# seven_segment_driver

--- src/rtl/seven_segment_driver.sv ---
// Multiplexed 4-digit hex display driver with active-low segment and digit outputs.
// Define SEVEN_SEGMENT_BLANK_EN to blank leading zero digits (digit 0 always shown).
module seven_segment_driver #(
  parameter int unsigned REFRESH_DIV = 1000
) (
  input  logic        clk,
  input  logic        rst_n,
  input  logic [15:0] value_in,
  output logic [6:0]  segments_n,
  output logic [3:0]  digit_en_n,
  output logic        frame_strobe
);

  logic [15:0] prescaler;
  logic [1:0]  index;
  logic [15:0] shadow;

  logic        tick;
  logic        boundary;
  logic [1:0]  next_index;
  logic [15:0] next_shadow;
  logic [3:0]  nibble;
  logic        blank;
  logic [6:0]  next_segments;

  function automatic logic [6:0] encode(input logic [3:0] n);
    logic [6:0] s;
    case (n)
      4'h0: s = 7'h40;
      4'h1: s = 7'h79;
      4'h2: s = 7'h24;
      4'h3: s = 7'h30;
      4'h4: s = 7'h19;
      4'h5: s = 7'h12;
      4'h6: s = 7'h02;
      4'h7: s = 7'h78;
      4'h8: s = 7'h00;
      4'h9: s = 7'h10;
      4'hA: s = 7'h08;
      4'hB: s = 7'h03;
      4'hC: s = 7'h46;
      4'hD: s = 7'h21;
      4'hE: s = 7'h06;
      default: s = 7'h0E;
    endcase
    return s;
  endfunction

  assign tick        = (prescaler == 16'(REFRESH_DIV - 1));
  assign next_index  = index + 2'd1;
  assign boundary    = tick && (next_index == 2'd0);
  // On a frame boundary the freshly sampled value drives the first digit directly.
  assign next_shadow = boundary ? value_in : shadow;

  always_comb begin
    nibble = 4'h0;
    blank  = 1'b0;
    case (next_index)
      2'd0: nibble = next_shadow[3:0];
      2'd1: begin
        nibble = next_shadow[7:4];
`ifdef SEVEN_SEGMENT_BLANK_EN
        blank = (next_shadow[15:4] == 12'h000);
`endif
      end
      2'd2: begin
        nibble = next_shadow[11:8];
`ifdef SEVEN_SEGMENT_BLANK_EN
        blank = (next_shadow[15:8] == 8'h00);
`endif
      end
      default: begin
        nibble = next_shadow[15:12];
`ifdef SEVEN_SEGMENT_BLANK_EN
        blank = (next_shadow[15:12] == 4'h0);
`endif
      end
    endcase
    next_segments = blank ? 7'h7F : encode(nibble);
  end

  always_ff @(posedge clk or negedge rst_n) begin
    if (!rst_n) begin
      prescaler    <= 16'h0000;
      index        <= 2'd3;
      shadow       <= 16'h0000;
      segments_n   <= 7'h7F;
      digit_en_n   <= 4'hF;
      frame_strobe <= 1'b0;
    end else begin
      frame_strobe <= boundary;
      if (tick) begin
        prescaler  <= 16'h0000;
        index      <= next_index;
        shadow     <= next_shadow;
        segments_n <= next_segments;
        digit_en_n <= ~(4'b0001 << next_index);
      end else begin
        prescaler <= prescaler + 16'd1;
      end
    end
  end

endmodule

--- config.mk ---
export PLATFORM = sky130hd
export DESIGN_NAME = seven_segment_driver
export DESIGN_NICKNAME = d
export VERILOG_FILES = /design/src/rtl/seven_segment_driver.sv
export SDC_FILE = /design/constraint.sdc
export NUM_CORES = 1
export LEC_CHECK = 0
export CAP_MARGIN = 40
export CORE_ASPECT_RATIO = 1.25
export CORE_MARGIN = 1
export CORE_UTILIZATION = 51
export CTS_CLUSTER_DIAMETER = 60
export DETAILED_ROUTE_END_ITERATION = 6
export GPL_ROUTABILITY_DRIVEN = 0
export PLACE_DENSITY = 0.83
export SYNTH_ARGS = -nofsm -noshare
export SYNTH_HDL_FRONTEND = slang
export SYNTH_SLANG_ARGS = --single-unit
--- constraint.sdc ---
create_clock -name clk -period 8.8 [get_ports clk]
set_clock_uncertainty 0.2 [all_clocks]
set_input_delay 1.76 -clock clk [delete_from_list [all_inputs] [get_ports clk]]
set_output_delay 1.76 -clock clk [all_outputs]
set_load 0.02 [all_outputs]
seven_segment_driver, cell classes on the final placement:
Bar = 20 um.
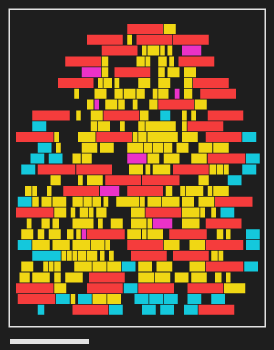
- red: flip-flops (cells 46; share of their area 42%)
- yellow: all other logic (cells 167; share of their area 44%)
- cyan: other buffers and delay cells (cells 31; share of their area 11%)
- magenta: clock drivers and dummy loads (cells 8; share of their area 2.9%)

seven_segment_driver, sizing map:
Bar = 20 um.
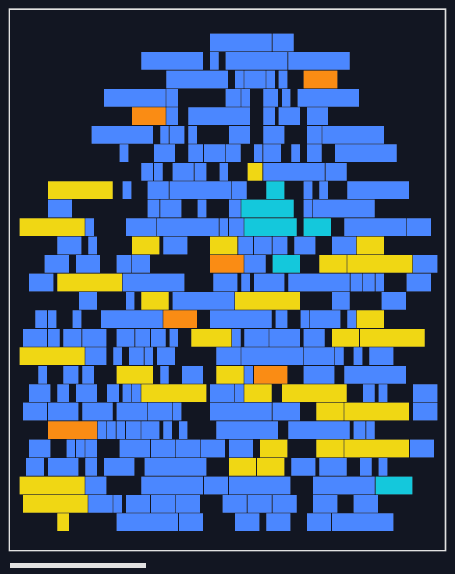
- yellow: drive 2 (cells 31; share 12%)
- cyan: drive 3 to 4 (cells 6; share 2.4%)
- blue: drive 1 or less (cells 209; share 83%)
- orange: drive 6 and up (cells 6; share 2.4%)

==> impl_metrics.py <==
# Metrics from the implementation run
metrics = {
    "timing": {
        "period_used_pct": 45.4,
        "min_period_ns": 4.00,
        "fin_max_slew_vios": 0,
        "post-route-worst-setup-slack_ns": 4.80,
        "timing.fmax_mhz": 250,
        "maxSlewHeadroom_pct": 52.9,
    },
    "clocking": {
        "later_pin_clock_latency_in_the_skew_report_ns": 0.30,
        "cts_inserted_buffers": 5,
        "hold_buffers": 0,
        "ctsHtreeMaxLevel": 2,
        "clock_root_buffer": "sky130_fd_sc_hd__clkbuf_8",
    },
    "final_layout": {
        "fin_cells": 310,
        "final_layout_top_logic_cell": "sky130_fd_sc_hd__dfrtp_1",
        "final_net_count": 281,
        "largest_cell_class": "combinational gates",
        "layout.non_clock_buffers": 31,
        "design.seq.count": 46,
        "n_fill_cell": 384,
        "largest_registers_in_the_final_layout": "prescaler: 16 flops, shadow: 16 flops, segments_n: 7 flops",
        "clock_area_share_pct": 2.79,
        "mi_logic_area_mm2": 0.00120,
        "num-multi-input-gates": 158,
        "area.growth.synth_to_final_pct": 16.9,
        "comb_area_share_pct": 41.9,
    },
    "floorplan": {
        "tap-cell-count": 58,
        "row_count": 27,
        "dieArea_mm2": 0.00510,
        "core_util_floorplan_pct": 54.3,
    },
    "synthesis": {
        "synthAdderAreaFrac_pct": 6.11,
        "flop_cell": "sky130_fd_sc_hd__dfrtp_1",
        "synth.cell_area_mm2": 0.00246,
        "post-synth-top-area-fraction_pct": 33.6,
        "postSynthSeqShare_pct": 47.5,
        "top_cell": "sky130_fd_sc_hd__dfrtp_1",
        "post_synth_ao_oa_area_fraction_pct": 9.73,
        "yosys_warnings": 0,
        "synth.cells.most_frequent": "33 x sky130_fd_sc_hd__dfrtp_1, 21 x sky130_fd_sc_hd__nand2_1, 19 x sky130_fd_sc_hd__nor2_1, 14 x sky130_fd_sc_hd__mux2_2, 13 x sky130_fd_sc_hd__dfstp_2",
        "synth.net_count": 252,
    },
    "critical_path": {
        "critical-path-max-stage-delay_ns": 0.42,
        "crit_path_end_kind": "flip-flop",
        "critical_path.reg2reg.startpoint": "prescaler[11]",
        "timing_worst_setup_path_type": "input port to flip-flop",
        "timing.critical_path.cells": "clkdlybuf4s50_1 > mux2_1 > a222oi_1 > mux2i_1 > inv_1 > ha_1 > nor2_1 > a2111oi_2 > nand3b_1",
        "arrival_ns": 4.03,
        "crit_required_ns": 8.83,
    },
    "global_routing": {
        "grt_max_degree": 27,
        "grt.total_usage_pct": 21.7,
    },
    "detailed_routing": {
        "remaining_drc_errors": 0,
        "dr.pass1.iters": 4,
    },
    "pwr": {
        "switching_share_pct": 22.4,
        "power_combinational_mw": 0.0251,
        "pwr-share-seq_pct": 59.0,
        "share_comb_of_total_power_pct": 6.9,
        "max_ir_drop_vdd_mv": 0.0760,
    },
    "placement": {
        "io_buffer_count": 29,
        "post-place-cells": 302,
    },
    "worst_hold_path": {
        "holdCritPathClass": "flip-flop to flip-flop",
    },
    "run_status": {
        "outcome": "complete, no violations",
    },
}
seven_segment_driver, routed clock nets over the placement:
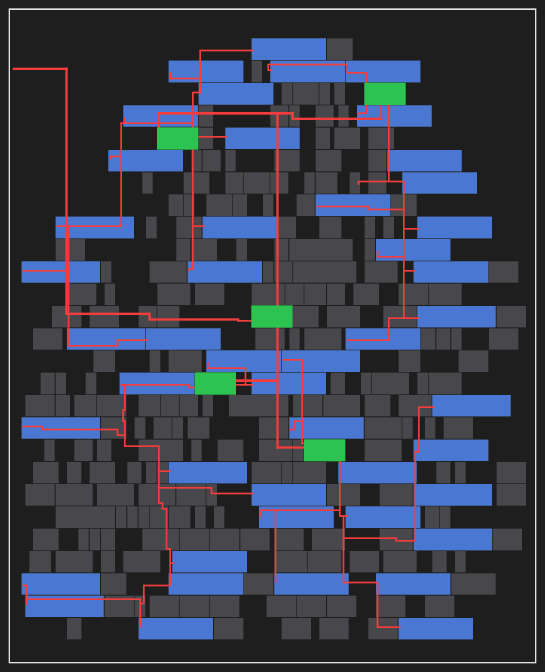
- red: clock wires (length 551 um)
- green: cells driving clock nets (count 5)
- blue: flip-flops (count 46)
- flops lie: widely spread
- routed clock nets: 6

-- worst paths after layout --
check                           cells past startpoint            end  slack, ns
max in group asynchronous                           2  digit_en_n[3]       6.59
worst max register to register                     10  segments_n[1]       4.92
worst max-delay path                                9  segments_n[1]       4.80
min in group asynchronous                           1     shadow[14]       1.22
worst min-delay path                                2  digit_en_n[2]       0.28
worst min register to register                      2  digit_en_n[2]       0.28
-- layer usage --
layer | vias to the layer above | routed length [um] | track usage, %
met5 | - | 0 | 0
met2 | 40 | 2470 | 39.1
met4 | 0 | 70 | 7.05
met3 | 6 | 184 | 5.00
li1 | 851 | - | -
met1 | 881 | 2090 | 25.1

# pipeline_stall_controller

pipeline_stall_controller, sizing map:
Bar = 10 um.
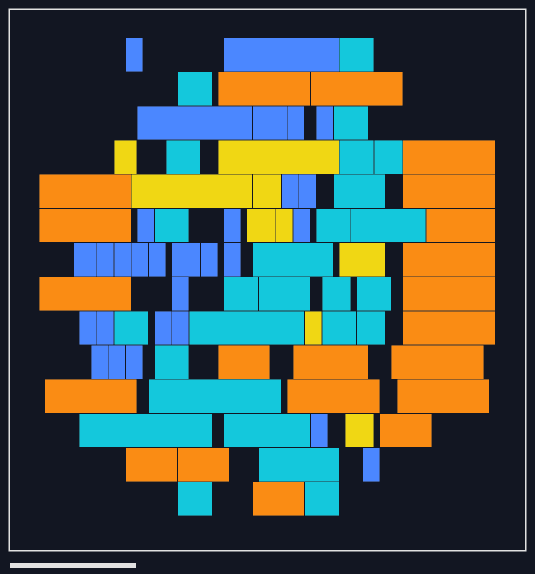
pipeline_stall_controller, routed clock nets over the placement:
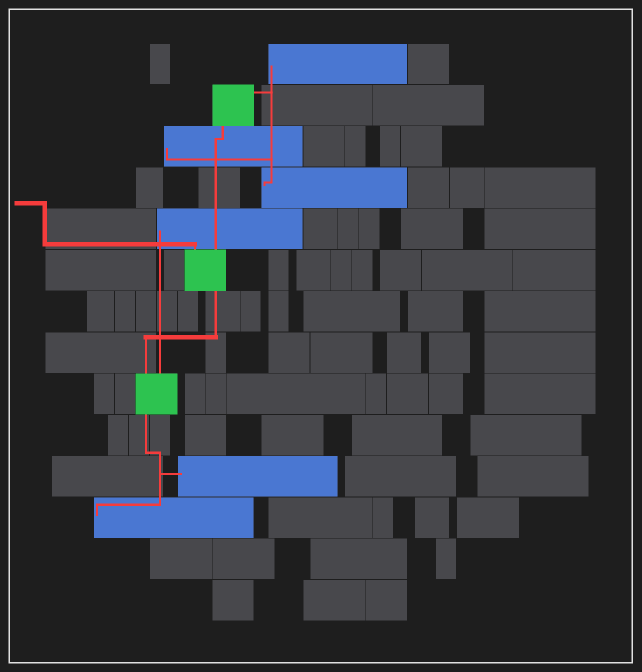
File: config.mk
export PLATFORM = sky130hd
export DESIGN_NAME = pipeline_stall_controller
export DESIGN_NICKNAME = d
export VERILOG_FILES = /design/src/rtl/pipe_ctl_pkg.sv /design/src/rtl/pipeline_stall_controller_sat_counter.sv /design/src/rtl/pipeline_stall_controller.sv
export SDC_FILE = /design/constraint.sdc
export NUM_CORES = 1
export LEC_CHECK = 0
export ABC_AREA = 1
export CORE_AREA = 2 2 39 41
export DETAILED_ROUTE_END_ITERATION = 8
export DIE_AREA = 0 0 41 43
export PLACE_DENSITY = 0.69
export SYNTH_ARGS = -nofsm -noshare
export SYNTH_HDL_FRONTEND = slang
export SYNTH_SLANG_ARGS = --single-unit
File: constraint.sdc
create_clock -name clk -period 1.22 [get_ports clk]
set_input_delay 0.305 -clock clk [delete_from_list [all_inputs] [get_ports clk]]
set_output_delay 0.305 -clock clk [all_outputs]
set_load 0.1 [all_outputs]
File: src/rtl/pipe_ctl_pkg.sv
// Shared definitions for the pipeline control slice: FSM state encodings
// and the forwarding select codes used by the hazard/forwarding unit.
package pipe_ctl_pkg;

  typedef enum logic [1:0] {
    ST_RUN   = 2'd0,
    ST_STALL = 2'd1,
    ST_FLUSH = 2'd2
  } ctl_state_t;

  localparam logic [1:0] FWD_RF  = 2'd0;
  localparam logic [1:0] FWD_MEM = 2'd1;
  localparam logic [1:0] FWD_WB  = 2'd2;
  localparam logic [1:0] FWD_IN  = 2'd3;

  // Wide enough to hold the largest flush reload value (FLUSH_DEPTH-1 <= 7)
  localparam int FL_W = 4;

endpackage

File: src/rtl/pipeline_stall_controller_sat_counter.sv
// Generic saturating up-counter with hold and clear.
// hold has priority over clear, clear over increment; the count sticks at
// all-ones instead of wrapping.
module sat_counter #(
  parameter int W = 4
) (
  input  logic         clk,
  input  logic         rst_n,
  input  logic         hold,
  input  logic         clr,
  input  logic         inc,
  output logic [W-1:0] count
);

  localparam logic [W-1:0] CNT_MAX = '1;

  // Count register: freeze, clear or saturating increment
  always_ff @(posedge clk or negedge rst_n) begin
    if (!rst_n) begin
      count <= '0;
    end else if (hold) begin
      count <= count;
    end else if (clr) begin
      count <= '0;
    end else if (inc && (count != CNT_MAX)) begin
      count <= count + 1'b1;
    end
  end

endmodule

File: src/rtl/pipeline_stall_controller.sv
// Pipeline stall/flush controller for the 5-stage core.
// Turns hazard stall, EX flush and memory freeze requests into per-stage
// register enables, IF/ID flush and ID/EX bubble controls. Outputs are
// Mealy so a request takes effect in the same cycle it is raised.
// Optional feature macro: STALL_PERF_EN adds stall/flush cycle counters.
module pipeline_stall_controller
  import pipe_ctl_pkg::*;
#(
  parameter int FLUSH_DEPTH = 1,
  parameter int CNT_W       = 4,
  parameter int MAX_STALL   = 8
) (
  input  logic             clk,
  input  logic             rst_n,
  input  logic             hz_stall,
  input  logic             flush_req,
  input  logic             mem_busy,
  output logic             pc_we,
  output logic             ifid_we,
  output logic             ifid_flush,
  output logic             idex_we,
  output logic             idex_bubble,
  output logic             exmem_we,
  output logic             memwb_we,
  output logic [1:0]       ctl_state,
`ifdef STALL_PERF_EN
  output logic [15:0]      perf_stall_cycles,
  output logic [15:0]      perf_flush_cycles,
`endif
  output logic [CNT_W-1:0] stall_cnt,
  output logic             stall_timeout
);

  localparam logic [FL_W-1:0]  FL_RELOAD   = FL_W'(FLUSH_DEPTH - 1);
  localparam bit               FLUSH_MULTI = (FLUSH_DEPTH > 1);
  localparam logic [CNT_W-1:0] WD_LIMIT    = CNT_W'(MAX_STALL - 1);

  ctl_state_t      state_q;
  logic [FL_W-1:0] fl_cnt;
  logic            do_flush;
  logic            in_flush;
  logic            do_stall;
  logic            wd_hit;

  assign ctl_state = state_q;

  // Resolve request priority: mem_busy over flush_req over hz_stall
  always_comb begin
    do_flush = 1'b0;
    in_flush = 1'b0;
    do_stall = 1'b0;
    if (!mem_busy) begin
      if (flush_req) begin
        do_flush = 1'b1;
      end else if (state_q == ST_FLUSH) begin
        in_flush = 1'b1;
      end else if (hz_stall && (state_q == ST_RUN || state_q == ST_STALL)) begin
        do_stall = 1'b1;
      end
    end
    wd_hit = do_stall && (stall_cnt >= WD_LIMIT);
  end

  // Mealy stage controls; reset forces every stage to hold a NOP
  always_comb begin
    pc_we       = 1'b1;
    ifid_we     = 1'b1;
    idex_we     = 1'b1;
    exmem_we    = 1'b1;
    memwb_we    = 1'b1;
    ifid_flush  = 1'b0;
    idex_bubble = 1'b0;
    if (!rst_n) begin
      pc_we       = 1'b0;
      ifid_we     = 1'b0;
      idex_we     = 1'b0;
      exmem_we    = 1'b0;
      memwb_we    = 1'b0;
      ifid_flush  = 1'b1;
      idex_bubble = 1'b1;
    end else if (mem_busy) begin
      pc_we    = 1'b0;
      ifid_we  = 1'b0;
      idex_we  = 1'b0;
      exmem_we = 1'b0;
      memwb_we = 1'b0;
    end else if (do_flush || in_flush) begin
      ifid_flush  = 1'b1;
      idex_bubble = 1'b1;
    end else if (do_stall) begin
      pc_we       = 1'b0;
      ifid_we     = 1'b0;
      idex_bubble = 1'b1;
    end
  end

  // Control FSM and flush extender; everything freezes while memory is busy
  always_ff @(posedge clk or negedge rst_n) begin
    if (!rst_n) begin
      state_q <= ST_RUN;
      fl_cnt  <= '0;
    end else if (!mem_busy) begin
      if (flush_req) begin
        if (FLUSH_MULTI) begin
          state_q <= ST_FLUSH;
          fl_cnt  <= FL_RELOAD;
        end else begin
          state_q <= ST_RUN;
          fl_cnt  <= '0;
        end
      end else begin
        case (state_q)
          ST_RUN, ST_STALL: begin
            state_q <= hz_stall ? ST_STALL : ST_RUN;
          end
          ST_FLUSH: begin
            if (fl_cnt <= FL_W'(1)) begin
              state_q <= ST_RUN;
              fl_cnt  <= '0;
            end else begin
              fl_cnt <= fl_cnt - 1'b1;
            end
          end
          default: begin
            state_q <= ST_RUN;
            fl_cnt  <= '0;
          end
        endcase
      end
    end
  end

  // Sticky watchdog: trips on the edge where the stall count reaches MAX_STALL
  always_ff @(posedge clk or negedge rst_n) begin
    if (!rst_n) begin
      stall_timeout <= 1'b0;
    end else if (wd_hit) begin
      stall_timeout <= 1'b1;
    end
  end

  sat_counter #(.W(CNT_W)) u_stall_cnt (
    .clk   (clk),
    .rst_n (rst_n),
    .hold  (mem_busy),
    .clr   (!do_stall),
    .inc   (do_stall),
    .count (stall_cnt)
  );

`ifdef STALL_PERF_EN
  sat_counter #(.W(16)) u_perf_stall (
    .clk   (clk),
    .rst_n (rst_n),
    .hold  (mem_busy),
    .clr   (1'b0),
    .inc   (do_stall),
    .count (perf_stall_cycles)
  );

  sat_counter #(.W(16)) u_perf_flush (
    .clk   (clk),
    .rst_n (rst_n),
    .hold  (mem_busy),
    .clr   (1'b0),
    .inc   (do_flush || in_flush),
    .count (perf_flush_cycles)
  );
`endif

endmodule

==> impl_metrics.py <==
# Metrics from the implementation run
metrics = {
    "critical_path": {
        "timing.critical_path.cells": "buf_4 > nand3_4 > inv_4 > nor3_4 > buf_12",
        "setup.worst_path.end": "pc_we",
        "rr_worst_depth": 7,
        "cpMaxStageDelayCell": "sky130_fd_sc_hd__nor3_4",
        "cp-startpoint": "hz_stall",
    },
    "pwr": {
        "leakagePower_nw": 0.448,
        "p_sw_mw": 0.333,
        "max_ir_drop_vdd_mv": 0.498,
        "power_frac_clock_pct": 23.8,
        "share_comb_of_total_power_pct": 49.6,
    },
    "placement": {
        "total_placed_instance_area_um2": 795,
    },
    "global_routing": {
        "grt.total_usage_pct": 15.7,
        "grt-busiest-layer": "met2",
        "grt_use_met2_pct": 22.5,
    },
    "synthesis": {
        "yosys.stat.chipArea_um2": 380,
        "postSynthSeqShare_pct": 39.5,
        "synth.ff_latch_count": 6,
        "synthesis.instances": 53,
        "post_synth_edffs": 0,
        "yosysCellCount": 53,
        "top_cell": "sky130_fd_sc_hd__nand2_1",
        "post-synth-top-area-fraction_pct": 39.5,
        "synthAdderAreaFrac_pct": 3.29,
    },
    "flow_run": {
        "max-cap-violations": 0,
    },
    "floorplan": {
        "core_util_floorplan_pct": 27.5,
        "design.core.area_mm2": 0.00138,
    },
    "detailed_routing": {
        "ant_nets": 0,
    },
    "timing": {
        "setup_violation_total_in_the_final_timing_report": 8,
        "finalSetupTns_ns": -0.491,
        "post-route-worst-setup-slack_ns": -0.120,
    },
    "clocking": {
        "clock_root_buffer": "sky130_fd_sc_hd__clkbuf_4",
        "later_pin_clock_latency_in_the_skew_report_ns": 0.24,
        "max-clock-path-buffers": 2,
        "cts_setup_buffers": 6,
    },
    "final_layout": {
        "diodes": 0,
        "num-nonclk-inverters": 8,
        "clock_area_share_pct": 2.80,
        "buffer_area_share_pct": 46.7,
        "comb_area_share_pct": 26.0,
        "design.seq.count": 6,
    },
    "run_status": {
        "violations": "negative setup slack",
        "outcome": "finished, violations left",
    },
}
Notes on 'sizing map' of pipeline_stall_controller above:
- yellow: drive 2 (cells 9; share 11%)
- cyan: drive 3 to 4 (cells 26; share 31%)
- blue: drive 1 or less (cells 29; share 34%)
- orange: drive 6 and up (cells 21; share 25%)

Notes on 'routed clock nets over the placement' of pipeline_stall_controller above:
- green: cells driving clock nets (count 3)
- red: clock wires (length 81.5 um)
- blue: flip-flops (count 6)
- routed clock nets: 4

==> flip-flops by register name, summed over array words and instances, names as in the netlist <==
name and cells:
ctl_state 1, stall_timeout 1, u_stall_cnt.count 4
==> cell families (layout without fill, tap and decap cells) <==
kind of cell	count (synthesis)	after routing
AND-OR/OR-AND	2	2
adder cells (fa/ha/maj)	1	1
buffers and inverters	12	44
flip-flops	6	6
other	1	1
AND/OR/NAND/NOR	31	31
==> cell usage in the layout, fill, tap and decap left out, drive strengths merged <==
master and instances:
nor3 1, conb 1, nand4 1, inv 8
nand3 4, dfrtp 6, nand2 20, nor2 5
o21bai 2, ha 1, buf 32, clkbuf 4

# multi_shift_calc

multi_shift_calc, sizing map:
Bar = 20 um.
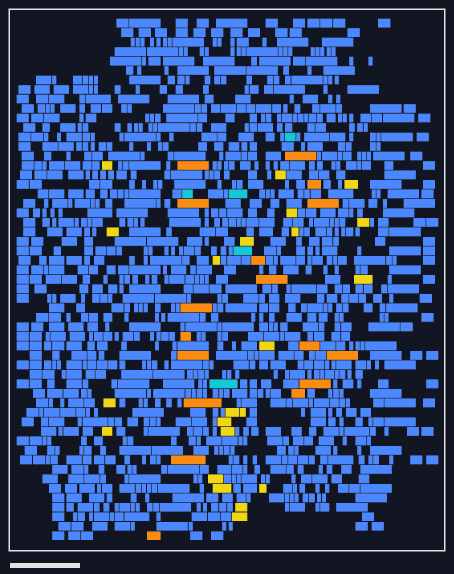
multi_shift_calc, routed clock nets over the placement:
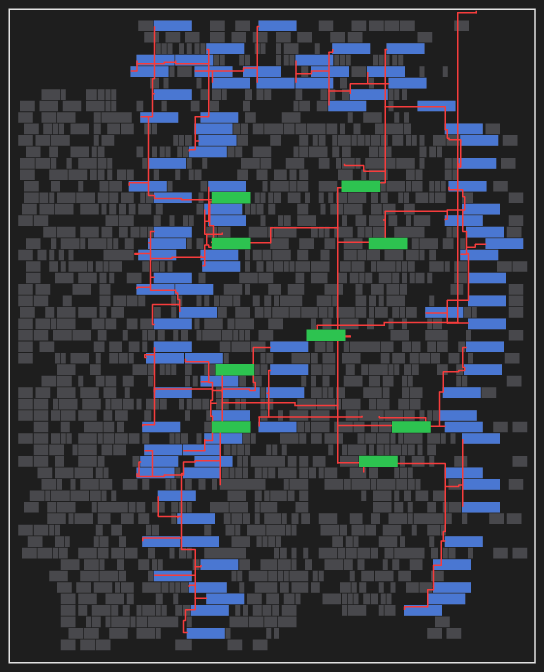
multi_shift_calc, metal 4:
Bar = 20 um.
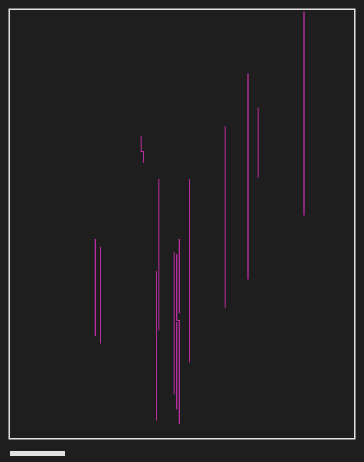
File: config.mk
export PLATFORM = sky130hd
export DESIGN_NAME = multi_shift_calc
export DESIGN_NICKNAME = d
export VERILOG_FILES = /design/src/rtl/multi_shift_calc.sv
export SDC_FILE = /design/constraint.sdc
export NUM_CORES = 1
export LEC_CHECK = 0
export CORE_ASPECT_RATIO = 1.25
export CORE_MARGIN = 1.5
export CORE_UTILIZATION = 48
export DETAILED_ROUTE_END_ITERATION = 16
export GPL_TIMING_DRIVEN = 0
export PLACE_DENSITY_LB_ADDON = 0.2
export SLEW_MARGIN = 20
export SYNTH_ARGS = -nofsm -noshare
export SYNTH_HDL_FRONTEND = slang
export SYNTH_SLANG_ARGS = --single-unit
File: constraint.sdc
create_clock -name clk -period 15.85 [get_ports clk]
set_input_delay 2.3775 -clock clk [delete_from_list [all_inputs] [get_ports clk]]
set_output_delay 2.3775 -clock clk [all_outputs]
set_load 0.02 [all_outputs]
File: src/rtl/multi_shift_calc.sv
// Two-stage exponent alignment for the dot-product datapath:
// product exponents, common max exponent, saturated per-lane shifts.
module multi_shift_calc #(
    parameter int LANES      = 4,
    parameter int EXP_W      = 8,
    parameter int EXP_BIAS   = 127,
    parameter int MUL_MANT_W = 8,
    parameter int ACC_MANT_W = 32,
    parameter int TAG_W      = 4
) (
    input  logic                     clk,
    input  logic                     rst_n,
    input  logic                     in_valid,
    output logic                     in_ready,
    input  logic [LANES*EXP_W-1:0]   in_exp_a,
    input  logic [LANES*EXP_W-1:0]   in_exp_b,
    input  logic [EXP_W-1:0]         in_exp_acc,
    input  logic [TAG_W-1:0]         in_tag,
    output logic                     out_valid,
    input  logic                     out_ready,
    output logic [EXP_W-1:0]         out_exp,
    output logic [LANES*$clog2(2*MUL_MANT_W+1)-1:0] out_mul_shift,
    output logic [$clog2(ACC_MANT_W+1)-1:0]         out_acc_shift,
    output logic [LANES-1:0]         out_zero,
    output logic                     out_inf,
    output logic [TAG_W-1:0]         out_tag
);
    localparam int MUL_SAT = 2 * MUL_MANT_W;
    localparam int ACC_SAT = ACC_MANT_W;
    localparam int MSH_W   = $clog2(MUL_SAT + 1);
    localparam int ASH_W   = $clog2(ACC_SAT + 1);
    localparam int SW      = EXP_W + 2;

    localparam logic signed [SW-1:0] BIAS_S  = SW'(EXP_BIAS);
    localparam logic signed [SW-1:0] INF_LIM = SW'((1 << EXP_W) - 1);
    localparam logic signed [SW-1:0] MSAT_S  = SW'(MUL_SAT);
    localparam logic signed [SW-1:0] ASAT_S  = SW'(ACC_SAT);

    logic                    s1_valid;
    logic signed [SW-1:0]    s1_em [LANES];
    logic [LANES-1:0]        s1_zero;
    logic                    s1_inf;
    logic [EXP_W-1:0]        s1_acc;
    logic [TAG_W-1:0]        s1_tag;

    logic                    s1_load;
    logic                    s2_load;

    logic signed [SW-1:0]    em_c [LANES];
    logic [LANES-1:0]        zero_c;
    logic                    inf_c;

    logic signed [SW-1:0]    mx;
    logic signed [SW-1:0]    diff;
    logic [EXP_W-1:0]        exp_c;
    logic [LANES*MSH_W-1:0]  msh_c;
    logic [ASH_W-1:0]        ash_c;

    assign s2_load  = !out_valid || out_ready;
    assign s1_load  = !s1_valid || s2_load;
    assign in_ready = s1_load;

    always_comb begin
        em_c   = '{default: '0};
        zero_c = '0;
        inf_c  = &in_exp_acc;
        for (int i = 0; i < LANES; i++) begin
            em_c[i] = $signed({2'b00, in_exp_a[i*EXP_W +: EXP_W]})
                    + $signed({2'b00, in_exp_b[i*EXP_W +: EXP_W]})
                    - BIAS_S;
            zero_c[i] = em_c[i][SW-1];
            inf_c = inf_c
                  | (em_c[i] >= INF_LIM)
                  | (&in_exp_a[i*EXP_W +: EXP_W])
                  | (&in_exp_b[i*EXP_W +: EXP_W]);
        end
    end

    always_ff @(posedge clk or negedge rst_n) begin
        if (!rst_n) begin
            s1_valid <= 1'b0;
            s1_em    <= '{default: '0};
            s1_zero  <= '0;
            s1_inf   <= 1'b0;
            s1_acc   <= '0;
            s1_tag   <= '0;
        end else if (s1_load) begin
            s1_valid <= in_valid;
            s1_em    <= em_c;
            s1_zero  <= zero_c;
            s1_inf   <= inf_c;
            s1_acc   <= in_exp_acc;
            s1_tag   <= in_tag;
        end
    end

    // Underflowed lanes never set the common exponent; without overflow
    // the max fits in EXP_W bits, so the shift differences are non-negative.
    always_comb begin
        mx = $signed({2'b00, s1_acc});
        for (int i = 0; i < LANES; i++) begin
            if (!s1_zero[i] && s1_em[i] > mx) begin
                mx = s1_em[i];
            end
        end
        exp_c = mx[EXP_W-1:0];
        msh_c = '0;
        diff  = '0;
        for (int i = 0; i < LANES; i++) begin
            diff = mx - s1_em[i];
            if (s1_zero[i] || diff > MSAT_S) begin
                msh_c[i*MSH_W +: MSH_W] = MSH_W'(MUL_SAT);
            end else begin
                msh_c[i*MSH_W +: MSH_W] = diff[MSH_W-1:0];
            end
        end
        diff  = mx - $signed({2'b00, s1_acc});
        ash_c = (diff > ASAT_S) ? ASH_W'(ACC_SAT) : diff[ASH_W-1:0];
        if (s1_inf) begin
            exp_c = '1;
            msh_c = '0;
            ash_c = '0;
        end
    end

    always_ff @(posedge clk or negedge rst_n) begin
        if (!rst_n) begin
            out_valid     <= 1'b0;
            out_exp       <= '0;
            out_mul_shift <= '0;
            out_acc_shift <= '0;
            out_zero      <= '0;
            out_inf       <= 1'b0;
            out_tag       <= '0;
        end else if (s2_load) begin
            out_valid     <= s1_valid;
            out_exp       <= exp_c;
            out_mul_shift <= msh_c;
            out_acc_shift <= ash_c;
            out_zero      <= s1_zero;
            out_inf       <= s1_inf;
            out_tag       <= s1_tag;
        end
    end

endmodule

==> impl_metrics.py <==
# Metrics from the implementation run
metrics = {
    "run_status": {
        "outcome": "complete, no violations",
    },
    "floorplan": {
        "design.core.area_mm2": 0.0181,
    },
    "critical_path": {
        "crit_path_end_kind": "flip-flop",
        "critical_path.reg2reg.startpoint": "s1_acc[4]",
        "rr_worst_depth": 58,
        "arrival_ns": 14.09,
    },
    "clocking": {
        "clkSlewWorstSetupHoldPaths_ns": 0.08,
        "cts_inserted_buffers": 9,
        "clock_root_buffer": "sky130_fd_sc_hd__clkbuf_16",
    },
    "detailed_routing": {
        "drt-vias-per-instance": 5.52,
        "remaining_drc_errors": 0,
    },
    "final_layout": {
        "layout.non_clock_buffers": 151,
        "buffer_area_share_pct": 12.8,
        "design.seq.count": 98,
        "diodes": 0,
        "stdcell_area_mm2": 0.0107,
        "largest_registers_in_the_final_layout": "s1_em: 37 flops, out_mul_shift: 20 flops",
    },
    "synthesis": {
        "post_synth_edffs": 0,
        "syn_avg_cell_area_um2": 8.34,
        "synth.distinct_cells": 65,
    },
    "placement": {
        "place_congestion": 0.989,
    },
    "timing": {
        "setup_violation_total_in_the_final_timing_report": 0,
        "period_used_pct": 87.1,
        "timing.fmax_mhz": 72.4,
    },
    "pwr": {
        "flop_latch_power_mw": 0.373,
    },
    "worst_hold_path": {
        "whs_path_depth": 1,
    },
    "global_routing": {
        "grt-busiest-layer": "met2",
    },
}
About 'sizing map' of multi_shift_calc:
- yellow: drive 2 (cells 22; share 1.8%)
- cyan: drive 3 to 4 (cells 5; share 0.42%)
- blue: drive 1 or less (cells 1,158; share 96%)
- orange: drive 6 and up (cells 17; share 1.4%)

About 'routed clock nets over the placement' of multi_shift_calc:
- green: cells driving clock nets (count 9)
- blue: flip-flops (count 98)
- red: clock wires (length 1,190 um)
- routed clock nets: 10
- flops lie: widely spread

About 'metal 4' of multi_shift_calc:
- wire length on this layer: 663 um
- nets with wire on the layer: 13
- share of all routed wire: 2.9%
- main direction: vertical
- longest straight run: 74.1 um

cell families after synthesis:
logic type      share of synthesized area (%)
simple gates                             17.9
compound gates                           18.9
buf+inv                                  6.60
fa+ha+maj                                21.7
flops                                    27.8
xor+xnor                                 4.86
mux                                      2.25
other cells                            0.0424
stage by stage:
stage | hold slack [ns] | power [mW]
2_1_floorplan | 0.425 | 1.36
3_3_place_gp | 0.438 | 1.70
3_5_place_dp | 0.456 | 1.73
4_1_cts | 0.474 | 1.97
5_1_grt | 0.487 | 2.16
6_report | 0.466 | 1.98

# axi_master_full

**src/rtl/axi_master_full.sv**
```systemverilog
// Command-driven AXI4 master: splits byte-granular write/read commands into
// INCR/FIXED bursts (max-beats and 4 KB limited), one outstanding burst per direction.
//   state   | meaning
//   IDLE    | ready for a command
//   AW / AR | address phase of the current burst
//   W / R   | data beats of the current burst
//   B       | waiting for write response
//   DONE    | one-cycle completion pulse, sticky error reported and cleared
module axi_master_full #(
  parameter int AXI_ADDR_WIDTH             = 32,
  parameter int AXI_DATA_WIDTH             = 32,
  parameter int USER_TRANSACTION_SIZE_BITS = 24,
  parameter int USER_DATA_WIDTH            = 32,
  parameter int AXI_MAX_BEATS              = 256
) (
  input  logic                                  clk,
  input  logic                                  rst_n,
  input  logic [AXI_ADDR_WIDTH-1:0]             cmd_wr_addr,
  input  logic [USER_TRANSACTION_SIZE_BITS-1:0] cmd_wr_size,
  input  logic                                  cmd_wr_low_lat,
  input  logic                                  cmd_wr_valid,
  output logic                                  cmd_wr_ready,
  input  logic [AXI_ADDR_WIDTH-1:0]             cmd_rd_addr,
  input  logic [USER_TRANSACTION_SIZE_BITS-1:0] cmd_rd_size,
  input  logic                                  cmd_rd_low_lat,
  input  logic                                  cmd_rd_valid,
  output logic                                  cmd_rd_ready,
  input  logic [USER_DATA_WIDTH-1:0]            wr_data,
  input  logic                                  wr_valid,
  output logic                                  wr_ready,
  output logic [USER_DATA_WIDTH-1:0]            rd_data,
  output logic                                  rd_last,
  output logic                                  rd_valid,
  input  logic                                  rd_ready,
  output logic                                  wr_done,
  output logic                                  wr_error,
  output logic                                  rd_done,
  output logic                                  rd_error,
  output logic [AXI_ADDR_WIDTH-1:0]             m_axi_aw_addr,
  output logic [7:0]                            m_axi_aw_len,
  output logic [2:0]                            m_axi_aw_size,
  output logic [1:0]                            m_axi_aw_burst,
  output logic                                  m_axi_aw_lock,
  output logic [3:0]                            m_axi_aw_cache,
  output logic [2:0]                            m_axi_aw_prot,
  output logic                                  m_axi_aw_valid,
  input  logic                                  m_axi_aw_ready,
  output logic [AXI_DATA_WIDTH-1:0]             m_axi_w_data,
  output logic [AXI_DATA_WIDTH/8-1:0]           m_axi_w_strb,
  output logic                                  m_axi_w_last,
  output logic                                  m_axi_w_valid,
  input  logic                                  m_axi_w_ready,
  input  logic [1:0]                            m_axi_b_resp,
  input  logic                                  m_axi_b_valid,
  output logic                                  m_axi_b_ready,
  output logic [AXI_ADDR_WIDTH-1:0]             m_axi_ar_addr,
  output logic [7:0]                            m_axi_ar_len,
  output logic [2:0]                            m_axi_ar_size,
  output logic [1:0]                            m_axi_ar_burst,
  output logic                                  m_axi_ar_lock,
  output logic [3:0]                            m_axi_ar_cache,
  output logic [2:0]                            m_axi_ar_prot,
  output logic                                  m_axi_ar_valid,
  input  logic                                  m_axi_ar_ready,
  input  logic [AXI_DATA_WIDTH-1:0]             m_axi_r_data,
  input  logic [1:0]                            m_axi_r_resp,
  input  logic                                  m_axi_r_last,
  input  logic                                  m_axi_r_valid,
  output logic                                  m_axi_r_ready
);
  localparam int B     = AXI_DATA_WIDTH / 8;
  localparam int LOG_B = $clog2(B);
  localparam int AW    = AXI_ADDR_WIDTH;
  localparam int SW    = USER_TRANSACTION_SIZE_BITS + 2;
  localparam logic [AW-1:0] ADDR_LOW  = AW'(B - 1);
  localparam logic [B-1:0]  STRB_ONES = '1;

  localparam logic [2:0] WR_IDLE = 3'd0, WR_AW = 3'd1, WR_W = 3'd2, WR_B = 3'd3, WR_DONE = 3'd4;
  localparam logic [1:0] RD_IDLE = 2'd0, RD_AR = 2'd1, RD_R = 2'd2, RD_DONE = 2'd3;

  if (USER_DATA_WIDTH != AXI_DATA_WIDTH) begin : g_width_check
    $error("user data width must equal AXI data width");
  end

  // Beats for the next burst: limited by remaining beats, max burst and the 4 KB page end.
  function automatic logic [8:0] calc_beats(input logic [11:0] a_lo, input logic [SW-1:0] rem);
    logic [12:0] to4k;
    logic [8:0]  n;
    to4k = (13'h1000 - {1'b0, a_lo}) >> LOG_B;
    n = 9'(AXI_MAX_BEATS);
    if (to4k < {4'd0, n}) n = to4k[8:0];
    if (rem < SW'(n)) n = rem[8:0];
    return n;
  endfunction

  logic unused_ok;
  assign unused_ok = &{1'b0, cmd_wr_low_lat, cmd_rd_low_lat};

  // ---------------- write path ----------------
  logic [2:0]    wr_state;
  logic [AW-1:0] wr_addr;
  logic [7:0]    wr_len;
  logic [SW-1:0] wr_rem;
  logic [8:0]    wr_cnt;
  logic [B-1:0]  wr_strb_first, wr_strb_last;
  logic          wr_first, wr_err;

  logic [SW-1:0] wr_off, wr_total, wr_end;
  logic [AW-1:0] wr_base, wr_addr_nxt;
  logic [8:0]    wr_beats_new, wr_beats_nxt;

  always_comb begin
    wr_off       = SW'(cmd_wr_addr & ADDR_LOW);
    wr_total     = (wr_off + SW'(cmd_wr_size) + SW'(B - 1)) >> LOG_B;
    wr_end       = (wr_off + SW'(cmd_wr_size) - SW'(1)) & SW'(B - 1);
    wr_base      = cmd_wr_addr & ~ADDR_LOW;
    wr_beats_new = calc_beats(wr_base[11:0], wr_total);
    wr_addr_nxt  = wr_addr + (AW'({1'b0, wr_len} + 9'd1) << LOG_B);
    wr_beats_nxt = calc_beats(wr_addr[11:0], wr_rem);
  end

  always_ff @(posedge clk or negedge rst_n) begin
    if (!rst_n) begin
      wr_state      <= WR_IDLE;
      wr_addr       <= '0;
      wr_len        <= '0;
      wr_rem        <= '0;
      wr_cnt        <= '0;
      wr_strb_first <= '0;
      wr_strb_last  <= '0;
      wr_first      <= 1'b0;
      wr_err        <= 1'b0;
    end else begin
      case (wr_state)
        WR_IDLE: if (cmd_wr_valid) begin
          if (cmd_wr_size == '0) begin
            wr_state <= WR_DONE;
          end else begin
            wr_addr       <= wr_base;
            wr_rem        <= wr_total;
            wr_len        <= 8'(wr_beats_new - 9'd1);
            wr_strb_first <= STRB_ONES << wr_off;
            wr_strb_last  <= STRB_ONES >> (SW'(B - 1) - wr_end);
            wr_first      <= 1'b1;
            wr_state      <= WR_AW;
          end
        end
        WR_AW: if (m_axi_aw_ready) begin
          wr_cnt   <= {1'b0, wr_len} + 9'd1;
          wr_state <= WR_W;
        end
        WR_W: if (wr_valid && m_axi_w_ready) begin
          wr_cnt   <= wr_cnt - 9'd1;
          wr_rem   <= wr_rem - SW'(1);
          wr_first <= 1'b0;
          if (wr_cnt == 9'd1) begin
            wr_addr  <= wr_addr_nxt;
            wr_state <= WR_B;
          end
        end
        WR_B: if (m_axi_b_valid) begin
          if (m_axi_b_resp != 2'b00) wr_err <= 1'b1;
          if (wr_rem == '0) begin
            wr_state <= WR_DONE;
          end else begin
            wr_len   <= 8'(wr_beats_nxt - 9'd1);
            wr_state <= WR_AW;
          end
        end
        WR_DONE: begin
          wr_err   <= 1'b0;
          wr_state <= WR_IDLE;
        end
        default: wr_state <= WR_IDLE;
      endcase
    end
  end

  always_comb begin
    m_axi_w_strb = '1;
    if (wr_first) m_axi_w_strb &= wr_strb_first;
    if (wr_rem == SW'(1)) m_axi_w_strb &= wr_strb_last;
  end

  assign cmd_wr_ready   = rst_n && (wr_state == WR_IDLE);
  assign m_axi_aw_addr  = wr_addr;
  assign m_axi_aw_len   = wr_len;
  assign m_axi_aw_size  = 3'(LOG_B);
  assign m_axi_aw_burst = (wr_len == 8'd0) ? 2'b00 : 2'b01;
  assign m_axi_aw_lock  = 1'b0;
  assign m_axi_aw_cache = 4'b0011;
  assign m_axi_aw_prot  = 3'b000;
  assign m_axi_aw_valid = (wr_state == WR_AW);
  assign m_axi_w_data   = wr_data;
  assign m_axi_w_valid  = (wr_state == WR_W) && wr_valid;
  assign m_axi_w_last   = (wr_state == WR_W) && (wr_cnt == 9'd1);
  assign wr_ready       = (wr_state == WR_W) && m_axi_w_ready;
  assign m_axi_b_ready  = (wr_state == WR_B);
  assign wr_done        = (wr_state == WR_DONE);
  assign wr_error       = (wr_state == WR_DONE) && wr_err;

  // ---------------- read path ----------------
  // rd_rem counts beats not yet requested, so zero marks the final burst.
  logic [1:0]    rd_state;
  logic [AW-1:0] rd_addr;
  logic [7:0]    rd_len;
  logic [SW-1:0] rd_rem;
  logic          rd_err;

  logic [SW-1:0] rd_off, rd_total;
  logic [AW-1:0] rd_base, rd_addr_nxt;
  logic [8:0]    rd_beats_new, rd_beats_nxt;

  always_comb begin
    rd_off       = SW'(cmd_rd_addr & ADDR_LOW);
    rd_total     = (rd_off + SW'(cmd_rd_size) + SW'(B - 1)) >> LOG_B;
    rd_base      = cmd_rd_addr & ~ADDR_LOW;
    rd_beats_new = calc_beats(rd_base[11:0], rd_total);
    rd_addr_nxt  = rd_addr + (AW'({1'b0, rd_len} + 9'd1) << LOG_B);
    rd_beats_nxt = calc_beats(rd_addr_nxt[11:0], rd_rem);
  end

  always_ff @(posedge clk or negedge rst_n) begin
    if (!rst_n) begin
      rd_state <= RD_IDLE;
      rd_addr  <= '0;
      rd_len   <= '0;
      rd_rem   <= '0;
      rd_err   <= 1'b0;
    end else begin
      case (rd_state)
        RD_IDLE: if (cmd_rd_valid) begin
          if (cmd_rd_size == '0) begin
            rd_state <= RD_DONE;
          end else begin
            rd_addr  <= rd_base;
            rd_len   <= 8'(rd_beats_new - 9'd1);
            rd_rem   <= rd_total - SW'(rd_beats_new);
            rd_state <= RD_AR;
          end
        end
        RD_AR: if (m_axi_ar_ready) rd_state <= RD_R;
        RD_R: if (m_axi_r_valid && rd_ready) begin
          if (m_axi_r_resp != 2'b00) rd_err <= 1'b1;
          if (m_axi_r_last) begin
            if (rd_rem == '0) begin
              rd_state <= RD_DONE;
            end else begin
              rd_addr  <= rd_addr_nxt;
              rd_len   <= 8'(rd_beats_nxt - 9'd1);
              rd_rem   <= rd_rem - SW'(rd_beats_nxt);
              rd_state <= RD_AR;
            end
          end
        end
        default: begin
          rd_err   <= 1'b0;
          rd_state <= RD_IDLE;
        end
      endcase
    end
  end

  assign cmd_rd_ready   = rst_n && (rd_state == RD_IDLE);
  assign m_axi_ar_addr  = rd_addr;
  assign m_axi_ar_len   = rd_len;
  assign m_axi_ar_size  = 3'(LOG_B);
  assign m_axi_ar_burst = (rd_len == 8'd0) ? 2'b00 : 2'b01;
  assign m_axi_ar_lock  = 1'b0;
  assign m_axi_ar_cache = 4'b0011;
  assign m_axi_ar_prot  = 3'b000;
  assign m_axi_ar_valid = (rd_state == RD_AR);
  assign m_axi_r_ready  = (rd_state == RD_R) && rd_ready;
  assign rd_data        = m_axi_r_data;
  assign rd_valid       = (rd_state == RD_R) && m_axi_r_valid;
  assign rd_last        = (rd_state == RD_R) && m_axi_r_last && (rd_rem == '0);
  assign rd_done        = (rd_state == RD_DONE);
  assign rd_error       = (rd_state == RD_DONE) && rd_err;

endmodule

```
**config.mk**
```make
export PLATFORM = sky130hd
export DESIGN_NAME = axi_master_full
export DESIGN_NICKNAME = d
export VERILOG_FILES = /design/src/rtl/axi_master_full.sv
export SDC_FILE = /design/constraint.sdc
export NUM_CORES = 1
export LEC_CHECK = 0
export CAP_MARGIN = 20
export CORE_MARGIN = 10
export CORE_UTILIZATION = 35
export CTS_CLUSTER_SIZE = 30
export DETAILED_ROUTE_END_ITERATION = 10
export PLACE_DENSITY = 0.7
export SKIP_LAST_GASP = 1
export SLEW_MARGIN = 20
export SYNTH_ARGS = -nofsm -noshare
export SYNTH_HDL_FRONTEND = slang
export SYNTH_SLANG_ARGS = --single-unit
```
**constraint.sdc**
```tcl
create_clock -name clk -period 19.7 [get_ports clk]
set_clock_uncertainty 0.2 [all_clocks]
set_input_delay 4.925 -clock clk [delete_from_list [all_inputs] [get_ports clk]]
set_output_delay 4.925 -clock clk [all_outputs]
set_load 0.01 [all_outputs]
```
axi_master_full, pin placement:
Pins as bars across the die edge, other pins in gray.
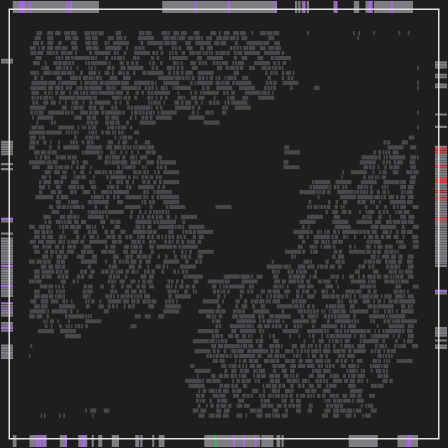
- green: rd_error (pins 1; direction output; edge bottom)
- red: m_axi_ar_len (pins 8; direction output; edge right)
- purple: rd_data (pins 32; direction output; edge 14 top, 11 bottom, 6 left, 1 right)
- all pins by edge: 156 top, 107 bottom, 67 right, 53 left

axi_master_full, routed clock nets over the placement:
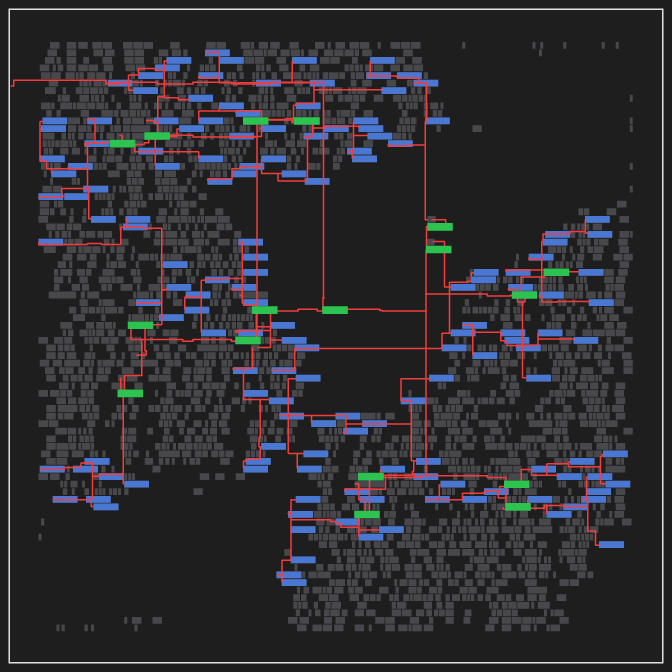
- red: clock wires (length 2,600 um)
- blue: flip-flops (count 152)
- green: cells driving clock nets (count 17)
- routed clock nets: 18
- flops lie: widely spread

==> impl_metrics.py <==
# Metrics from the implementation run
metrics = {
    "run_status": {
        "outcome": "complete, no violations",
    },
    "final_layout": {
        "fraction_of_area_in_registers_pct": 20.3,
        "layout.non_clock_buffers": 237,
        "stdcell_area_mm2": 0.0187,
        "diodes": 0,
        "comb_area_share_pct": 58.3,
        "share_of_post_route_cells_with_drive_strength_above_1_pct": 4.74,
        "utilization_pct": 41.3,
        "leading_cell_types_in_the_layout_fill_and_taps_excluded": "223 x sky130_fd_sc_hd__clkdlybuf4s50_1, 216 x sky130_fd_sc_hd__nand2_1, 181 x sky130_fd_sc_hd__a21oi_1",
        "combined_flip_flop_and_latch_cell_area_mm2": 0.00380,
        "n_fill_cell": 4666,
    },
    "detailed_routing": {
        "ant_nets": 0,
    },
    "pwr": {
        "leakagePower_nw": 7.27,
        "power-top-group": "combinational cells",
        "pwr-share-seq_pct": 23.7,
        "internal_power_mw": 1.41,
        "switching_share_pct": 50.5,
        "power_mw": 2.85,
        "power_frac_clock_pct": 11.9,
        "power_combinational_mw": 1.83,
    },
    "synthesis": {
        "post-synth-top-area-fraction_pct": 23.7,
        "postSynthSeqShare_pct": 23.7,
        "ys_sh_simple_pct": 26.4,
        "top_cell": "sky130_fd_sc_hd__nand2_1",
        "flop_cell": "sky130_fd_sc_hd__dfrtp_1",
        "yosysCellCount": 2140,
        "post_synth_ao_oa_area_fraction_pct": 24.4,
        "synth.cell_area_mm2": 0.0161,
        "ys_top_cells_by_area": "sky130_fd_sc_hd__dfrtp_1 24%, sky130_fd_sc_hd__ha_1 7.0%, sky130_fd_sc_hd__a21oi_1 5.6%",
        "post_synth_edffs": 0,
    },
    "global_routing": {
        "grt_max_degree": 86,
        "grt_pass1_vias": 15800,
    },
    "critical_path": {
        "cpMaxStageDelayCell": "sky130_fd_sc_hd__o21ai_0",
        "cp.depth": 34,
        "cp-startpoint": "cmd_rd_size[1]",
        "crit_path_end_kind": "flip-flop",
        "critical_path_peak_fanout": 8,
    },
    "floorplan": {
        "dieArea_mm2": 0.0549,
        "row_count": 78,
    },
    "timing": {
        "post-route-worst-setup-slack_ns": 6.72,
        "unrepaired_setup_endpoints_after_global_routing": "false",
        "min_period_ns": 12.98,
    },
    "clocking": {
        "later_pin_clock_latency_in_the_skew_report_ns": 0.46,
    },
}
[layer usage]
| metal | share of wire, % | wire (um) | GRT usage (%) | vias up |
|---|---|---|---|---|
| met4 | 2.5 | 1320 | 6.55 | 0 |
| met3 | 5.7 | 3000 | 3.31 | 81 |
| li1 | - | - | - | 7847 |
| met5 | 0 | 0 | 0 | - |
| met2 | 50 | 26200 | 32.0 | 569 |
| met1 | 42 | 22100 | 22.9 | 7868 |

# instr_fetch_unit

instr_fetch_unit, pin placement:
Pins as bars across the die edge, other pins in gray.
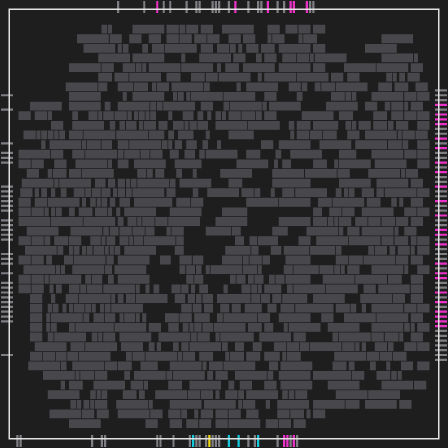
instr_fetch_unit, routed clock nets over the placement:
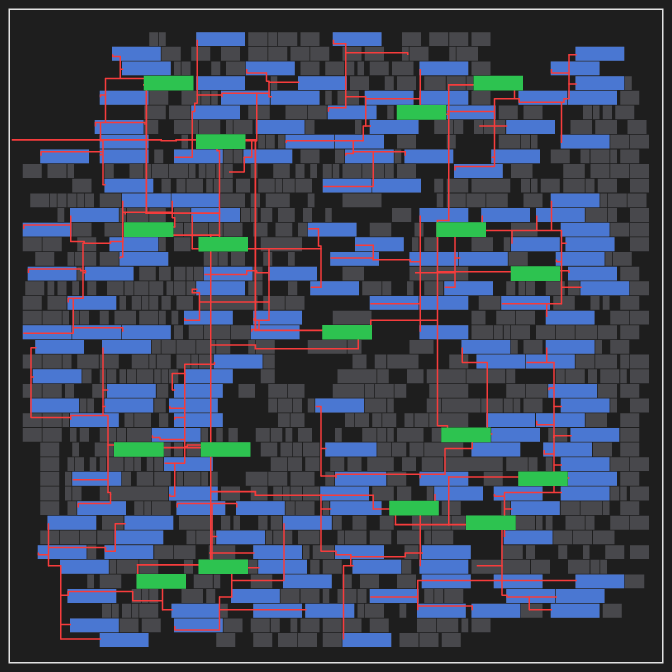
instr_fetch_unit, clock wiring as the flow saved it:
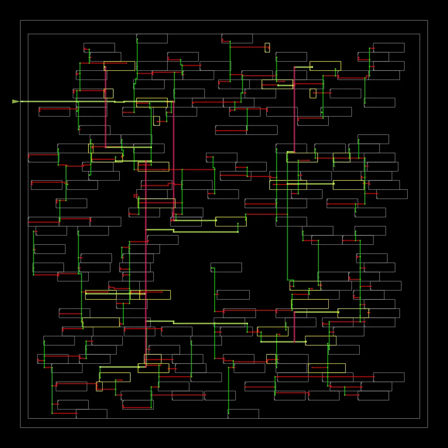
`src/rtl/instr_fetch_unit.sv`:
```
// Fetch stage: owns the PC, drives the instruction ROM and buffers returned
// words in a 2-entry queue presented to decode over a valid/ready handshake.
module instr_fetch_unit #(
   parameter int          ADDR_BITS = 4,
   parameter logic [31:0] RESET_PC  = 32'h0000_0000
) (
   input  logic                 clk,
   input  logic                 rst_n,
   output logic [ADDR_BITS-1:0] rom_addr,
   output logic                 rom_sel,
   input  logic [31:0]          rom_dout,
   input  logic                 redirect,
   input  logic [31:0]          redirect_pc,
   input  logic                 halt,
   output logic                 out_valid,
   input  logic                 out_ready,
   output logic [31:0]          out_instr,
   output logic [31:0]          out_pc,
   output logic                 halted
);

   typedef enum logic {RUN, HALTED} state_t;

   state_t      state;
   logic [31:0] pc;
   logic [1:0]  count;
   logic [31:0] head_instr, head_pc;
   logic [31:0] tail_instr, tail_pc;
   logic [31:0] target;
   logic        pop;
   logic        fetch;

   assign target    = redirect_pc & ~32'h3;
   assign out_valid = (count != 2'd0);
   assign pop       = out_valid & out_ready;
   // A pop frees a slot in the same cycle, so a full queue can still fetch.
   assign fetch     = (state == RUN) & ~redirect & ~halt & ((count < 2'd2) | pop);
   assign rom_sel   = fetch & rst_n;
   assign rom_addr  = pc[ADDR_BITS+1:2];
   assign out_instr = head_instr;
   assign out_pc    = head_pc;
   assign halted    = (state == HALTED);

   always_ff @(posedge clk or negedge rst_n) begin
      if (!rst_n) begin
         state      <= RUN;
         pc         <= RESET_PC;
         count      <= 2'd0;
         head_instr <= 32'd0;
         head_pc    <= 32'd0;
         tail_instr <= 32'd0;
         tail_pc    <= 32'd0;
      end else if (redirect) begin
         state <= RUN;
         pc    <= target;
         count <= 2'd0;
      end else begin
         if (state == RUN && halt)
            state <= HALTED;
         if (fetch)
            pc <= pc + 32'd4;
         // Head holds its value when the queue empties so outputs never go unknown.
         case ({fetch, pop})
            2'b10: begin
               if (count == 2'd0) begin
                  head_instr <= rom_dout;
                  head_pc    <= pc;
               end else begin
                  tail_instr <= rom_dout;
                  tail_pc    <= pc;
               end
               count <= count + 2'd1;
            end
            2'b01: begin
               if (count == 2'd2) begin
                  head_instr <= tail_instr;
                  head_pc    <= tail_pc;
               end
               count <= count - 2'd1;
            end
            2'b11: begin
               if (count == 2'd2) begin
                  head_instr <= tail_instr;
                  head_pc    <= tail_pc;
                  tail_instr <= rom_dout;
                  tail_pc    <= pc;
               end else begin
                  head_instr <= rom_dout;
                  head_pc    <= pc;
               end
            end
            default: ;
         endcase
      end
   end

   count_in_range: assert property (@(posedge clk) disable iff (!rst_n) count != 2'd3);

endmodule

```
`config.mk`:
```
export PLATFORM = sky130hd
export DESIGN_NAME = instr_fetch_unit
export DESIGN_NICKNAME = d
export VERILOG_FILES = /design/src/rtl/instr_fetch_unit.sv
export SDC_FILE = /design/constraint.sdc
export NUM_CORES = 1
export LEC_CHECK = 0
export CORE_MARGIN = 2
export CORE_UTILIZATION = 52
export DETAILED_ROUTE_END_ITERATION = 7
export PLACE_DENSITY = 0.86
export SYNTH_ARGS = -nofsm -noshare
export SYNTH_HDL_FRONTEND = slang
export SYNTH_SLANG_ARGS = --single-unit
```
`constraint.sdc`:
```
create_clock -name clk -period 2.45 [get_ports clk]
set_clock_uncertainty 0.1 [all_clocks]
set_input_delay 0.735 -clock clk [delete_from_list [all_inputs] [get_ports clk]]
set_output_delay 0.735 -clock clk [all_outputs]
set_load 0.02 [all_outputs]
```
==> impl_metrics.py <==
# Metrics from the implementation run
metrics = {
    "run_status": {
        "outcome": "complete, no violations",
    },
    "final_layout": {
        "leading_cell_types_in_the_layout_fill_and_taps_excluded": "155 x sky130_fd_sc_hd__dfrtp_1, 131 x sky130_fd_sc_hd__clkdlybuf4s50_1, 70 x sky130_fd_sc_hd__nor2_1",
        "num-nonclk-inverters": 10,
        "share_of_post_route_cells_with_drive_strength_above_1_pct": 18.9,
        "n_fill_cell": 894,
        "stdcell_area_mm2": 0.00967,
    },
    "global_routing": {
        "grt_max_degree": 59,
        "grt_pass1_vias": 5709,
        "global_route.usage.met1_pct": 29.5,
        "groute.layer.met3.usage_pct": 5.31,
        "grt_use_met2_pct": 41.3,
    },
    "synthesis": {
        "ys_top_cells_by_area": "sky130_fd_sc_hd__dfrtp_1 56%, sky130_fd_sc_hd__mux2i_1 9.0%, sky130_fd_sc_hd__mux2_2 8.9%",
        "post-synth-top-area-fraction_pct": 55.5,
        "dominant_kind_of_combinational_cell": "multiplexers",
        "postSynthSeqShare_pct": 55.5,
        "yosys.stat.chipArea_mm2": 0.00712,
        "synth.distinct_cells": 42,
        "top_cell": "sky130_fd_sc_hd__dfrtp_1",
        "synth.net_count": 708,
    },
    "timing": {
        "final_hold_viol_count": 0,
        "hold-worst-slack_ns": 0.322,
    },
    "critical_path": {
        "rr_worst_depth": 5,
        "critical_path_peak_fanout": 7,
        "timing_worst_setup_path_type": "flip-flop to primary output",
        "arrival_ns": 1.55,
        "reg2reg_to": "pc[20]",
        "critical-path-max-stage-delay_ns": 0.45,
        "cp-startpoint": "count[1]",
    },
    "placement": {
        "total_placed_instance_area_mm2": 0.00899,
        "place_congestion": 0.817,
    },
    "floorplan": {
        "dieArea_mm2": 0.0146,
        "height_of_the_die_um": 121,
        "tap-cell-count": 176,
    },
    "detailed_routing": {
        "dr.pass1.iters": 7,
        "vias": 5389,
        "top_signal_layer_used": "met4",
    },
    "clocking": {
        "clkSlewWorstSetupHoldPaths_ns": 0.06,
        "hold_buffers": 0,
        "cts_inserted_buffers": 17,
        "ctsHtreeMaxLevel": 4,
    },
}
About 'pin placement' of instr_fetch_unit:
- cyan: rom_addr (pins 4; direction output; edge bottom)
- magenta: rom_dout (pins 32; direction input; edge 23 right, 6 top, 3 bottom)
- yellow: rom_sel (pins 1; direction output; edge bottom)
- all pins by edge: 57 right, 31 left, 28 bottom, 24 top

About 'routed clock nets over the placement' of instr_fetch_unit:
- red: clock wires (length 1,790 um)
- green: cells driving clock nets (count 17)
- blue: flip-flops (count 158)
- flops lie: widely spread
- routed clock nets: 18

About 'clock wiring as the flow saved it' of instr_fetch_unit:
number of sinks driven by the clock tree: 158
num sequential: 158
number of clock buffer instances in the layout: 21

-- flip-flops by register name, summed over array words and instances, names as in the netlist --
name,cells
out_pc,31
tail_instr,32
halted,1
count,2
tail_pc,30
pc,30
out_instr,32
-- worst max-delay path: cells and delay by family (launching register included) --
kind          cells  cell delay, ns
flops             1            0.45
buf+inv           1            0.35
simple gates      1            0.33
-- report_power, final --
group          switching (mW)  internal, mW  leakage, nW
Combinational           0.952          1.03         1.83
Sequential              0.367          3.19         1.91
Clock                    1.02          1.85        0.309

# bus_arbiter

bus_arbiter, sizing map:
Bar = 50 um.
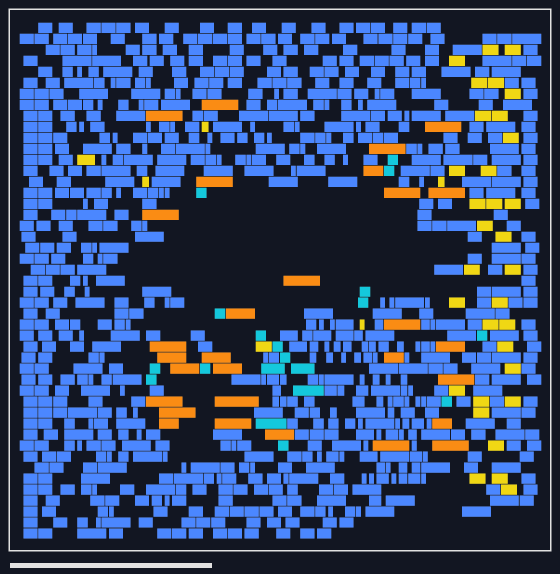
==> src/rtl/bus_arbiter.sv <==
// bus_arbiter: three-requester arbiter (bit0 data, bit1 code, bit2 page
// walker) in front of a single downstream bus with one outstanding transfer.
//
// Optional build macro: BUS_ARBITER_ROUND_ROBIN_EN
//   defined   -> round-robin winner selection starting after the last IDLE grant
//   undefined -> fixed priority bit0 > bit1 > bit2
//
// Parameters
//   TIMEOUT_CYCLES  WAIT cycles without i_bus_ready before abort (1..255)
// Ports
//   i_clock, i_reset_n          clock, synchronous active-low reset
//   i_req_vaild/_write_enable/_lock [2:0]   per-requester controls
//   i_req_address/_data_write   [95:0]      requester k at [32k+31:32k]
//   o_req_ready [2:0]           one-cycle completion pulse to the owner
//   o_req_data_read, o_req_error  response data / timeout flag
//   o_grant [2:0]               one-hot owner, 0 when idle
//   o_bus_*, i_bus_*            downstream bus interface
module bus_arbiter #(
  parameter int TIMEOUT_CYCLES = 255
) (
  input  logic        i_clock,
  input  logic        i_reset_n,
  input  logic [2:0]  i_req_vaild,
  output logic [2:0]  o_req_ready,
  input  logic [2:0]  i_req_write_enable,
  input  logic [2:0]  i_req_lock,
  input  logic [95:0] i_req_address,
  input  logic [95:0] i_req_data_write,
  output logic [31:0] o_req_data_read,
  output logic        o_req_error,
  output logic [2:0]  o_grant,
  output logic        o_bus_vaild,
  output logic        o_bus_write_enable,
  output logic [31:0] o_bus_address,
  output logic [31:0] o_bus_data_write,
  input  logic        i_bus_ready,
  input  logic [31:0] i_bus_data_read
);

  localparam logic [7:0] CNT_LAST = 8'(TIMEOUT_CYCLES - 1);

  typedef enum logic [1:0] {S_IDLE, S_WAIT, S_RESP, S_HOLD} state_t;

  state_t          state;
  logic [7:0]      wait_cnt;
  logic [1:0]      owner;
  logic [2:0][31:0] req_addr, req_wdata;
  logic [1:0]      win_idx, issue_idx;
  logic            win_any, issue;

  assign req_addr  = i_req_address;
  assign req_wdata = i_req_data_write;

`ifdef BUS_ARBITER_ROUND_ROBIN_EN
  // rr_ptr holds the last requester granted from IDLE; search starts one above.
  logic [1:0] rr_ptr;
  logic [1:0] cand;

  always_comb begin
    win_idx = 2'd0;
    win_any = 1'b0;
    cand    = 2'd0;
    for (int i = 1; i <= 3; i++) begin
      cand = 2'((32'(rr_ptr) + 32'(i)) % 32'd3);
      if (!win_any && i_req_vaild[cand]) begin
        win_idx = cand;
        win_any = 1'b1;
      end
    end
  end
`else
  always_comb begin
    win_any = |i_req_vaild;
    if (i_req_vaild[0])      win_idx = 2'd0;
    else if (i_req_vaild[1]) win_idx = 2'd1;
    else                     win_idx = 2'd2;
  end
`endif

  // In HOLD only the locked owner may issue; everyone else stalls.
  assign issue_idx = (state == S_HOLD) ? owner : win_idx;
  assign issue     = ((state == S_IDLE) && win_any) ||
                     ((state == S_HOLD) && i_req_vaild[owner]);

  always_ff @(posedge i_clock) begin
    if (!i_reset_n) begin
      state              <= S_IDLE;
      wait_cnt           <= 8'd0;
      owner              <= 2'd0;
      o_bus_vaild        <= 1'b0;
      o_bus_write_enable <= 1'b0;
      o_bus_address      <= 32'd0;
      o_bus_data_write   <= 32'd0;
      o_req_ready        <= 3'b000;
      o_req_data_read    <= 32'd0;
      o_req_error        <= 1'b0;
      o_grant            <= 3'b000;
`ifdef BUS_ARBITER_ROUND_ROBIN_EN
      rr_ptr             <= 2'd2;
`endif
    end else begin
      case (state)
        S_IDLE: begin
          if (!win_any) begin
            o_bus_vaild <= 1'b0;
            o_grant     <= 3'b000;
          end
        end
        S_WAIT: begin
          // Ready takes precedence over a timeout landing on the same cycle.
          if (i_bus_ready) begin
            o_bus_vaild     <= 1'b0;
            o_req_data_read <= i_bus_data_read;
            o_req_ready     <= 3'b001 << owner;
            o_req_error     <= 1'b0;
            state           <= S_RESP;
          end else if (wait_cnt == CNT_LAST) begin
            o_bus_vaild     <= 1'b0;
            o_req_data_read <= 32'hFFFF_FFFF;
            o_req_ready     <= 3'b001 << owner;
            o_req_error     <= 1'b1;
            state           <= S_RESP;
          end else begin
            wait_cnt <= wait_cnt + 8'd1;
          end
        end
        S_RESP: begin
          o_req_ready <= 3'b000;
          o_req_error <= 1'b0;
          if (i_req_lock[owner]) begin
            state <= S_HOLD;
          end else begin
            state   <= S_IDLE;
            o_grant <= 3'b000;
          end
        end
        S_HOLD: begin
          // Lock dropped with a request still pending: issue serves it as the
          // final transfer and RESP then releases the bus.
          if (!i_req_vaild[owner] && !i_req_lock[owner]) begin
            state   <= S_IDLE;
            o_grant <= 3'b000;
          end
        end
        default: state <= S_IDLE;
      endcase

      if (issue) begin
        state              <= S_WAIT;
        wait_cnt           <= 8'd0;
        owner              <= issue_idx;
        o_grant            <= 3'b001 << issue_idx;
        o_bus_vaild        <= 1'b1;
        o_bus_write_enable <= i_req_write_enable[issue_idx];
        o_bus_address      <= req_addr[issue_idx];
        o_bus_data_write   <= req_wdata[issue_idx];
`ifdef BUS_ARBITER_ROUND_ROBIN_EN
        if (state == S_IDLE) rr_ptr <= issue_idx;
`endif
      end
    end
  end

endmodule

==> config.mk <==
export PLATFORM = sky130hd
export DESIGN_NAME = bus_arbiter
export DESIGN_NICKNAME = d
export VERILOG_FILES = /design/src/rtl/bus_arbiter.sv
export SDC_FILE = /design/constraint.sdc
export NUM_CORES = 1
export LEC_CHECK = 0
export CAP_MARGIN = 0
export CORE_MARGIN = 2
export CORE_UTILIZATION = 30
export CTS_CLUSTER_SIZE = 20
export DETAILED_ROUTE_END_ITERATION = 16
export GPL_TIMING_DRIVEN = 1
export PLACE_DENSITY = 0.7
export REMOVE_ABC_BUFFERS = 1
export SYNTH_ARGS = -nofsm -noshare
export SYNTH_HDL_FRONTEND = slang
export SYNTH_SLANG_ARGS = --single-unit
==> constraint.sdc <==
create_clock -name i_clock -period 2.7 [get_ports i_clock]
set_clock_uncertainty 0.15 [all_clocks]
set_input_delay 0.54 -clock i_clock [delete_from_list [all_inputs] [get_ports i_clock]]
set_output_delay 0.54 -clock i_clock [all_outputs]
set_load 0.005 [all_outputs]
==> impl_metrics.py <==
# Metrics from the implementation run
metrics = {
    "run_status": {
        "outcome": "complete, no violations",
    },
    "pwr": {
        "power-top-group": "combinational cells",
        "leakagePower_nw": 3.38,
        "share_comb_of_total_power_pct": 39.8,
        "max_ir_drop_vdd_mv": 0.507,
        "p_sw_mw": 2.38,
    },
    "final_layout": {
        "share_of_post_route_cells_with_drive_strength_above_1_pct": 10.3,
        "mi_logic_area_mm2": 0.00241,
        "combined_flip_flop_and_latch_cell_area_mm2": 0.00234,
        "largest_registers_in_the_final_layout": "o_bus_address: 32 flops, o_bus_data_write: 32 flops, o_req_data_read: 32 flops",
        "final_layout_top_logic_cell": "sky130_fd_sc_hd__clkdlybuf4s50_1",
        "utilization_pct": 56.0,
    },
    "placement": {
        "place_congestion": 0.762,
        "place_worst_setup_slack_ns": 0.0661,
        "detailed_place_hpwl_mm": 14.0,
    },
    "timing": {
        "fin_max_slew_vios": 0,
        "unrepaired_setup_endpoints_after_global_routing": "false",
        "maxSlewHeadroom_pct": 68.6,
        "hold-worst-slack_ns": 0.309,
        "measured_slew_at_the_worst_slew_check_pin_ns": 0.471,
    },
    "global_routing": {
        "grt.total_usage_pct": 20.3,
        "grt_first_pass_wirelength_mm": 28.3,
        "initial_antenna_violation_count": 1,
    },
    "clocking": {
        "cts_setup_buffers": 0,
        "max-clock-path-buffers": 2,
        "hold_buffers": 0,
        "clock_root_buffer": "sky130_fd_sc_hd__clkbuf_16",
        "cts_resized": 0,
        "cts_inserted_buffers": 17,
    },
    "floorplan": {
        "io-pin-count": 341,
        "tap-cell-count": 220,
        "row_count": 47,
    },
    "critical_path": {
        "timing.reg2reg.setup_slack_ns": 0.60,
        "timing.critical_path.cells": "clkdlybuf4s50_1 > mux2i_1 > o21a_1 > o21ai_4 > buf_12 > nor2_1 > a211oi_1",
        "critical_path_peak_fanout": 66,
        "path_buffers": 2,
        "cp-startpoint": "i_req_vaild[0]",
        "setup.worst_path.end": "o_bus_data_write[13]",
    },
    "detailed_routing": {
        "drt-total-wl_mm": 18.6,
        "vias": 5534,
        "drt-vias-per-instance": 5.23,
    },
    "synthesis": {
        "postSynthSeqShare_pct": 46.5,
        "ys_sh_simple_pct": 9.35,
        "yosys_warnings": 0,
        "post-synth-top-area-fraction_pct": 46.5,
        "ys_top_cells_by_area": "sky130_fd_sc_hd__dfxtp_1 46%, sky130_fd_sc_hd__a222oi_1 13%, sky130_fd_sc_hd__a211oi_1 9.7%",
    },
    "worst_hold_path": {
        "whs_path_depth": 2,
    },
}
Notes on 'sizing map' of bus_arbiter above:
- cyan: drive 3 to 4 (cells 19; share 2.3%)
- blue: drive 1 or less (cells 753; share 90%)
- yellow: drive 2 (cells 38; share 4.5%)
- orange: drive 6 and up (cells 29; share 3.5%)

[metrics by stage]
step           cells  power, mW  setup TNS, ns
2_1_floorplan    450       3.83         -85.75
3_3_place_gp    1028       5.57              0
3_5_place_dp    1028       5.60              0
4_1_cts         1059       7.76              0
5_1_grt         1059       8.12              0
6_report        1059       7.67              0
[layer usage]
layer / vias up / track usage [%] / wire length (um)
li1: 2689 / - / -
met1: 2544 / 24.4 / 7630
met2: 265 / 34.0 / 8890
met3: 34 / 6.51 / 1630
met4: 2 / 7.45 / 426
met5: - / 0 / 10

# alu_operand_collector

`config.mk`:
```
export PLATFORM = sky130hd
export DESIGN_NAME = alu_operand_collector
export DESIGN_NICKNAME = d
export VERILOG_FILES = /design/src/rtl/cu_pkg.sv /design/src/rtl/alu_operand_collector.sv
export SDC_FILE = /design/constraint.sdc
export NUM_CORES = 1
export LEC_CHECK = 0
export ABC_AREA = 1
export CORE_UTILIZATION = 47
export DETAILED_ROUTE_END_ITERATION = 12
export PLACE_DENSITY = 0.78
export SLEW_MARGIN = 20
export SYNTH_ARGS = -nofsm -noshare
export SYNTH_HDL_FRONTEND = slang
export SYNTH_SLANG_ARGS = --single-unit
```
`constraint.sdc`:
```
create_clock -name clk -period 2 [get_ports clk]
set_clock_uncertainty 0.15 [all_clocks]
set_input_delay 0.4 -clock clk [delete_from_list [all_inputs] [get_ports clk]]
set_output_delay 0.4 -clock clk [all_outputs]
set_load 0.005 [all_outputs]
```
`src/rtl/cu_pkg.sv`:
```
// Shared definitions for the ALU operand collector: default widths,
// FSM state encoding and the funct3 operation codes understood by the ALU.
package cu_pkg;

    localparam int XLEN_DEF = 32;
    localparam int RAW_DEF  = 5;

    localparam logic [2:0] ST_IDLE = 3'd0;
    localparam logic [2:0] ST_RS1  = 3'd1;
    localparam logic [2:0] ST_RS2  = 3'd2;
    localparam logic [2:0] ST_EXE  = 3'd3;
    localparam logic [2:0] ST_WB   = 3'd4;

    localparam logic [2:0] F3_ADD_SUB = 3'b000;
    localparam logic [2:0] F3_SLL     = 3'b001;
    localparam logic [2:0] F3_SLT     = 3'b010;
    localparam logic [2:0] F3_SLTU    = 3'b011;
    localparam logic [2:0] F3_XOR     = 3'b100;
    localparam logic [2:0] F3_SRL_SRA = 3'b101;
    localparam logic [2:0] F3_OR      = 3'b110;
    localparam logic [2:0] F3_AND     = 3'b111;

endpackage

```
`src/rtl/alu_operand_collector.sv`:
```
// Collects ALU operands from a sync-read register file, runs the external ALU
// and hands the result to writeback. Define ALU_FWD_EN to forward the last writeback.
module alu_operand_collector
    import cu_pkg::*;
#(
    parameter int XLEN = XLEN_DEF,
    parameter int RAW  = RAW_DEF
) (
    input  logic            clk,
    input  logic            rst_n,
    input  logic            in_valid,
    output logic            in_ready,
    input  logic [RAW-1:0]  in_rs1,
    input  logic [RAW-1:0]  in_rs2,
    input  logic [RAW-1:0]  in_rd,
    input  logic [XLEN-1:0] in_imm,
    input  logic            in_use_imm,
    input  logic [2:0]      in_funct3,
    input  logic            in_funct7,
    output logic            rf_ren,
    output logic [RAW-1:0]  rf_raddr,
    input  logic [XLEN-1:0] rf_rdata,
    output logic [2:0]      alu_funct3,
    output logic            alu_funct7,
    output logic [XLEN-1:0] alu_a,
    output logic [XLEN-1:0] alu_b,
    input  logic [XLEN-1:0] alu_y,
    output logic            wb_valid,
    input  logic            wb_ready,
    output logic [RAW-1:0]  wb_rd,
    output logic [XLEN-1:0] wb_data
);

    logic [2:0]      state_q, state_d;
    logic [RAW-1:0]  rs1_q, rs2_q, rd_q;
    logic [XLEN-1:0] imm_q;
    logic            use_imm_q;
    logic [2:0]      funct3_q;
    logic            funct7_q;
    logic [XLEN-1:0] alu_a_q, alu_a_d;
    logic [XLEN-1:0] alu_b_q, alu_b_d;
    logic [RAW-1:0]  wb_rd_q, wb_rd_d;
    logic [XLEN-1:0] wb_data_q, wb_data_d;

    logic            accept;
    logic            rs1_zero, rs2_zero;
    logic            hit1, hit2;
    logic [XLEN-1:0] fwd_data;
    logic            b_from_rf;

    assign accept   = in_valid && (state_q == ST_IDLE);
    assign rs1_zero = (rs1_q == '0);
    assign rs2_zero = (rs2_q == '0);

`ifdef ALU_FWD_EN
    logic            fwd_valid_q;
    logic [RAW-1:0]  fwd_rd_q;
    logic [XLEN-1:0] fwd_data_q;

    // Only one instruction is in flight, so the store cannot change between
    // the source-read states and EXE of the instruction that consults it.
    always_ff @(posedge clk or negedge rst_n) begin
        if (!rst_n) begin
            fwd_valid_q <= 1'b0;
            fwd_rd_q    <= '0;
            fwd_data_q  <= '0;
        end else if (wb_valid && wb_ready) begin
            fwd_valid_q <= 1'b1;
            fwd_rd_q    <= wb_rd_q;
            fwd_data_q  <= wb_data_q;
        end
    end

    assign hit1     = fwd_valid_q && !rs1_zero && (rs1_q == fwd_rd_q);
    assign hit2     = fwd_valid_q && !rs2_zero && (rs2_q == fwd_rd_q);
    assign fwd_data = fwd_data_q;
`else
    assign hit1     = 1'b0;
    assign hit2     = 1'b0;
    assign fwd_data = '0;
`endif

    // The RS2 read only returns during EXE; RF data is itself a register
    // output, so operand B passes it through there and freezes it on exit.
    assign b_from_rf = (state_q == ST_EXE) && !use_imm_q && !rs2_zero && !hit2;

    assign in_ready   = (state_q == ST_IDLE);
    assign wb_valid   = (state_q == ST_WB);
    assign wb_rd      = wb_rd_q;
    assign wb_data    = wb_data_q;
    assign alu_a      = alu_a_q;
    assign alu_b      = b_from_rf ? rf_rdata : alu_b_q;
    assign alu_funct3 = funct3_q;
    assign alu_funct7 = funct7_q;

    always_comb begin
        rf_ren   = 1'b0;
        rf_raddr = '0;
        case (state_q)
            ST_RS1: begin
                if (!rs1_zero && !hit1) begin
                    rf_ren   = 1'b1;
                    rf_raddr = rs1_q;
                end
            end
            ST_RS2: begin
                if (!use_imm_q && !rs2_zero && !hit2) begin
                    rf_ren   = 1'b1;
                    rf_raddr = rs2_q;
                end
            end
            default: begin
                rf_ren   = 1'b0;
                rf_raddr = '0;
            end
        endcase
    end

    always_comb begin
        state_d   = state_q;
        alu_a_d   = alu_a_q;
        alu_b_d   = alu_b_q;
        wb_rd_d   = wb_rd_q;
        wb_data_d = wb_data_q;
        case (state_q)
            ST_IDLE: begin
                if (in_valid) begin
                    state_d = ST_RS1;
                end
            end
            ST_RS1: begin
                state_d = ST_RS2;
            end
            ST_RS2: begin
                state_d = ST_EXE;
                if (rs1_zero) begin
                    alu_a_d = '0;
                end else if (hit1) begin
                    alu_a_d = fwd_data;
                end else begin
                    alu_a_d = rf_rdata;
                end
                if (use_imm_q) begin
                    alu_b_d = imm_q;
                end else if (hit2) begin
                    alu_b_d = fwd_data;
                end else begin
                    alu_b_d = '0;
                end
            end
            ST_EXE: begin
                alu_b_d   = alu_b;
                wb_data_d = alu_y;
                wb_rd_d   = rd_q;
                state_d   = (rd_q != '0) ? ST_WB : ST_IDLE;
            end
            ST_WB: begin
                if (wb_ready) begin
                    state_d = ST_IDLE;
                end
            end
            default: begin
                state_d = ST_IDLE;
            end
        endcase
    end

    always_ff @(posedge clk or negedge rst_n) begin
        if (!rst_n) begin
            state_q   <= ST_IDLE;
            rs1_q     <= '0;
            rs2_q     <= '0;
            rd_q      <= '0;
            imm_q     <= '0;
            use_imm_q <= 1'b0;
            funct3_q  <= 3'b000;
            funct7_q  <= 1'b0;
            alu_a_q   <= '0;
            alu_b_q   <= '0;
            wb_rd_q   <= '0;
            wb_data_q <= '0;
        end else begin
            state_q   <= state_d;
            alu_a_q   <= alu_a_d;
            alu_b_q   <= alu_b_d;
            wb_rd_q   <= wb_rd_d;
            wb_data_q <= wb_data_d;
            if (accept) begin
                rs1_q     <= in_rs1;
                rs2_q     <= in_rs2;
                rd_q      <= in_rd;
                imm_q     <= in_imm;
                use_imm_q <= in_use_imm;
                funct3_q  <= in_funct3;
                funct7_q  <= in_funct7;
            end
        end
    end

endmodule

```
alu_operand_collector, metal 4:
Bar = 50 um.
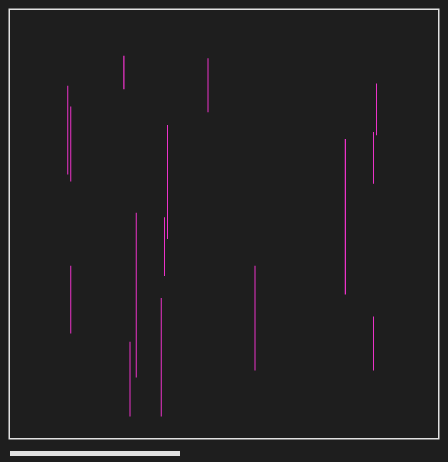
- longest straight run: 48.3 um
- wire length on this layer: 369 um
- main direction: vertical

==> impl_metrics.py <==
# Metrics from the implementation run
metrics = {
    "synthesis": {
        "postSynthSeqShare_pct": 53.8,
        "ys_top_cells_by_area": "sky130_fd_sc_hd__dfrtp_1 54%, sky130_fd_sc_hd__nand2_1 10%, sky130_fd_sc_hd__nand3_1 9.5%",
        "synthesis.instances": 839,
        "syn_avg_cell_area_um2": 8.64,
        "synth.cell_area_mm2": 0.00725,
    },
    "final_layout": {
        "clock_area_share_pct": 4.94,
        "share_of_post_route_cells_with_drive_strength_above_1_pct": 26.6,
        "utilization_pct": 77.1,
        "n_fill_cell": 1027,
        "mi_logic_area_mm2": 0.00315,
        "comb_area_share_pct": 27.0,
        "num-nonclk-inverters": 101,
        "fraction_of_area_in_registers_pct": 33.4,
        "largest_cell_class": "sequential cells",
        "area.growth.synth_to_final_pct": 61.1,
        "num-multi-input-gates": 534,
        "leading_cell_types_in_the_layout_fill_and_taps_excluded": "191 x sky130_fd_sc_hd__clkdlybuf4s50_1, 161 x sky130_fd_sc_hd__nand2_1, 156 x sky130_fd_sc_hd__dfrtp_1",
        "design.seq.count": 156,
    },
    "timing": {
        "maxSlewHeadroom_pct": 71.7,
        "measured_slew_at_the_worst_slew_check_pin_ns": 0.425,
        "post-route-worst-setup-slack_ns": -0.443,
        "timing.fmax_mhz": 409,
        "period_used_pct": 122,
        "setup_violation_total_in_the_final_timing_report": 39,
    },
    "floorplan": {
        "height_of_the_die_um": 126,
        "die-width_um": 126,
        "core_util_floorplan_pct": 47.9,
    },
    "critical_path": {
        "critPathTopFamily": "buffers and inverters",
        "path_buffers": 5,
        "cp-startpoint": "use_imm_q",
        "cp.depth": 8,
    },
    "detailed_routing": {
        "drt_iter0_markers": 499,
        "remaining_drc_errors": 0,
        "routed_wire_length_per_instance_um": 16.9,
        "drt-total-wl_mm": 22.7,
    },
    "global_routing": {
        "grt_pass1_vias": 7139,
        "initial_antenna_violation_count": 0,
        "grt_first_pass_wirelength_mm": 36.3,
        "grt_use_met2_pct": 49.6,
    },
    "clocking": {
        "hold_buffers": 1,
        "clkSlewWorstSetupHoldPaths_ns": 0.07,
        "ctsHtreeMaxLevel": 4,
        "max-clock-path-buffers": 2,
    },
    "run_status": {
        "outcome": "finished, violations left",
        "violations": "negative setup slack",
    },
    "worst_hold_path": {
        "holdCritPathClass": "input port to asynchronous set/reset pin",
    },
    "placement": {
        "io_buffer_count": 232,
        "detailed_place_hpwl_mm": 14.3,
        "place_congestion": 0.802,
        "total_placed_instance_area_mm2": 0.0101,
        "place_worst_setup_slack_ns": -0.277,
    },
    "pwr": {
        "powerDensity_mw_per_mm2": 1560,
    },
}
alu_operand_collector, sizing map:
Bar = 50 um.
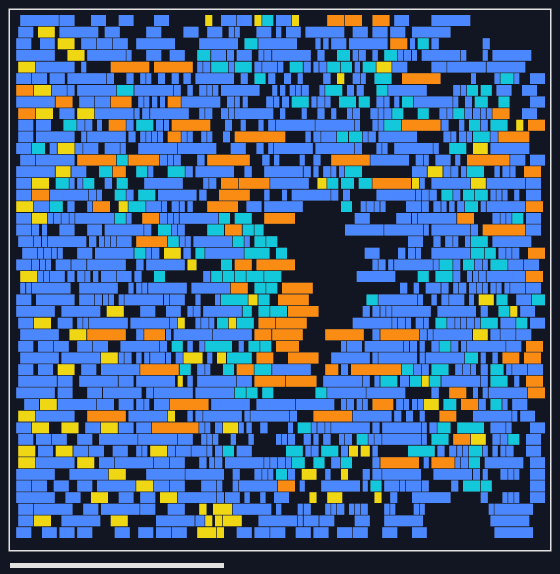
- orange: drive 6 and up (cells 83; share 7.2%)
- blue: drive 1 or less (cells 852; share 73%)
- yellow: drive 2 (cells 76; share 6.6%)
- cyan: drive 3 to 4 (cells 149; share 13%)

## cell families after synthesis
| group | count (synthesis) |
|---|---|
| AOI/OAI and AO/OA | 89 |
| buffers and inverters | 149 |
| DFF | 156 |
| muxes | 35 |
| and+or+nand+nor | 410 |
## where the power goes
part	leakage (nW)	switching [mW]	internal, mW	total, mW
logic	3.55	4.40	5.19	9.59
registers	1.83	0.773	4.73	5.51
clock network	0.276	1.34	1.82	3.16
total	5.65	6.51	11.8	18.3

# sdram_arbiter_flat

sdram_arbiter_flat, sizing map:
Bar = 20 um.
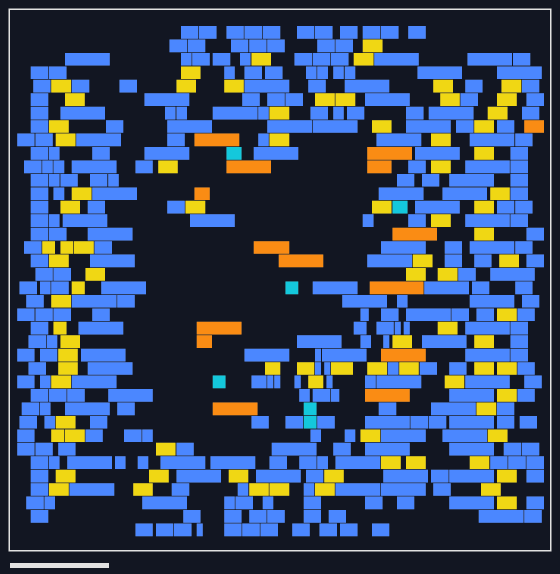
## config.mk

```make
export PLATFORM = sky130hd
export DESIGN_NAME = sdram_arbiter_flat
export DESIGN_NICKNAME = d
export VERILOG_FILES = /design/src/rtl/sdram_arbiter_if.sv /design/src/rtl/sdram_arbiter.sv /design/src/flat_wrapper.sv
export SDC_FILE = /design/constraint.sdc
export NUM_CORES = 1
export LEC_CHECK = 0
export CORE_UTILIZATION = 30
export DETAILED_ROUTE_END_ITERATION = 16
export PLACE_DENSITY = 0.75
export SLEW_MARGIN = 20
export SYNTH_ARGS = -nofsm -noshare
export SYNTH_HDL_FRONTEND = slang
export SYNTH_SLANG_ARGS = --single-unit
```

## constraint.sdc

```tcl
create_clock -name clk -period 3.6 [get_ports clk]
set_clock_uncertainty 0.2 [all_clocks]
set_input_delay 0.54 -clock clk [delete_from_list [all_inputs] [get_ports clk]]
set_output_delay 0.54 -clock clk [all_outputs]
set_load 0.01 [all_outputs]
```

## src/rtl/sdram_arbiter_if.sv

```systemverilog
// sdram_arbiter_if: two client request ports plus the SDRAM controller side bus.
interface sdram_arbiter_if #(parameter int AW = 25);
  logic [1:0]          req, we, word, ack;
  logic [1:0][AW-1:0]  addr;
  logic [1:0][15:0]    din, dout;
  logic [AW-1:0]       sd_addr;
  logic [15:0]         sd_din, sd_dout;
  logic                sd_word, sd_rd, sd_wr, sd_refresh, sd_busy;
  modport slave (input req, we, word, addr, din, sd_dout, sd_busy,
                 output ack, dout, sd_addr, sd_din, sd_word, sd_rd, sd_wr, sd_refresh);
  modport master (output req, we, word, addr, din, sd_dout, sd_busy,
                  input ack, dout, sd_addr, sd_din, sd_word, sd_rd, sd_wr, sd_refresh);
endinterface

```

## src/rtl/sdram_arbiter.sv

```systemverilog
// sdram_arbiter: two-client req/ack front end for the single-port SDRAM controller.
// Define SDRAM_ARB_REFRESH_EN to add the idle refresh counter and post-refresh hold.
module sdram_arbiter #(
  parameter int AW = 25,
  parameter int RR_EN_PARAM = 1
`ifdef SDRAM_ARB_REFRESH_EN
  , parameter int REF_INTERVAL = 384,
  parameter int REF_HOLD = 6
`endif
) (
  input logic clk,
  input logic reset_n,
  sdram_arbiter_if.slave bus
);
  typedef enum logic [2:0] {IDLE, ISSUE, WAIT_BSY, WAIT_DONE, GAP} state_t;
  state_t state, state_nx;
  logic owner, we_q, rr, pick, grant, done, strobe, hold_ok;
  logic [AW-1:0] g_addr;
  // rr names the client that wins the next contention; it only moves on contention
  assign pick = (&bus.req) ? ((RR_EN_PARAM != 0) && rr) : bus.req[1];
  assign grant = (state == IDLE) && (|bus.req) && hold_ok;
  assign done = (state == WAIT_DONE) && !bus.sd_busy;
  assign strobe = state inside {ISSUE, WAIT_BSY, WAIT_DONE};
  assign bus.sd_rd = strobe && !we_q;
  assign bus.sd_wr = strobe && we_q;
  assign g_addr = bus.addr[pick];
  always_comb begin
    state_nx = state;
    case (state)
      IDLE:      state_nx = grant ? ISSUE : IDLE;
      ISSUE:     state_nx = WAIT_BSY;
      WAIT_BSY:  state_nx = bus.sd_busy ? WAIT_DONE : WAIT_BSY;
      WAIT_DONE: state_nx = bus.sd_busy ? WAIT_DONE : GAP;
      default:   state_nx = IDLE;
    endcase
  end
  always_ff @(posedge clk or negedge reset_n) begin
    if (!reset_n) begin
      state <= IDLE;
      owner <= 1'b0;
      we_q <= 1'b0;
      rr <= 1'b0;
      bus.sd_addr <= '0;
      bus.sd_din <= '0;
      bus.sd_word <= 1'b0;
      bus.ack <= '0;
      bus.dout <= '0;
    end else begin
      state <= state_nx;
      bus.ack <= {2{done}} & {owner, ~owner};
      if (grant) begin
        owner <= pick;
        we_q <= bus.we[pick];
        bus.sd_addr <= g_addr;
        bus.sd_din <= bus.din[pick];
        bus.sd_word <= bus.word[pick];
        if (&bus.req) rr <= ~pick;
      end
      if (done && !we_q) bus.dout[owner] <= bus.sd_dout;
    end
  end
`ifdef SDRAM_ARB_REFRESH_EN
  localparam int CW = $clog2(REF_INTERVAL);
  localparam int HW = $clog2(REF_HOLD + 1);
  logic [CW-1:0] ref_cnt;
  logic [HW-1:0] hold;
  logic ref_idle, ref_fire;
  assign ref_idle = (state == IDLE) && !(|bus.req);
  assign ref_fire = ref_idle && (ref_cnt == CW'(REF_INTERVAL - 1));
  assign hold_ok = (hold == '0);
  // the pulse is only ever raised from an idle cycle, and hold blocks the following grant
  always_ff @(posedge clk or negedge reset_n) begin
    if (!reset_n) begin
      ref_cnt <= '0;
      hold <= '0;
      bus.sd_refresh <= 1'b0;
    end else begin
      bus.sd_refresh <= ref_fire;
      hold <= ref_fire ? HW'(REF_HOLD) : hold - HW'(hold != '0);
      ref_cnt <= (grant || ref_fire) ? '0 : ref_idle ? ref_cnt + 1'b1 : ref_cnt;
    end
  end
`else
  assign hold_ok = 1'b1;
  assign bus.sd_refresh = 1'b0;
`endif
endmodule
```

## src/flat_wrapper.sv

```systemverilog
// flat-port wrapper written by rule: the top's interface ports become plain ports
module sdram_arbiter_flat 
#(
  parameter int AW = 25,
  parameter int RR_EN_PARAM = 1

)
  (clk, reset_n, bus_req, bus_we, bus_word, bus_addr, bus_din, bus_sd_dout, bus_sd_busy, bus_ack, bus_dout, bus_sd_addr, bus_sd_din, bus_sd_word, bus_sd_rd, bus_sd_wr, bus_sd_refresh);
  sdram_arbiter_if #(.AW(AW)) bus_i ();
  input logic clk;
  input logic reset_n;
  input wire logic [$bits(bus_i.req)-1:0] bus_req;
  input wire logic [$bits(bus_i.we)-1:0] bus_we;
  input wire logic [$bits(bus_i.word)-1:0] bus_word;
  input wire logic [$bits(bus_i.addr)-1:0] bus_addr;
  input wire logic [$bits(bus_i.din)-1:0] bus_din;
  input wire logic [$bits(bus_i.sd_dout)-1:0] bus_sd_dout;
  input wire logic [$bits(bus_i.sd_busy)-1:0] bus_sd_busy;
  output wire logic [$bits(bus_i.ack)-1:0] bus_ack;
  output wire logic [$bits(bus_i.dout)-1:0] bus_dout;
  output wire logic [$bits(bus_i.sd_addr)-1:0] bus_sd_addr;
  output wire logic [$bits(bus_i.sd_din)-1:0] bus_sd_din;
  output wire logic [$bits(bus_i.sd_word)-1:0] bus_sd_word;
  output wire logic [$bits(bus_i.sd_rd)-1:0] bus_sd_rd;
  output wire logic [$bits(bus_i.sd_wr)-1:0] bus_sd_wr;
  output wire logic [$bits(bus_i.sd_refresh)-1:0] bus_sd_refresh;
  assign bus_i.req = bus_req;
  assign bus_i.we = bus_we;
  assign bus_i.word = bus_word;
  assign bus_i.addr = bus_addr;
  assign bus_i.din = bus_din;
  assign bus_i.sd_dout = bus_sd_dout;
  assign bus_i.sd_busy = bus_sd_busy;
  assign bus_ack = bus_i.ack;
  assign bus_dout = bus_i.dout;
  assign bus_sd_addr = bus_i.sd_addr;
  assign bus_sd_din = bus_i.sd_din;
  assign bus_sd_word = bus_i.sd_word;
  assign bus_sd_rd = bus_i.sd_rd;
  assign bus_sd_wr = bus_i.sd_wr;
  assign bus_sd_refresh = bus_i.sd_refresh;
  sdram_arbiter #(.AW(AW), .RR_EN_PARAM(RR_EN_PARAM)) u_core (.clk(clk), .reset_n(reset_n), .bus(bus_i));
endmodule
```

==> impl_metrics.py <==
# Metrics from the implementation run
metrics = {
    "run_status": {
        "outcome": "complete, no violations",
    },
    "timing": {
        "timing.fmax_mhz": 377,
        "hold-worst-slack_ns": 0.0281,
    },
    "critical_path": {
        "setup.worst_path.end": "u_core.bus.sd_addr[7]",
        "timing.critical_path.from_type": "input port",
    },
    "pwr": {
        "pg_clk_mw": 0.940,
    },
    "clocking": {
        "cts_inserted_buffers": 9,
        "ctsHtreeMaxLevel": 3,
    },
    "detailed_routing": {
        "remaining_drc_errors": 0,
        "m1WireLength_mm": 4.00,
        "top_signal_layer_used": "met4",
    },
    "global_routing": {
        "grt_first_pass_wirelength_mm": 14.3,
    },
    "final_layout": {
        "stdcell_area_mm2": 0.00570,
    },
    "floorplan": {
        "io-pin-count": 186,
        "height_of_the_die_um": 109,
    },
    "synthesis": {
        "yosys.stat.chipArea_mm2": 0.00345,
        "synthesis.instances": 247,
    },
}
Notes on 'sizing map' of sdram_arbiter_flat above:
- orange: drive 6 and up (cells 15; share 3.5%)
- yellow: drive 2 (cells 85; share 20%)
- cyan: drive 3 to 4 (cells 6; share 1.4%)
- blue: drive 1 or less (cells 323; share 75%)

[cell type report]
| cell class | count | area share (%) |
|---|---|---|
| Clock buffer | 10 | 4.19 |
| Clock inverter | 6 | 1.27 |
| Inverter | 3 | 0.198 |
| Multi-Input combinational cell | 140 | 22.2 |
| Sequential cell | 82 | 36.0 |
| Tap cell | 140 | 3.07 |
| Timing Repair Buffer | 188 | 33.1 |

# rv2t_reg_writeback

--- config.mk ---
export PLATFORM = sky130hd
export DESIGN_NAME = rv2t_reg_writeback
export DESIGN_NICKNAME = d
export VERILOG_FILES = /design/src/rtl/rv2t_reg_writeback.sv
export SDC_FILE = /design/constraint.sdc
export NUM_CORES = 1
export LEC_CHECK = 0
export CAP_MARGIN = 10
export CORE_AREA = 5 5 141 116
export DETAILED_ROUTE_END_ITERATION = 12
export DIE_AREA = 0 0 146 121
export PLACE_DENSITY = 0.77
export SYNTH_ARGS = -nofsm -noshare
export SYNTH_HDL_FRONTEND = slang
export SYNTH_SLANG_ARGS = --single-unit
export TNS_END_PERCENT = 30
--- constraint.sdc ---
create_clock -name clk -period 3 [get_ports clk]
set_input_delay 0.6 -clock clk [delete_from_list [all_inputs] [get_ports clk]]
set_output_delay 0.6 -clock clk [all_outputs]
set_load 0.01 [all_outputs]
--- src/rtl/rv2t_reg_writeback.sv ---
// -----------------------------------------------------------------------------
// rv2t_reg_writeback
//
// Write-back arbiter and scoreboard for the RV2T register file write port.
// Three result sources are merged into one registered write per cycle, using
// a fixed priority: ALU, then the deferred-load skid entry, then a fresh load,
// then mul/div. An accepted load that loses arbitration goes into a one-entry
// skid register, so loads are never dropped. A per-register busy bit tracks
// in-flight long-latency ops, and read hazards are reported to decode.
//
// Ports:
//   clk, reset_n (async, active-low), sync_reset (synchronous clear)
//   issue_valid/issue_rd/issue_ready   : long-latency issue; WAW stall when busy
//   rs1_addr/rs2_addr -> rs1_busy/rs2_busy : decode hazard query (x0 never busy)
//   alu_valid/alu_rd/alu_data          : ALU result, no back-pressure
//   ld_valid/ld_ready/ld_rd/ld_data    : load result handshake
//   md_valid/md_ready/md_rd/md_data    : mul/div result handshake
//   write_enable/write_addr/write_data_in : registered register-file write
//   busy_vector                        : registered scoreboard
//
// Optional feature, macro RV2T_WB_STATS_EN:
//   adds wb_conflict_cnt, a 16-bit saturating count of cycles in which two or
//   more sources were competing for the write port.
// -----------------------------------------------------------------------------
module rv2t_reg_writeback #(
    parameter int XLEN          = 32,
    parameter int REG_ADDR_BITS = 5
) (
    input  logic                        clk,
    input  logic                        reset_n,
    input  logic                        sync_reset,
    input  logic                        issue_valid,
    input  logic [REG_ADDR_BITS-1:0]    issue_rd,
    output logic                        issue_ready,
    input  logic [REG_ADDR_BITS-1:0]    rs1_addr,
    input  logic [REG_ADDR_BITS-1:0]    rs2_addr,
    output logic                        rs1_busy,
    output logic                        rs2_busy,
    input  logic                        alu_valid,
    input  logic [REG_ADDR_BITS-1:0]    alu_rd,
    input  logic [XLEN-1:0]             alu_data,
    input  logic                        ld_valid,
    output logic                        ld_ready,
    input  logic [REG_ADDR_BITS-1:0]    ld_rd,
    input  logic [XLEN-1:0]             ld_data,
    input  logic                        md_valid,
    output logic                        md_ready,
    input  logic [REG_ADDR_BITS-1:0]    md_rd,
    input  logic [XLEN-1:0]             md_data,
`ifdef RV2T_WB_STATS_EN
    output logic [15:0]                 wb_conflict_cnt,
`endif
    output logic                        write_enable,
    output logic [REG_ADDR_BITS-1:0]    write_addr,
    output logic [XLEN-1:0]             write_data_in,
    output logic [(2**REG_ADDR_BITS)-1:0] busy_vector
);

    localparam int NREG = 2**REG_ADDR_BITS;

    // Registered state
    logic                       we_q,        we_d;
    logic [REG_ADDR_BITS-1:0]   waddr_q,     waddr_d;
    logic [XLEN-1:0]            wdata_q,     wdata_d;
    logic [NREG-1:0]            busy_q,      busy_d;
    logic                       hold_valid_q, hold_valid_d;
    logic [REG_ADDR_BITS-1:0]   hold_rd_q,   hold_rd_d;
    logic [XLEN-1:0]            hold_data_q, hold_data_d;

    // Arbitration results
    logic                       ld_xfer;
    logic                       win_valid;
    logic                       win_clears;   // winner is a load or mul/div
    logic [REG_ADDR_BITS-1:0]   win_rd;
    logic [XLEN-1:0]            win_data;
    logic                       issue_fire;
    logic [NREG-1:0]            set_vec;
    logic [NREG-1:0]            clr_vec;

    // ------------------------------------------------------------------
    // Handshake / hazard outputs (combinational)
    // ------------------------------------------------------------------
    assign ld_ready    = !hold_valid_q;
    assign ld_xfer     = ld_valid && !hold_valid_q;
    assign issue_ready = !busy_q[issue_rd] || (issue_rd == '0);
    assign issue_fire  = issue_valid && issue_ready;
    assign rs1_busy    = busy_q[rs1_addr] && (rs1_addr != '0);
    assign rs2_busy    = busy_q[rs2_addr] && (rs2_addr != '0);

    // ------------------------------------------------------------------
    // Fixed-priority arbitration and skid-register control
    // ------------------------------------------------------------------
    always_comb begin
        win_valid    = 1'b0;
        win_clears   = 1'b0;
        win_rd       = '0;
        win_data     = '0;
        md_ready     = 1'b0;
        hold_valid_d = hold_valid_q;
        hold_rd_d    = hold_rd_q;
        hold_data_d  = hold_data_q;

        if (alu_valid) begin
            win_valid = 1'b1;
            win_rd    = alu_rd;
            win_data  = alu_data;
            // A load accepted this cycle loses to the ALU: park it.
            if (ld_xfer) begin
                hold_valid_d = 1'b1;
                hold_rd_d    = ld_rd;
                hold_data_d  = ld_data;
            end
        end else if (hold_valid_q) begin
            win_valid    = 1'b1;
            win_clears   = 1'b1;
            win_rd       = hold_rd_q;
            win_data     = hold_data_q;
            hold_valid_d = 1'b0;
        end else if (ld_xfer) begin
            win_valid  = 1'b1;
            win_clears = 1'b1;
            win_rd     = ld_rd;
            win_data   = ld_data;
        end else if (md_valid) begin
            win_valid  = 1'b1;
            win_clears = 1'b1;
            win_rd     = md_rd;
            win_data   = md_data;
            md_ready   = 1'b1;
        end

        // x0 winners consume their handshake but never write.
        we_d    = win_valid && (win_rd != '0);
        waddr_d = win_rd;
        wdata_d = win_data;
    end

    // ------------------------------------------------------------------
    // Scoreboard next state: set has priority over clear on the same index
    // ------------------------------------------------------------------
    generate
        for (genvar gi = 0; gi < NREG; gi++) begin : g_busy
            assign set_vec[gi] = (gi != 0) && issue_fire &&
                                 (issue_rd == REG_ADDR_BITS'(gi));
            assign clr_vec[gi] = win_clears && (win_rd == REG_ADDR_BITS'(gi));
            assign busy_d[gi]  = set_vec[gi] || (busy_q[gi] && !clr_vec[gi]);
        end
    endgenerate

    // ------------------------------------------------------------------
    // State registers
    // ------------------------------------------------------------------
    always_ff @(posedge clk or negedge reset_n) begin
        if (!reset_n) begin
            we_q         <= 1'b0;
            waddr_q      <= '0;
            wdata_q      <= '0;
            busy_q       <= '0;
            hold_valid_q <= 1'b0;
            hold_rd_q    <= '0;
            hold_data_q  <= '0;
        end else if (sync_reset) begin
            we_q         <= 1'b0;
            waddr_q      <= '0;
            wdata_q      <= '0;
            busy_q       <= '0;
            hold_valid_q <= 1'b0;
            hold_rd_q    <= '0;
            hold_data_q  <= '0;
        end else begin
            we_q         <= we_d;
            waddr_q      <= waddr_d;
            wdata_q      <= wdata_d;
            busy_q       <= busy_d;
            hold_valid_q <= hold_valid_d;
            hold_rd_q    <= hold_rd_d;
            hold_data_q  <= hold_data_d;
        end
    end

    assign write_enable  = we_q;
    assign write_addr    = waddr_q;
    assign write_data_in = wdata_q;
    assign busy_vector   = busy_q;

`ifdef RV2T_WB_STATS_EN
    // ------------------------------------------------------------------
    // Conflict statistics: cycles with at least two competing candidates
    // ------------------------------------------------------------------
    logic        conflict;
    logic [15:0] conflict_cnt_q, conflict_cnt_d;

    assign conflict = (alu_valid    && hold_valid_q) ||
                      (alu_valid    && ld_xfer)      ||
                      (alu_valid    && md_valid)     ||
                      (hold_valid_q && ld_xfer)      ||
                      (hold_valid_q && md_valid)     ||
                      (ld_xfer      && md_valid);

    always_comb begin
        conflict_cnt_d = conflict_cnt_q;
        if (conflict && (conflict_cnt_q != 16'hFFFF)) begin
            conflict_cnt_d = conflict_cnt_q + 16'd1;
        end
    end

    always_ff @(posedge clk or negedge reset_n) begin
        if (!reset_n) begin
            conflict_cnt_q <= '0;
        end else if (sync_reset) begin
            conflict_cnt_q <= '0;
        end else begin
            conflict_cnt_q <= conflict_cnt_d;
        end
    end

    assign wb_conflict_cnt = conflict_cnt_q;
`endif

endmodule

rv2t_reg_writeback, clock wiring as the flow saved it:
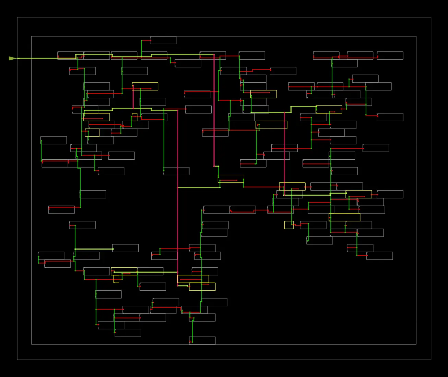
later-pin clock latency in the skew report: 0.35 ns
number of sinks driven by the clock tree: 108
number of clock buffer instances in the layout: 10

==> impl_metrics.py <==
# Metrics from the implementation run
metrics = {
    "synthesis": {
        "muxShareOfSynthArea_pct": 11.2,
        "postSynthSeqShare_pct": 44.5,
        "top_cell": "sky130_fd_sc_hd__nand2_1",
    },
    "floorplan": {
        "design.core.area_mm2": 0.0148,
        "row_count": 40,
        "io-pin-count": 208,
        "height_of_the_die_um": 121,
    },
    "clocking": {
        "cts_resized": 28,
        "cts_tree": "yes",
        "clock_root_buffer": "sky130_fd_sc_hd__clkbuf_16",
    },
    "run_status": {
        "outcome": "complete, no violations",
    },
    "detailed_routing": {
        "drt_iter0_markers": 617,
        "remaining_drc_errors": 0,
    },
    "placement": {
        "detailed_place_hpwl_mm": 16.2,
        "post-place-cells": 985,
    },
    "global_routing": {
        "grt.overflow.total": 0,
    },
    "critical_path": {
        "setup.worst_path.end": "rs2_busy",
        "crit_required_ns": 2.40,
    },
}
-- area by class of cell --
class                      count  area share [%]
multi-input combinational    431            35.1
sequential                   108            30.5
timing repair buffer         248            27.3
clock buffer                  10            2.70
tap                          189            2.67
clock inverter                 6            1.23
inverter                      11           0.466
-- kinds of logic after synthesis --
family,Yosys count
AOI/OAI and AO/OA,222
buffers and inverters,70
DFF,108
muxes,35
and+or+nand+nor,174
-- worst reg2reg max path, delay by kind of cell (launching register included) --
| family | cells | cell delay, ns |
|---|---|---|
| and+or+nand+nor | 2 | 0.70 |
| DFF | 1 | 0.65 |
| AOI/OAI and AO/OA | 3 | 0.85 |

# vga_sincronia

vga_sincronia, sizing map:
Bar = 20 um.
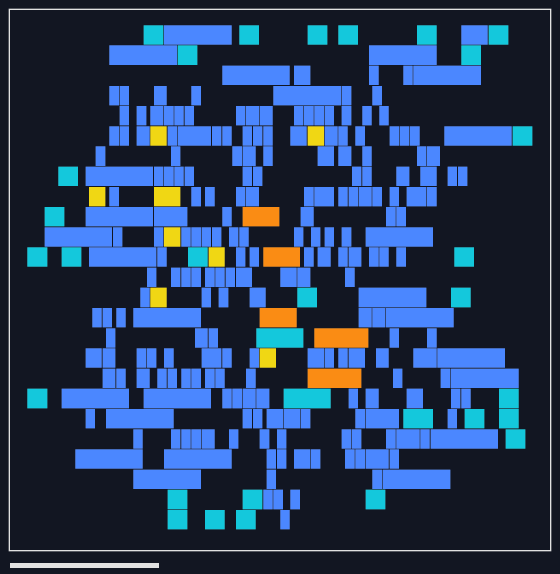
vga_sincronia, routed clock nets over the placement:
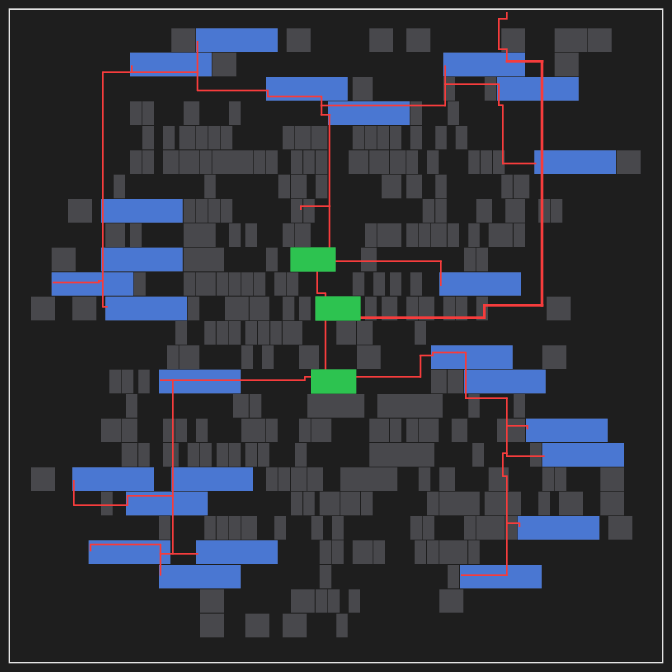
--- src/rtl/vga_sincronia.sv ---
// VGA timing generator (640x480@60 by default).
// A clock divider produces the pixel tick; the column/row counters advance on
// that tick, and every timing flag is registered from the next-state counter
// values so flags and counters change on the same clock edge.
// Counter origin is the start of the sync pulse, so active video begins at
// column H_SYNC+H_BP and row V_SYNC+V_BP.
module vga_sincronia #(
    parameter int CLK_DIV  = 2,
    parameter int H_SYNC   = 96,
    parameter int H_BP     = 48,
    parameter int H_ACT    = 640,
    parameter int H_FP     = 16,
    parameter int V_SYNC   = 2,
    parameter int V_BP     = 33,
    parameter int V_ACT    = 480,
    parameter int V_FP     = 10,
    parameter bit SYNC_POL = 1'b0
) (
    input  logic       clk,
    input  logic       rst_n,
    output logic [9:0] Columnas,
    output logic [9:0] Filas,
    output logic       hsync,
    output logic       vsync,
    output logic       video_on,
    output logic       pix_tick,
    output logic       frame_start
);

    localparam int H_TOT = H_SYNC + H_BP + H_ACT + H_FP;
    localparam int V_TOT = V_SYNC + V_BP + V_ACT + V_FP;
    localparam int DW    = (CLK_DIV > 1) ? $clog2(CLK_DIV) : 1;

    localparam logic [DW-1:0] DIV_LAST = DW'(CLK_DIV - 1);
    localparam logic [9:0] H_LAST   = 10'(H_TOT - 1);
    localparam logic [9:0] V_LAST   = 10'(V_TOT - 1);
    localparam logic [9:0] H_SYNC_E = 10'(H_SYNC);
    localparam logic [9:0] V_SYNC_E = 10'(V_SYNC);
    localparam logic [9:0] H_ACT_LO = 10'(H_SYNC + H_BP);
    localparam logic [9:0] H_ACT_HI = 10'(H_SYNC + H_BP + H_ACT - 1);
    localparam logic [9:0] V_ACT_LO = 10'(V_SYNC + V_BP);
    localparam logic [9:0] V_ACT_HI = 10'(V_SYNC + V_BP + V_ACT - 1);

    logic [DW-1:0] div_reg, div_next;
    logic [9:0]    col_reg, col_next;
    logic [9:0]    row_reg, row_next;
    logic          pix_tick_reg, pix_tick_next;
    logic          hsync_reg, vsync_reg, video_on_reg, frame_start_reg;
    logic          frame_wrap;

    // Next-state logic: divider wrap, pixel-tick flag and counter advance/wrap.
    always_comb begin
        div_next      = (div_reg == DIV_LAST) ? '0 : div_reg + 1'b1;
        pix_tick_next = (div_next == DIV_LAST);
        col_next      = col_reg;
        row_next      = row_reg;
        frame_wrap    = 1'b0;
        // pix_tick_reg marks the clock in which the divider sits at its last
        // count, so counters move on the edge that ends that pixel period.
        if (pix_tick_reg) begin
            if (col_reg == H_LAST) begin
                col_next = '0;
                if (row_reg == V_LAST) begin
                    row_next   = '0;
                    frame_wrap = 1'b1;
                end else begin
                    row_next = row_reg + 10'd1;
                end
            end else begin
                col_next = col_reg + 10'd1;
            end
        end
    end

    // Divider, counters and tick flag registers.
    always_ff @(posedge clk or negedge rst_n) begin
        if (!rst_n) begin
            div_reg      <= '0;
            col_reg      <= '0;
            row_reg      <= '0;
            pix_tick_reg <= 1'b0;
        end else begin
            div_reg      <= div_next;
            col_reg      <= col_next;
            row_reg      <= row_next;
            pix_tick_reg <= pix_tick_next;
        end
    end

    // Timing flags decoded from next-state counters for zero skew vs the counters.
    always_ff @(posedge clk or negedge rst_n) begin
        if (!rst_n) begin
            hsync_reg       <= SYNC_POL;
            vsync_reg       <= SYNC_POL;
            video_on_reg    <= 1'b0;
            frame_start_reg <= 1'b0;
        end else begin
            hsync_reg       <= (col_next < H_SYNC_E) ? SYNC_POL : ~SYNC_POL;
            vsync_reg       <= (row_next < V_SYNC_E) ? SYNC_POL : ~SYNC_POL;
            video_on_reg    <= (col_next >= H_ACT_LO) && (col_next <= H_ACT_HI) &&
                               (row_next >= V_ACT_LO) && (row_next <= V_ACT_HI);
            frame_start_reg <= frame_wrap;
        end
    end

    assign Columnas    = col_reg;
    assign Filas       = row_reg;
    assign hsync       = hsync_reg;
    assign vsync       = vsync_reg;
    assign video_on    = video_on_reg;
    assign pix_tick    = pix_tick_reg;
    assign frame_start = frame_start_reg;

endmodule
--- config.mk ---
export PLATFORM = sky130hd
export DESIGN_NAME = vga_sincronia
export DESIGN_NICKNAME = d
export VERILOG_FILES = /design/src/rtl/vga_sincronia.sv
export SDC_FILE = /design/constraint.sdc
export NUM_CORES = 1
export LEC_CHECK = 0
export ABC_AREA = 1
export ABC_CLOCK_PERIOD_IN_PS = 2600
export CORE_MARGIN = 2
export CORE_UTILIZATION = 35
export DETAILED_ROUTE_END_ITERATION = 16
export PLACE_DENSITY = 0.53
export SLEW_MARGIN = 20
export SYNTH_ARGS = -nofsm -noshare
export SYNTH_HDL_FRONTEND = slang
export SYNTH_SLANG_ARGS = --single-unit
--- constraint.sdc ---
create_clock -name clk -period 2.6 [get_ports clk]
set_input_delay 0.39 -clock clk [delete_from_list [all_inputs] [get_ports clk]]
set_output_delay 0.39 -clock clk [all_outputs]
set_load 0.1 [all_outputs]
==> impl_metrics.py <==
# Metrics from the implementation run
metrics = {
    "global_routing": {
        "global_route.usage.met1_pct": 23.9,
        "grt-busiest-layer": "met2",
    },
    "final_layout": {
        "layout.non_clock_buffers": 29,
        "clock_buffers": 4,
        "comb_area_share_pct": 43.2,
        "clock_area_share_pct": 2.29,
        "final_layout_top_logic_cell": "sky130_fd_sc_hd__nand2_1",
    },
    "synthesis": {
        "syn_avg_cell_area_um2": 6.86,
        "synthesis.instances": 241,
        "synth.net_count": 246,
        "ys_sh_simple_pct": 44.2,
        "synth_async_sr_flop_share_pct": 100,
        "yosys.stat.chipArea_mm2": 0.00165,
        "yosysCellCount": 241,
        "flop_cell": "sky130_fd_sc_hd__dfrtp_1",
    },
    "timing": {
        "timing.fmax_mhz": 477,
        "unrepaired_setup_endpoints_after_global_routing": "false",
        "min_period_ns": 2.10,
        "maxSlewHeadroom_pct": 78.1,
    },
    "detailed_routing": {
        "m1WireLength_mm": 1.97,
        "routed_wire_length_per_instance_um": 11.9,
        "dr.pass1.iters": 5,
        "detailroute.wirelength.met2_mm": 1.78,
        "drt-vias-per-instance": 4.64,
        "top_signal_layer_used": "met4",
    },
    "critical_path": {
        "timing_worst_setup_path_type": "flip-flop to flip-flop",
        "cpMaxStageDelayCell": "sky130_fd_sc_hd__dfrtp_1",
        "crit_required_ns": 2.77,
    },
    "floorplan": {
        "tap-cell-count": 54,
        "core_util_floorplan_pct": 35.7,
    },
    "pwr": {
        "p_sw_mw": 0.129,
        "share_comb_of_total_power_pct": 1.6,
    },
    "clocking": {
        "cts_num_sinks": 25,
        "cts_tree": "yes",
        "cts_setup_buffers": 0,
    },
    "placement": {
        "total_placed_instance_area_mm2": 0.00193,
    },
    "run_status": {
        "outcome": "complete, no violations",
    },
}
About 'sizing map' of vga_sincronia:
- cyan: drive 3 to 4 (cells 31; share 11%)
- blue: drive 1 or less (cells 227; share 84%)
- orange: drive 6 and up (cells 5; share 1.8%)
- yellow: drive 2 (cells 8; share 3.0%)

About 'routed clock nets over the placement' of vga_sincronia:
- blue: flip-flops (count 25)
- green: cells driving clock nets (count 3)
- red: clock wires (length 358 um)
- flops lie: widely spread
- routed clock nets: 4

## path summary, 6_finish.rpt
path / end / slack, ns / cells past startpoint / start
setup / recovery: video_on / 0.50 / 12 / Columnas[0]
setup reg to reg: video_on / 0.50 / 12 / Columnas[0]
max in group asynchronous: Columnas[6] / 1.87 / 2 / rst_n
min in group clk: Columnas[1] / 0.61 / 2 / Columnas[1]
hold reg to reg: Columnas[1] / 0.61 / 2 / Columnas[1]
hold / removal: frame_start / 0.48 / 2 / rst_n
## worst register-to-register path, delay by kind of cell, from the launching register on
family        cells  cell delay [ns]
fa+ha+maj         1             0.24
simple gates     11             1.29
flops             1             0.49

# uart_rx

uart_rx, routed clock nets over the placement:
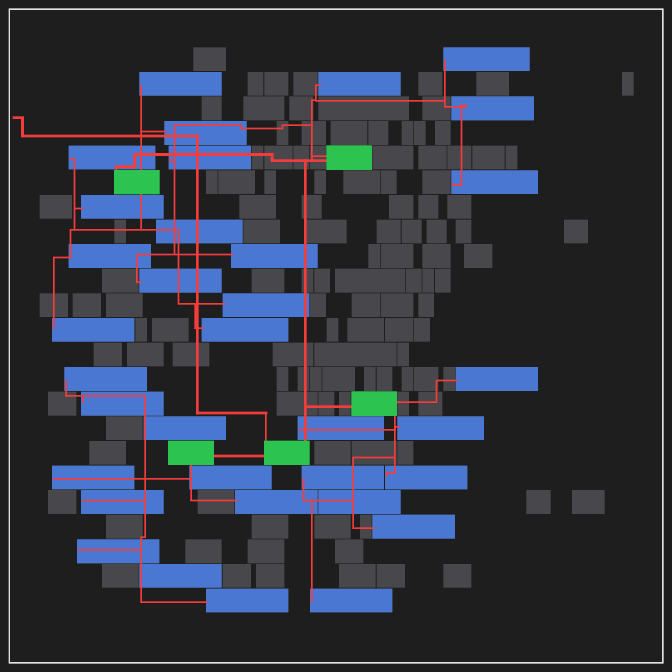
uart_rx, cell classes on the final placement:
Bar = 20 um.
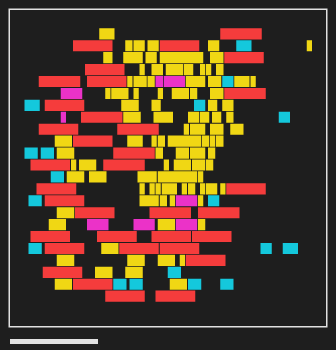
[src/rtl/uart_rx.sv]
// -----------------------------------------------------------------------------
// uart_rx
// 16x-oversampling UART receiver.
//
// The raw rx line is synchronised, and the receiver then waits for a
// high-to-low start edge. Each bit is sampled on ticks 7, 8 and 9 of its
// 16-tick window, and the bit value is the 2-of-3 majority. Data arrives
// LSB first. An optional parity bit and the stop bit are checked, and each
// frame produces a one-clock rx_valid pulse.
//
// Parameters
//   DATA_BITS  data bits per frame (5..9)
//   PARITY     0 = none, 1 = even, 2 = odd
//
// Ports
//   clk         in   system clock
//   reset_n     in   async active-low reset
//   tick_16x    in   one-clock strobe at 16x the baud rate
//   rx          in   raw serial line (asynchronous, idle high)
//   rx_data     out  received word, LSB = first bit on the line
//   rx_valid    out  one-clock pulse: rx_data and error flags are valid
//   frame_err   out  stop bit sampled low; qualified by rx_valid
//   parity_err  out  parity mismatch; qualified by rx_valid (0 if PARITY=0)
//   rx_busy     out  receiver is in any state other than IDLE
//
// state   | meaning
// --------+-----------------------------------------------------------
// S_IDLE  | waiting for a high->low edge on the synchronised line
// S_START | validating the start bit (glitch rejection at tick 9)
// S_DATA  | shifting in DATA_BITS data bits
// S_PAR   | capturing the parity bit (only reached when PARITY != 0)
// S_STOP  | resolving the stop bit; leaves at tick 9 to catch the next edge
// -----------------------------------------------------------------------------
module uart_rx #(
  parameter int DATA_BITS = 8,
  parameter int PARITY    = 0
) (
  input  logic                 clk,
  input  logic                 reset_n,
  input  logic                 tick_16x,
  input  logic                 rx,
  output logic [DATA_BITS-1:0] rx_data,
  output logic                 rx_valid,
  output logic                 frame_err,
  output logic                 parity_err,
  output logic                 rx_busy
);

  localparam logic [2:0] S_IDLE  = 3'd0;
  localparam logic [2:0] S_START = 3'd1;
  localparam logic [2:0] S_DATA  = 3'd2;
  localparam logic [2:0] S_PAR   = 3'd3;
  localparam logic [2:0] S_STOP  = 3'd4;

  localparam logic [3:0] LAST_BIT = 4'(DATA_BITS - 1);

  logic [2:0]           state;
  logic [3:0]           cnt;
  logic [3:0]           bit_idx;
  logic [DATA_BITS-1:0] shift_reg;
  logic                 par_bit;
  logic                 samp7;
  logic                 samp8;

  logic                 rx_meta;
  logic                 rx_s;
  logic                 rx_s_d;

  logic                 maj;
  logic                 start_edge;
  logic                 parity_bad;

  // Two-flop synchroniser plus one delay stage for edge detection.
  // These flops reset to 1 so the idle line does not look like a start edge.
  always_ff @(posedge clk or negedge reset_n) begin
    if (!reset_n) begin
      rx_meta <= 1'b1;
      rx_s    <= 1'b1;
      rx_s_d  <= 1'b1;
    end else begin
      rx_meta <= rx;
      rx_s    <= rx_meta;
      rx_s_d  <= rx_s;
    end
  end

  assign start_edge = rx_s_d & ~rx_s;

  // Majority vote. The third sample is the live synchronised line on the
  // cnt==9 tick.
  assign maj = (samp7 & samp8) | (samp7 & rx_s) | (samp8 & rx_s);

  // Parity check of the completed word against the captured parity bit.
  always_comb begin
    parity_bad = 1'b0;
    if (PARITY == 1) begin
      parity_bad = (^{shift_reg, par_bit}) != 1'b0;
    end else if (PARITY == 2) begin
      parity_bad = (^{shift_reg, par_bit}) != 1'b1;
    end
  end

  assign rx_busy = (state != S_IDLE);

  always_ff @(posedge clk or negedge reset_n) begin
    if (!reset_n) begin
      state      <= S_IDLE;
      cnt        <= 4'd0;
      bit_idx    <= 4'd0;
      shift_reg  <= '0;
      par_bit    <= 1'b0;
      samp7      <= 1'b1;
      samp8      <= 1'b1;
      rx_data    <= '0;
      rx_valid   <= 1'b0;
      frame_err  <= 1'b0;
      parity_err <= 1'b0;
    end else begin
      rx_valid   <= 1'b0;
      frame_err  <= 1'b0;
      parity_err <= 1'b0;

      if (state == S_IDLE) begin
        // The edge is taken on any clock, not only on a tick, so the tick
        // phase jitter stays within one tick.
        if (start_edge) begin
          state   <= S_START;
          cnt     <= 4'd0;
          bit_idx <= 4'd0;
        end
      end else if (tick_16x) begin
        cnt <= cnt + 4'd1;
        if (cnt == 4'd7) samp7 <= rx_s;
        if (cnt == 4'd8) samp8 <= rx_s;

        case (state)
          S_START: begin
            if (cnt == 4'd9 && maj) begin
              state <= S_IDLE;
              cnt   <= 4'd0;
            end else if (cnt == 4'd15) begin
              state <= S_DATA;
            end
          end

          S_DATA: begin
            if (cnt == 4'd9) begin
              shift_reg <= {maj, shift_reg[DATA_BITS-1:1]};
            end
            if (cnt == 4'd15) begin
              if (bit_idx == LAST_BIT) begin
                state <= (PARITY != 0) ? S_PAR : S_STOP;
              end else begin
                bit_idx <= bit_idx + 4'd1;
              end
            end
          end

          S_PAR: begin
            if (cnt == 4'd9) par_bit <= maj;
            if (cnt == 4'd15) state <= S_STOP;
          end

          S_STOP: begin
            if (cnt == 4'd9) begin
              state      <= S_IDLE;
              cnt        <= 4'd0;
              rx_data    <= shift_reg;
              rx_valid   <= 1'b1;
              frame_err  <= ~maj;
              parity_err <= parity_bad;
            end
          end

          default: begin
            state <= S_IDLE;
            cnt   <= 4'd0;
          end
        endcase
      end
    end
  end

endmodule

[config.mk]
export PLATFORM = sky130hd
export DESIGN_NAME = uart_rx
export DESIGN_NICKNAME = d
export VERILOG_FILES = /design/src/rtl/uart_rx.sv
export SDC_FILE = /design/constraint.sdc
export NUM_CORES = 1
export LEC_CHECK = 0
export CAP_MARGIN = 20
export CORE_MARGIN = 3
export CORE_UTILIZATION = 38
export DETAILED_ROUTE_END_ITERATION = 8
export PLACE_DENSITY = 0.63
export SETUP_SLACK_MARGIN = 0.4
export SYNTH_ARGS = -nofsm -noshare
export SYNTH_HDL_FRONTEND = slang
export SYNTH_SLANG_ARGS = --single-unit
[constraint.sdc]
create_clock -name clk -period 2.2 [get_ports clk]
set_input_delay 0.44 -clock clk [delete_from_list [all_inputs] [get_ports clk]]
set_output_delay 0.44 -clock clk [all_outputs]
set_load 0.05 [all_outputs]
==> impl_metrics.py <==
# Metrics from the implementation run
metrics = {
    "clocking": {
        "later_pin_clock_latency_in_the_skew_report_ns": 0.28,
        "max-clock-path-buffers": 2,
        "cts_setup_buffers": 1,
    },
    "critical_path": {
        "critical-path-max-stage-delay_ns": 0.41,
    },
    "detailed_routing": {
        "drt-total-wl_mm": 2.93,
    },
    "synthesis": {
        "synth.ff_latch_count": 34,
        "synth.cells.most_frequent": "29 x sky130_fd_sc_hd__dfrtp_1, 10 x sky130_fd_sc_hd__mux2_1, 9 x sky130_fd_sc_hd__mux2_2, 9 x sky130_fd_sc_hd__nand2_1, 7 x sky130_fd_sc_hd__inv_1",
        "synthAdderAreaFrac_pct": 3.62,
        "post-synth-top-area-fraction_pct": 43.7,
    },
    "final_layout": {
        "area.growth.synth_to_final_pct": 17.1,
        "num-multi-input-gates": 88,
        "fraction_of_area_in_registers_pct": 44.4,
        "buffer_area_share_pct": 7.98,
    },
    "run_status": {
        "outcome": "complete, no violations",
    },
    "worst_hold_path": {
        "whs_endpoint": "rx_s",
    },
    "floorplan": {
        "core_util_floorplan_pct": 40.3,
        "die-width_um": 72.1,
    },
    "timing": {
        "setup_violation_total_in_the_final_timing_report": 0,
    },
}
## Picture notes: 'routed clock nets over the placement' of uart_rx
- red: clock wires (length 457 um)
- blue: flip-flops (count 34)
- green: cells driving clock nets (count 5)
- routed clock nets: 6

## Picture notes: 'cell classes on the final placement' of uart_rx
- magenta: clock drivers and dummy loads (cells 8; share of their area 4.9%)
- cyan: other buffers and delay cells (cells 18; share of their area 8.3%)
- yellow: all other logic (cells 96; share of their area 41%)
- red: flip-flops (cells 34; share of their area 46%)

==> stage by stage <==
stage,setup WS (ns),cells
floorplan,0.552,137
global placement,0.241,197
detailed placement,0.198,197
CTS,0.406,206
global route,0.351,206
finish,0.450,206
==> power breakdown <==
| part | total [mW] | internal [mW] | switching (mW) |
|---|---|---|---|
| logic | 0.252 | 0.109 | 0.143 |
| registers | 0.796 | 0.702 | 0.0938 |
| clock network | 0.469 | 0.252 | 0.216 |
| total | 1.52 | 1.06 | 0.453 |


==> notes/layouts.md <==
Pictures saved along the way, in no particular order.

Routed clock nets over the placement.
shot_01.png
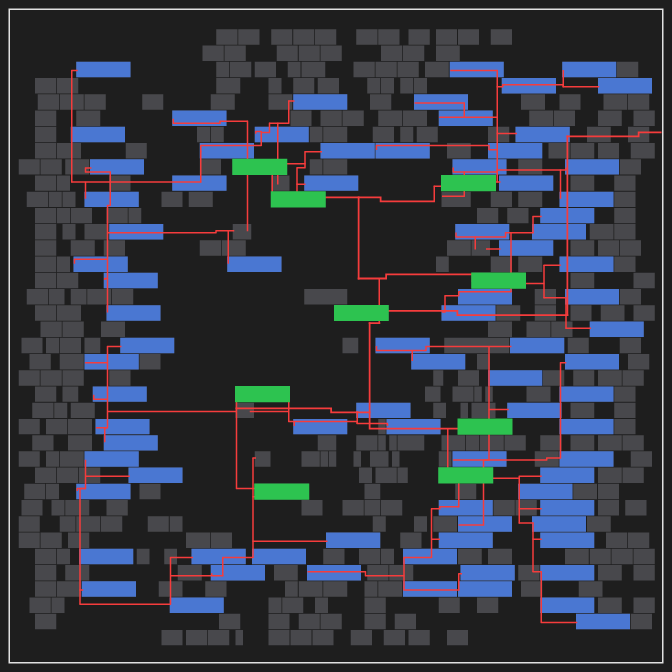
shot_02.png
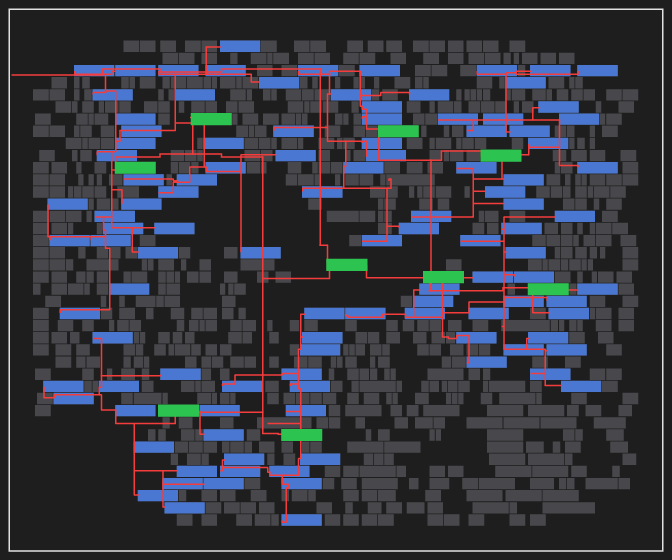
shot_03.png
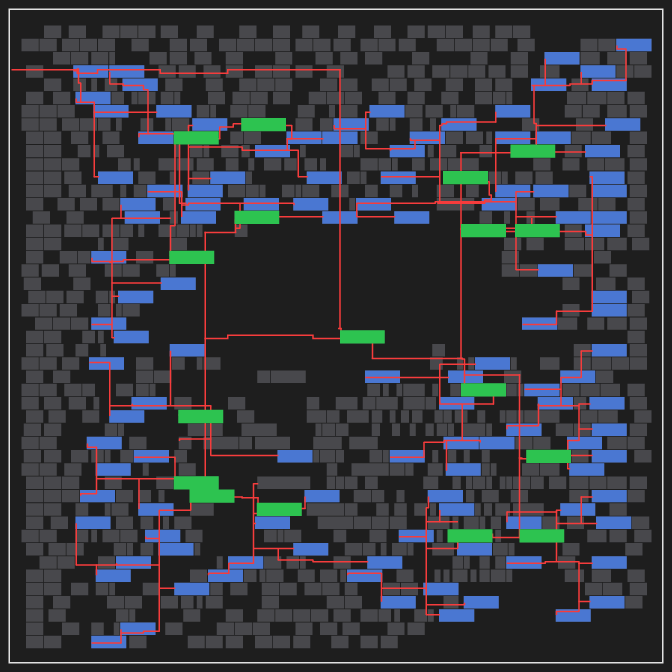
shot_04.png
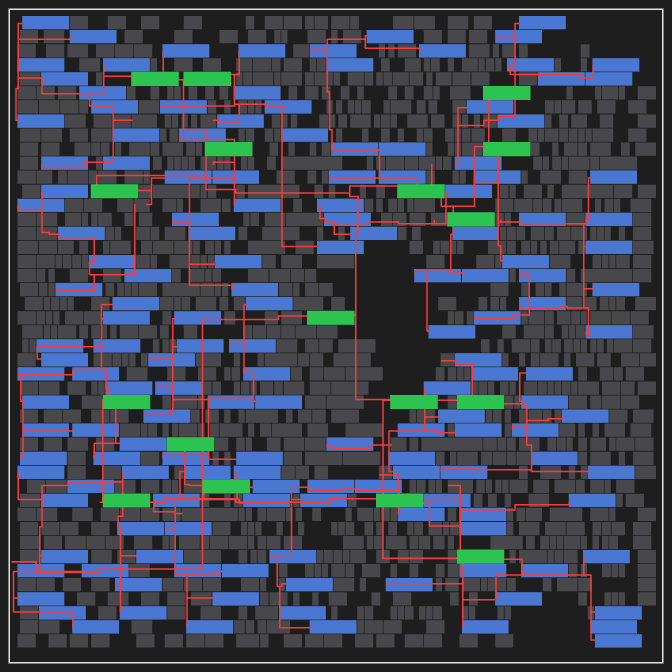
alu_operand_collector -> shot_04.png
bus_arbiter -> shot_03.png
sdram_arbiter_flat -> shot_01.png
rv2t_reg_writeback -> shot_02.png
Of these, fewest sequential cells: shot_01.png
Of these, most sequential cells: shot_04.png

Key to shot_01.png:
- blue: flip-flops (count 82)
- red: clock wires (length 1,060 um)
- green: cells driving clock nets (count 9)
- routed clock nets: 10


==> notes/layouts.md <==
Pictures saved along the way, in no particular order.

Cell classes on the final placement.
(a)
Bar = 20 um.
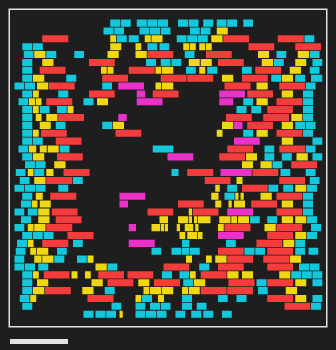
(b)
Bar = 10 um.
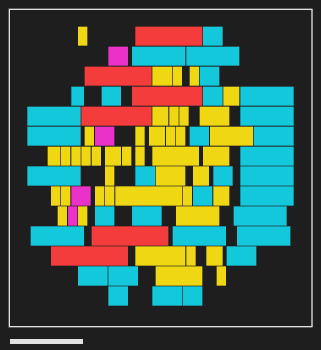
(c)
Bar = 20 um.
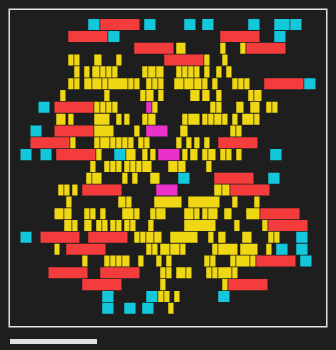
Of these, smallest die: (b)
Of these, fewest cells: (b)
- vga_sincronia = (c)
- pipeline_stall_controller = (b)
- sdram_arbiter_flat = (a)

No activity file was given, so power comes from the tool's default toggle rates.
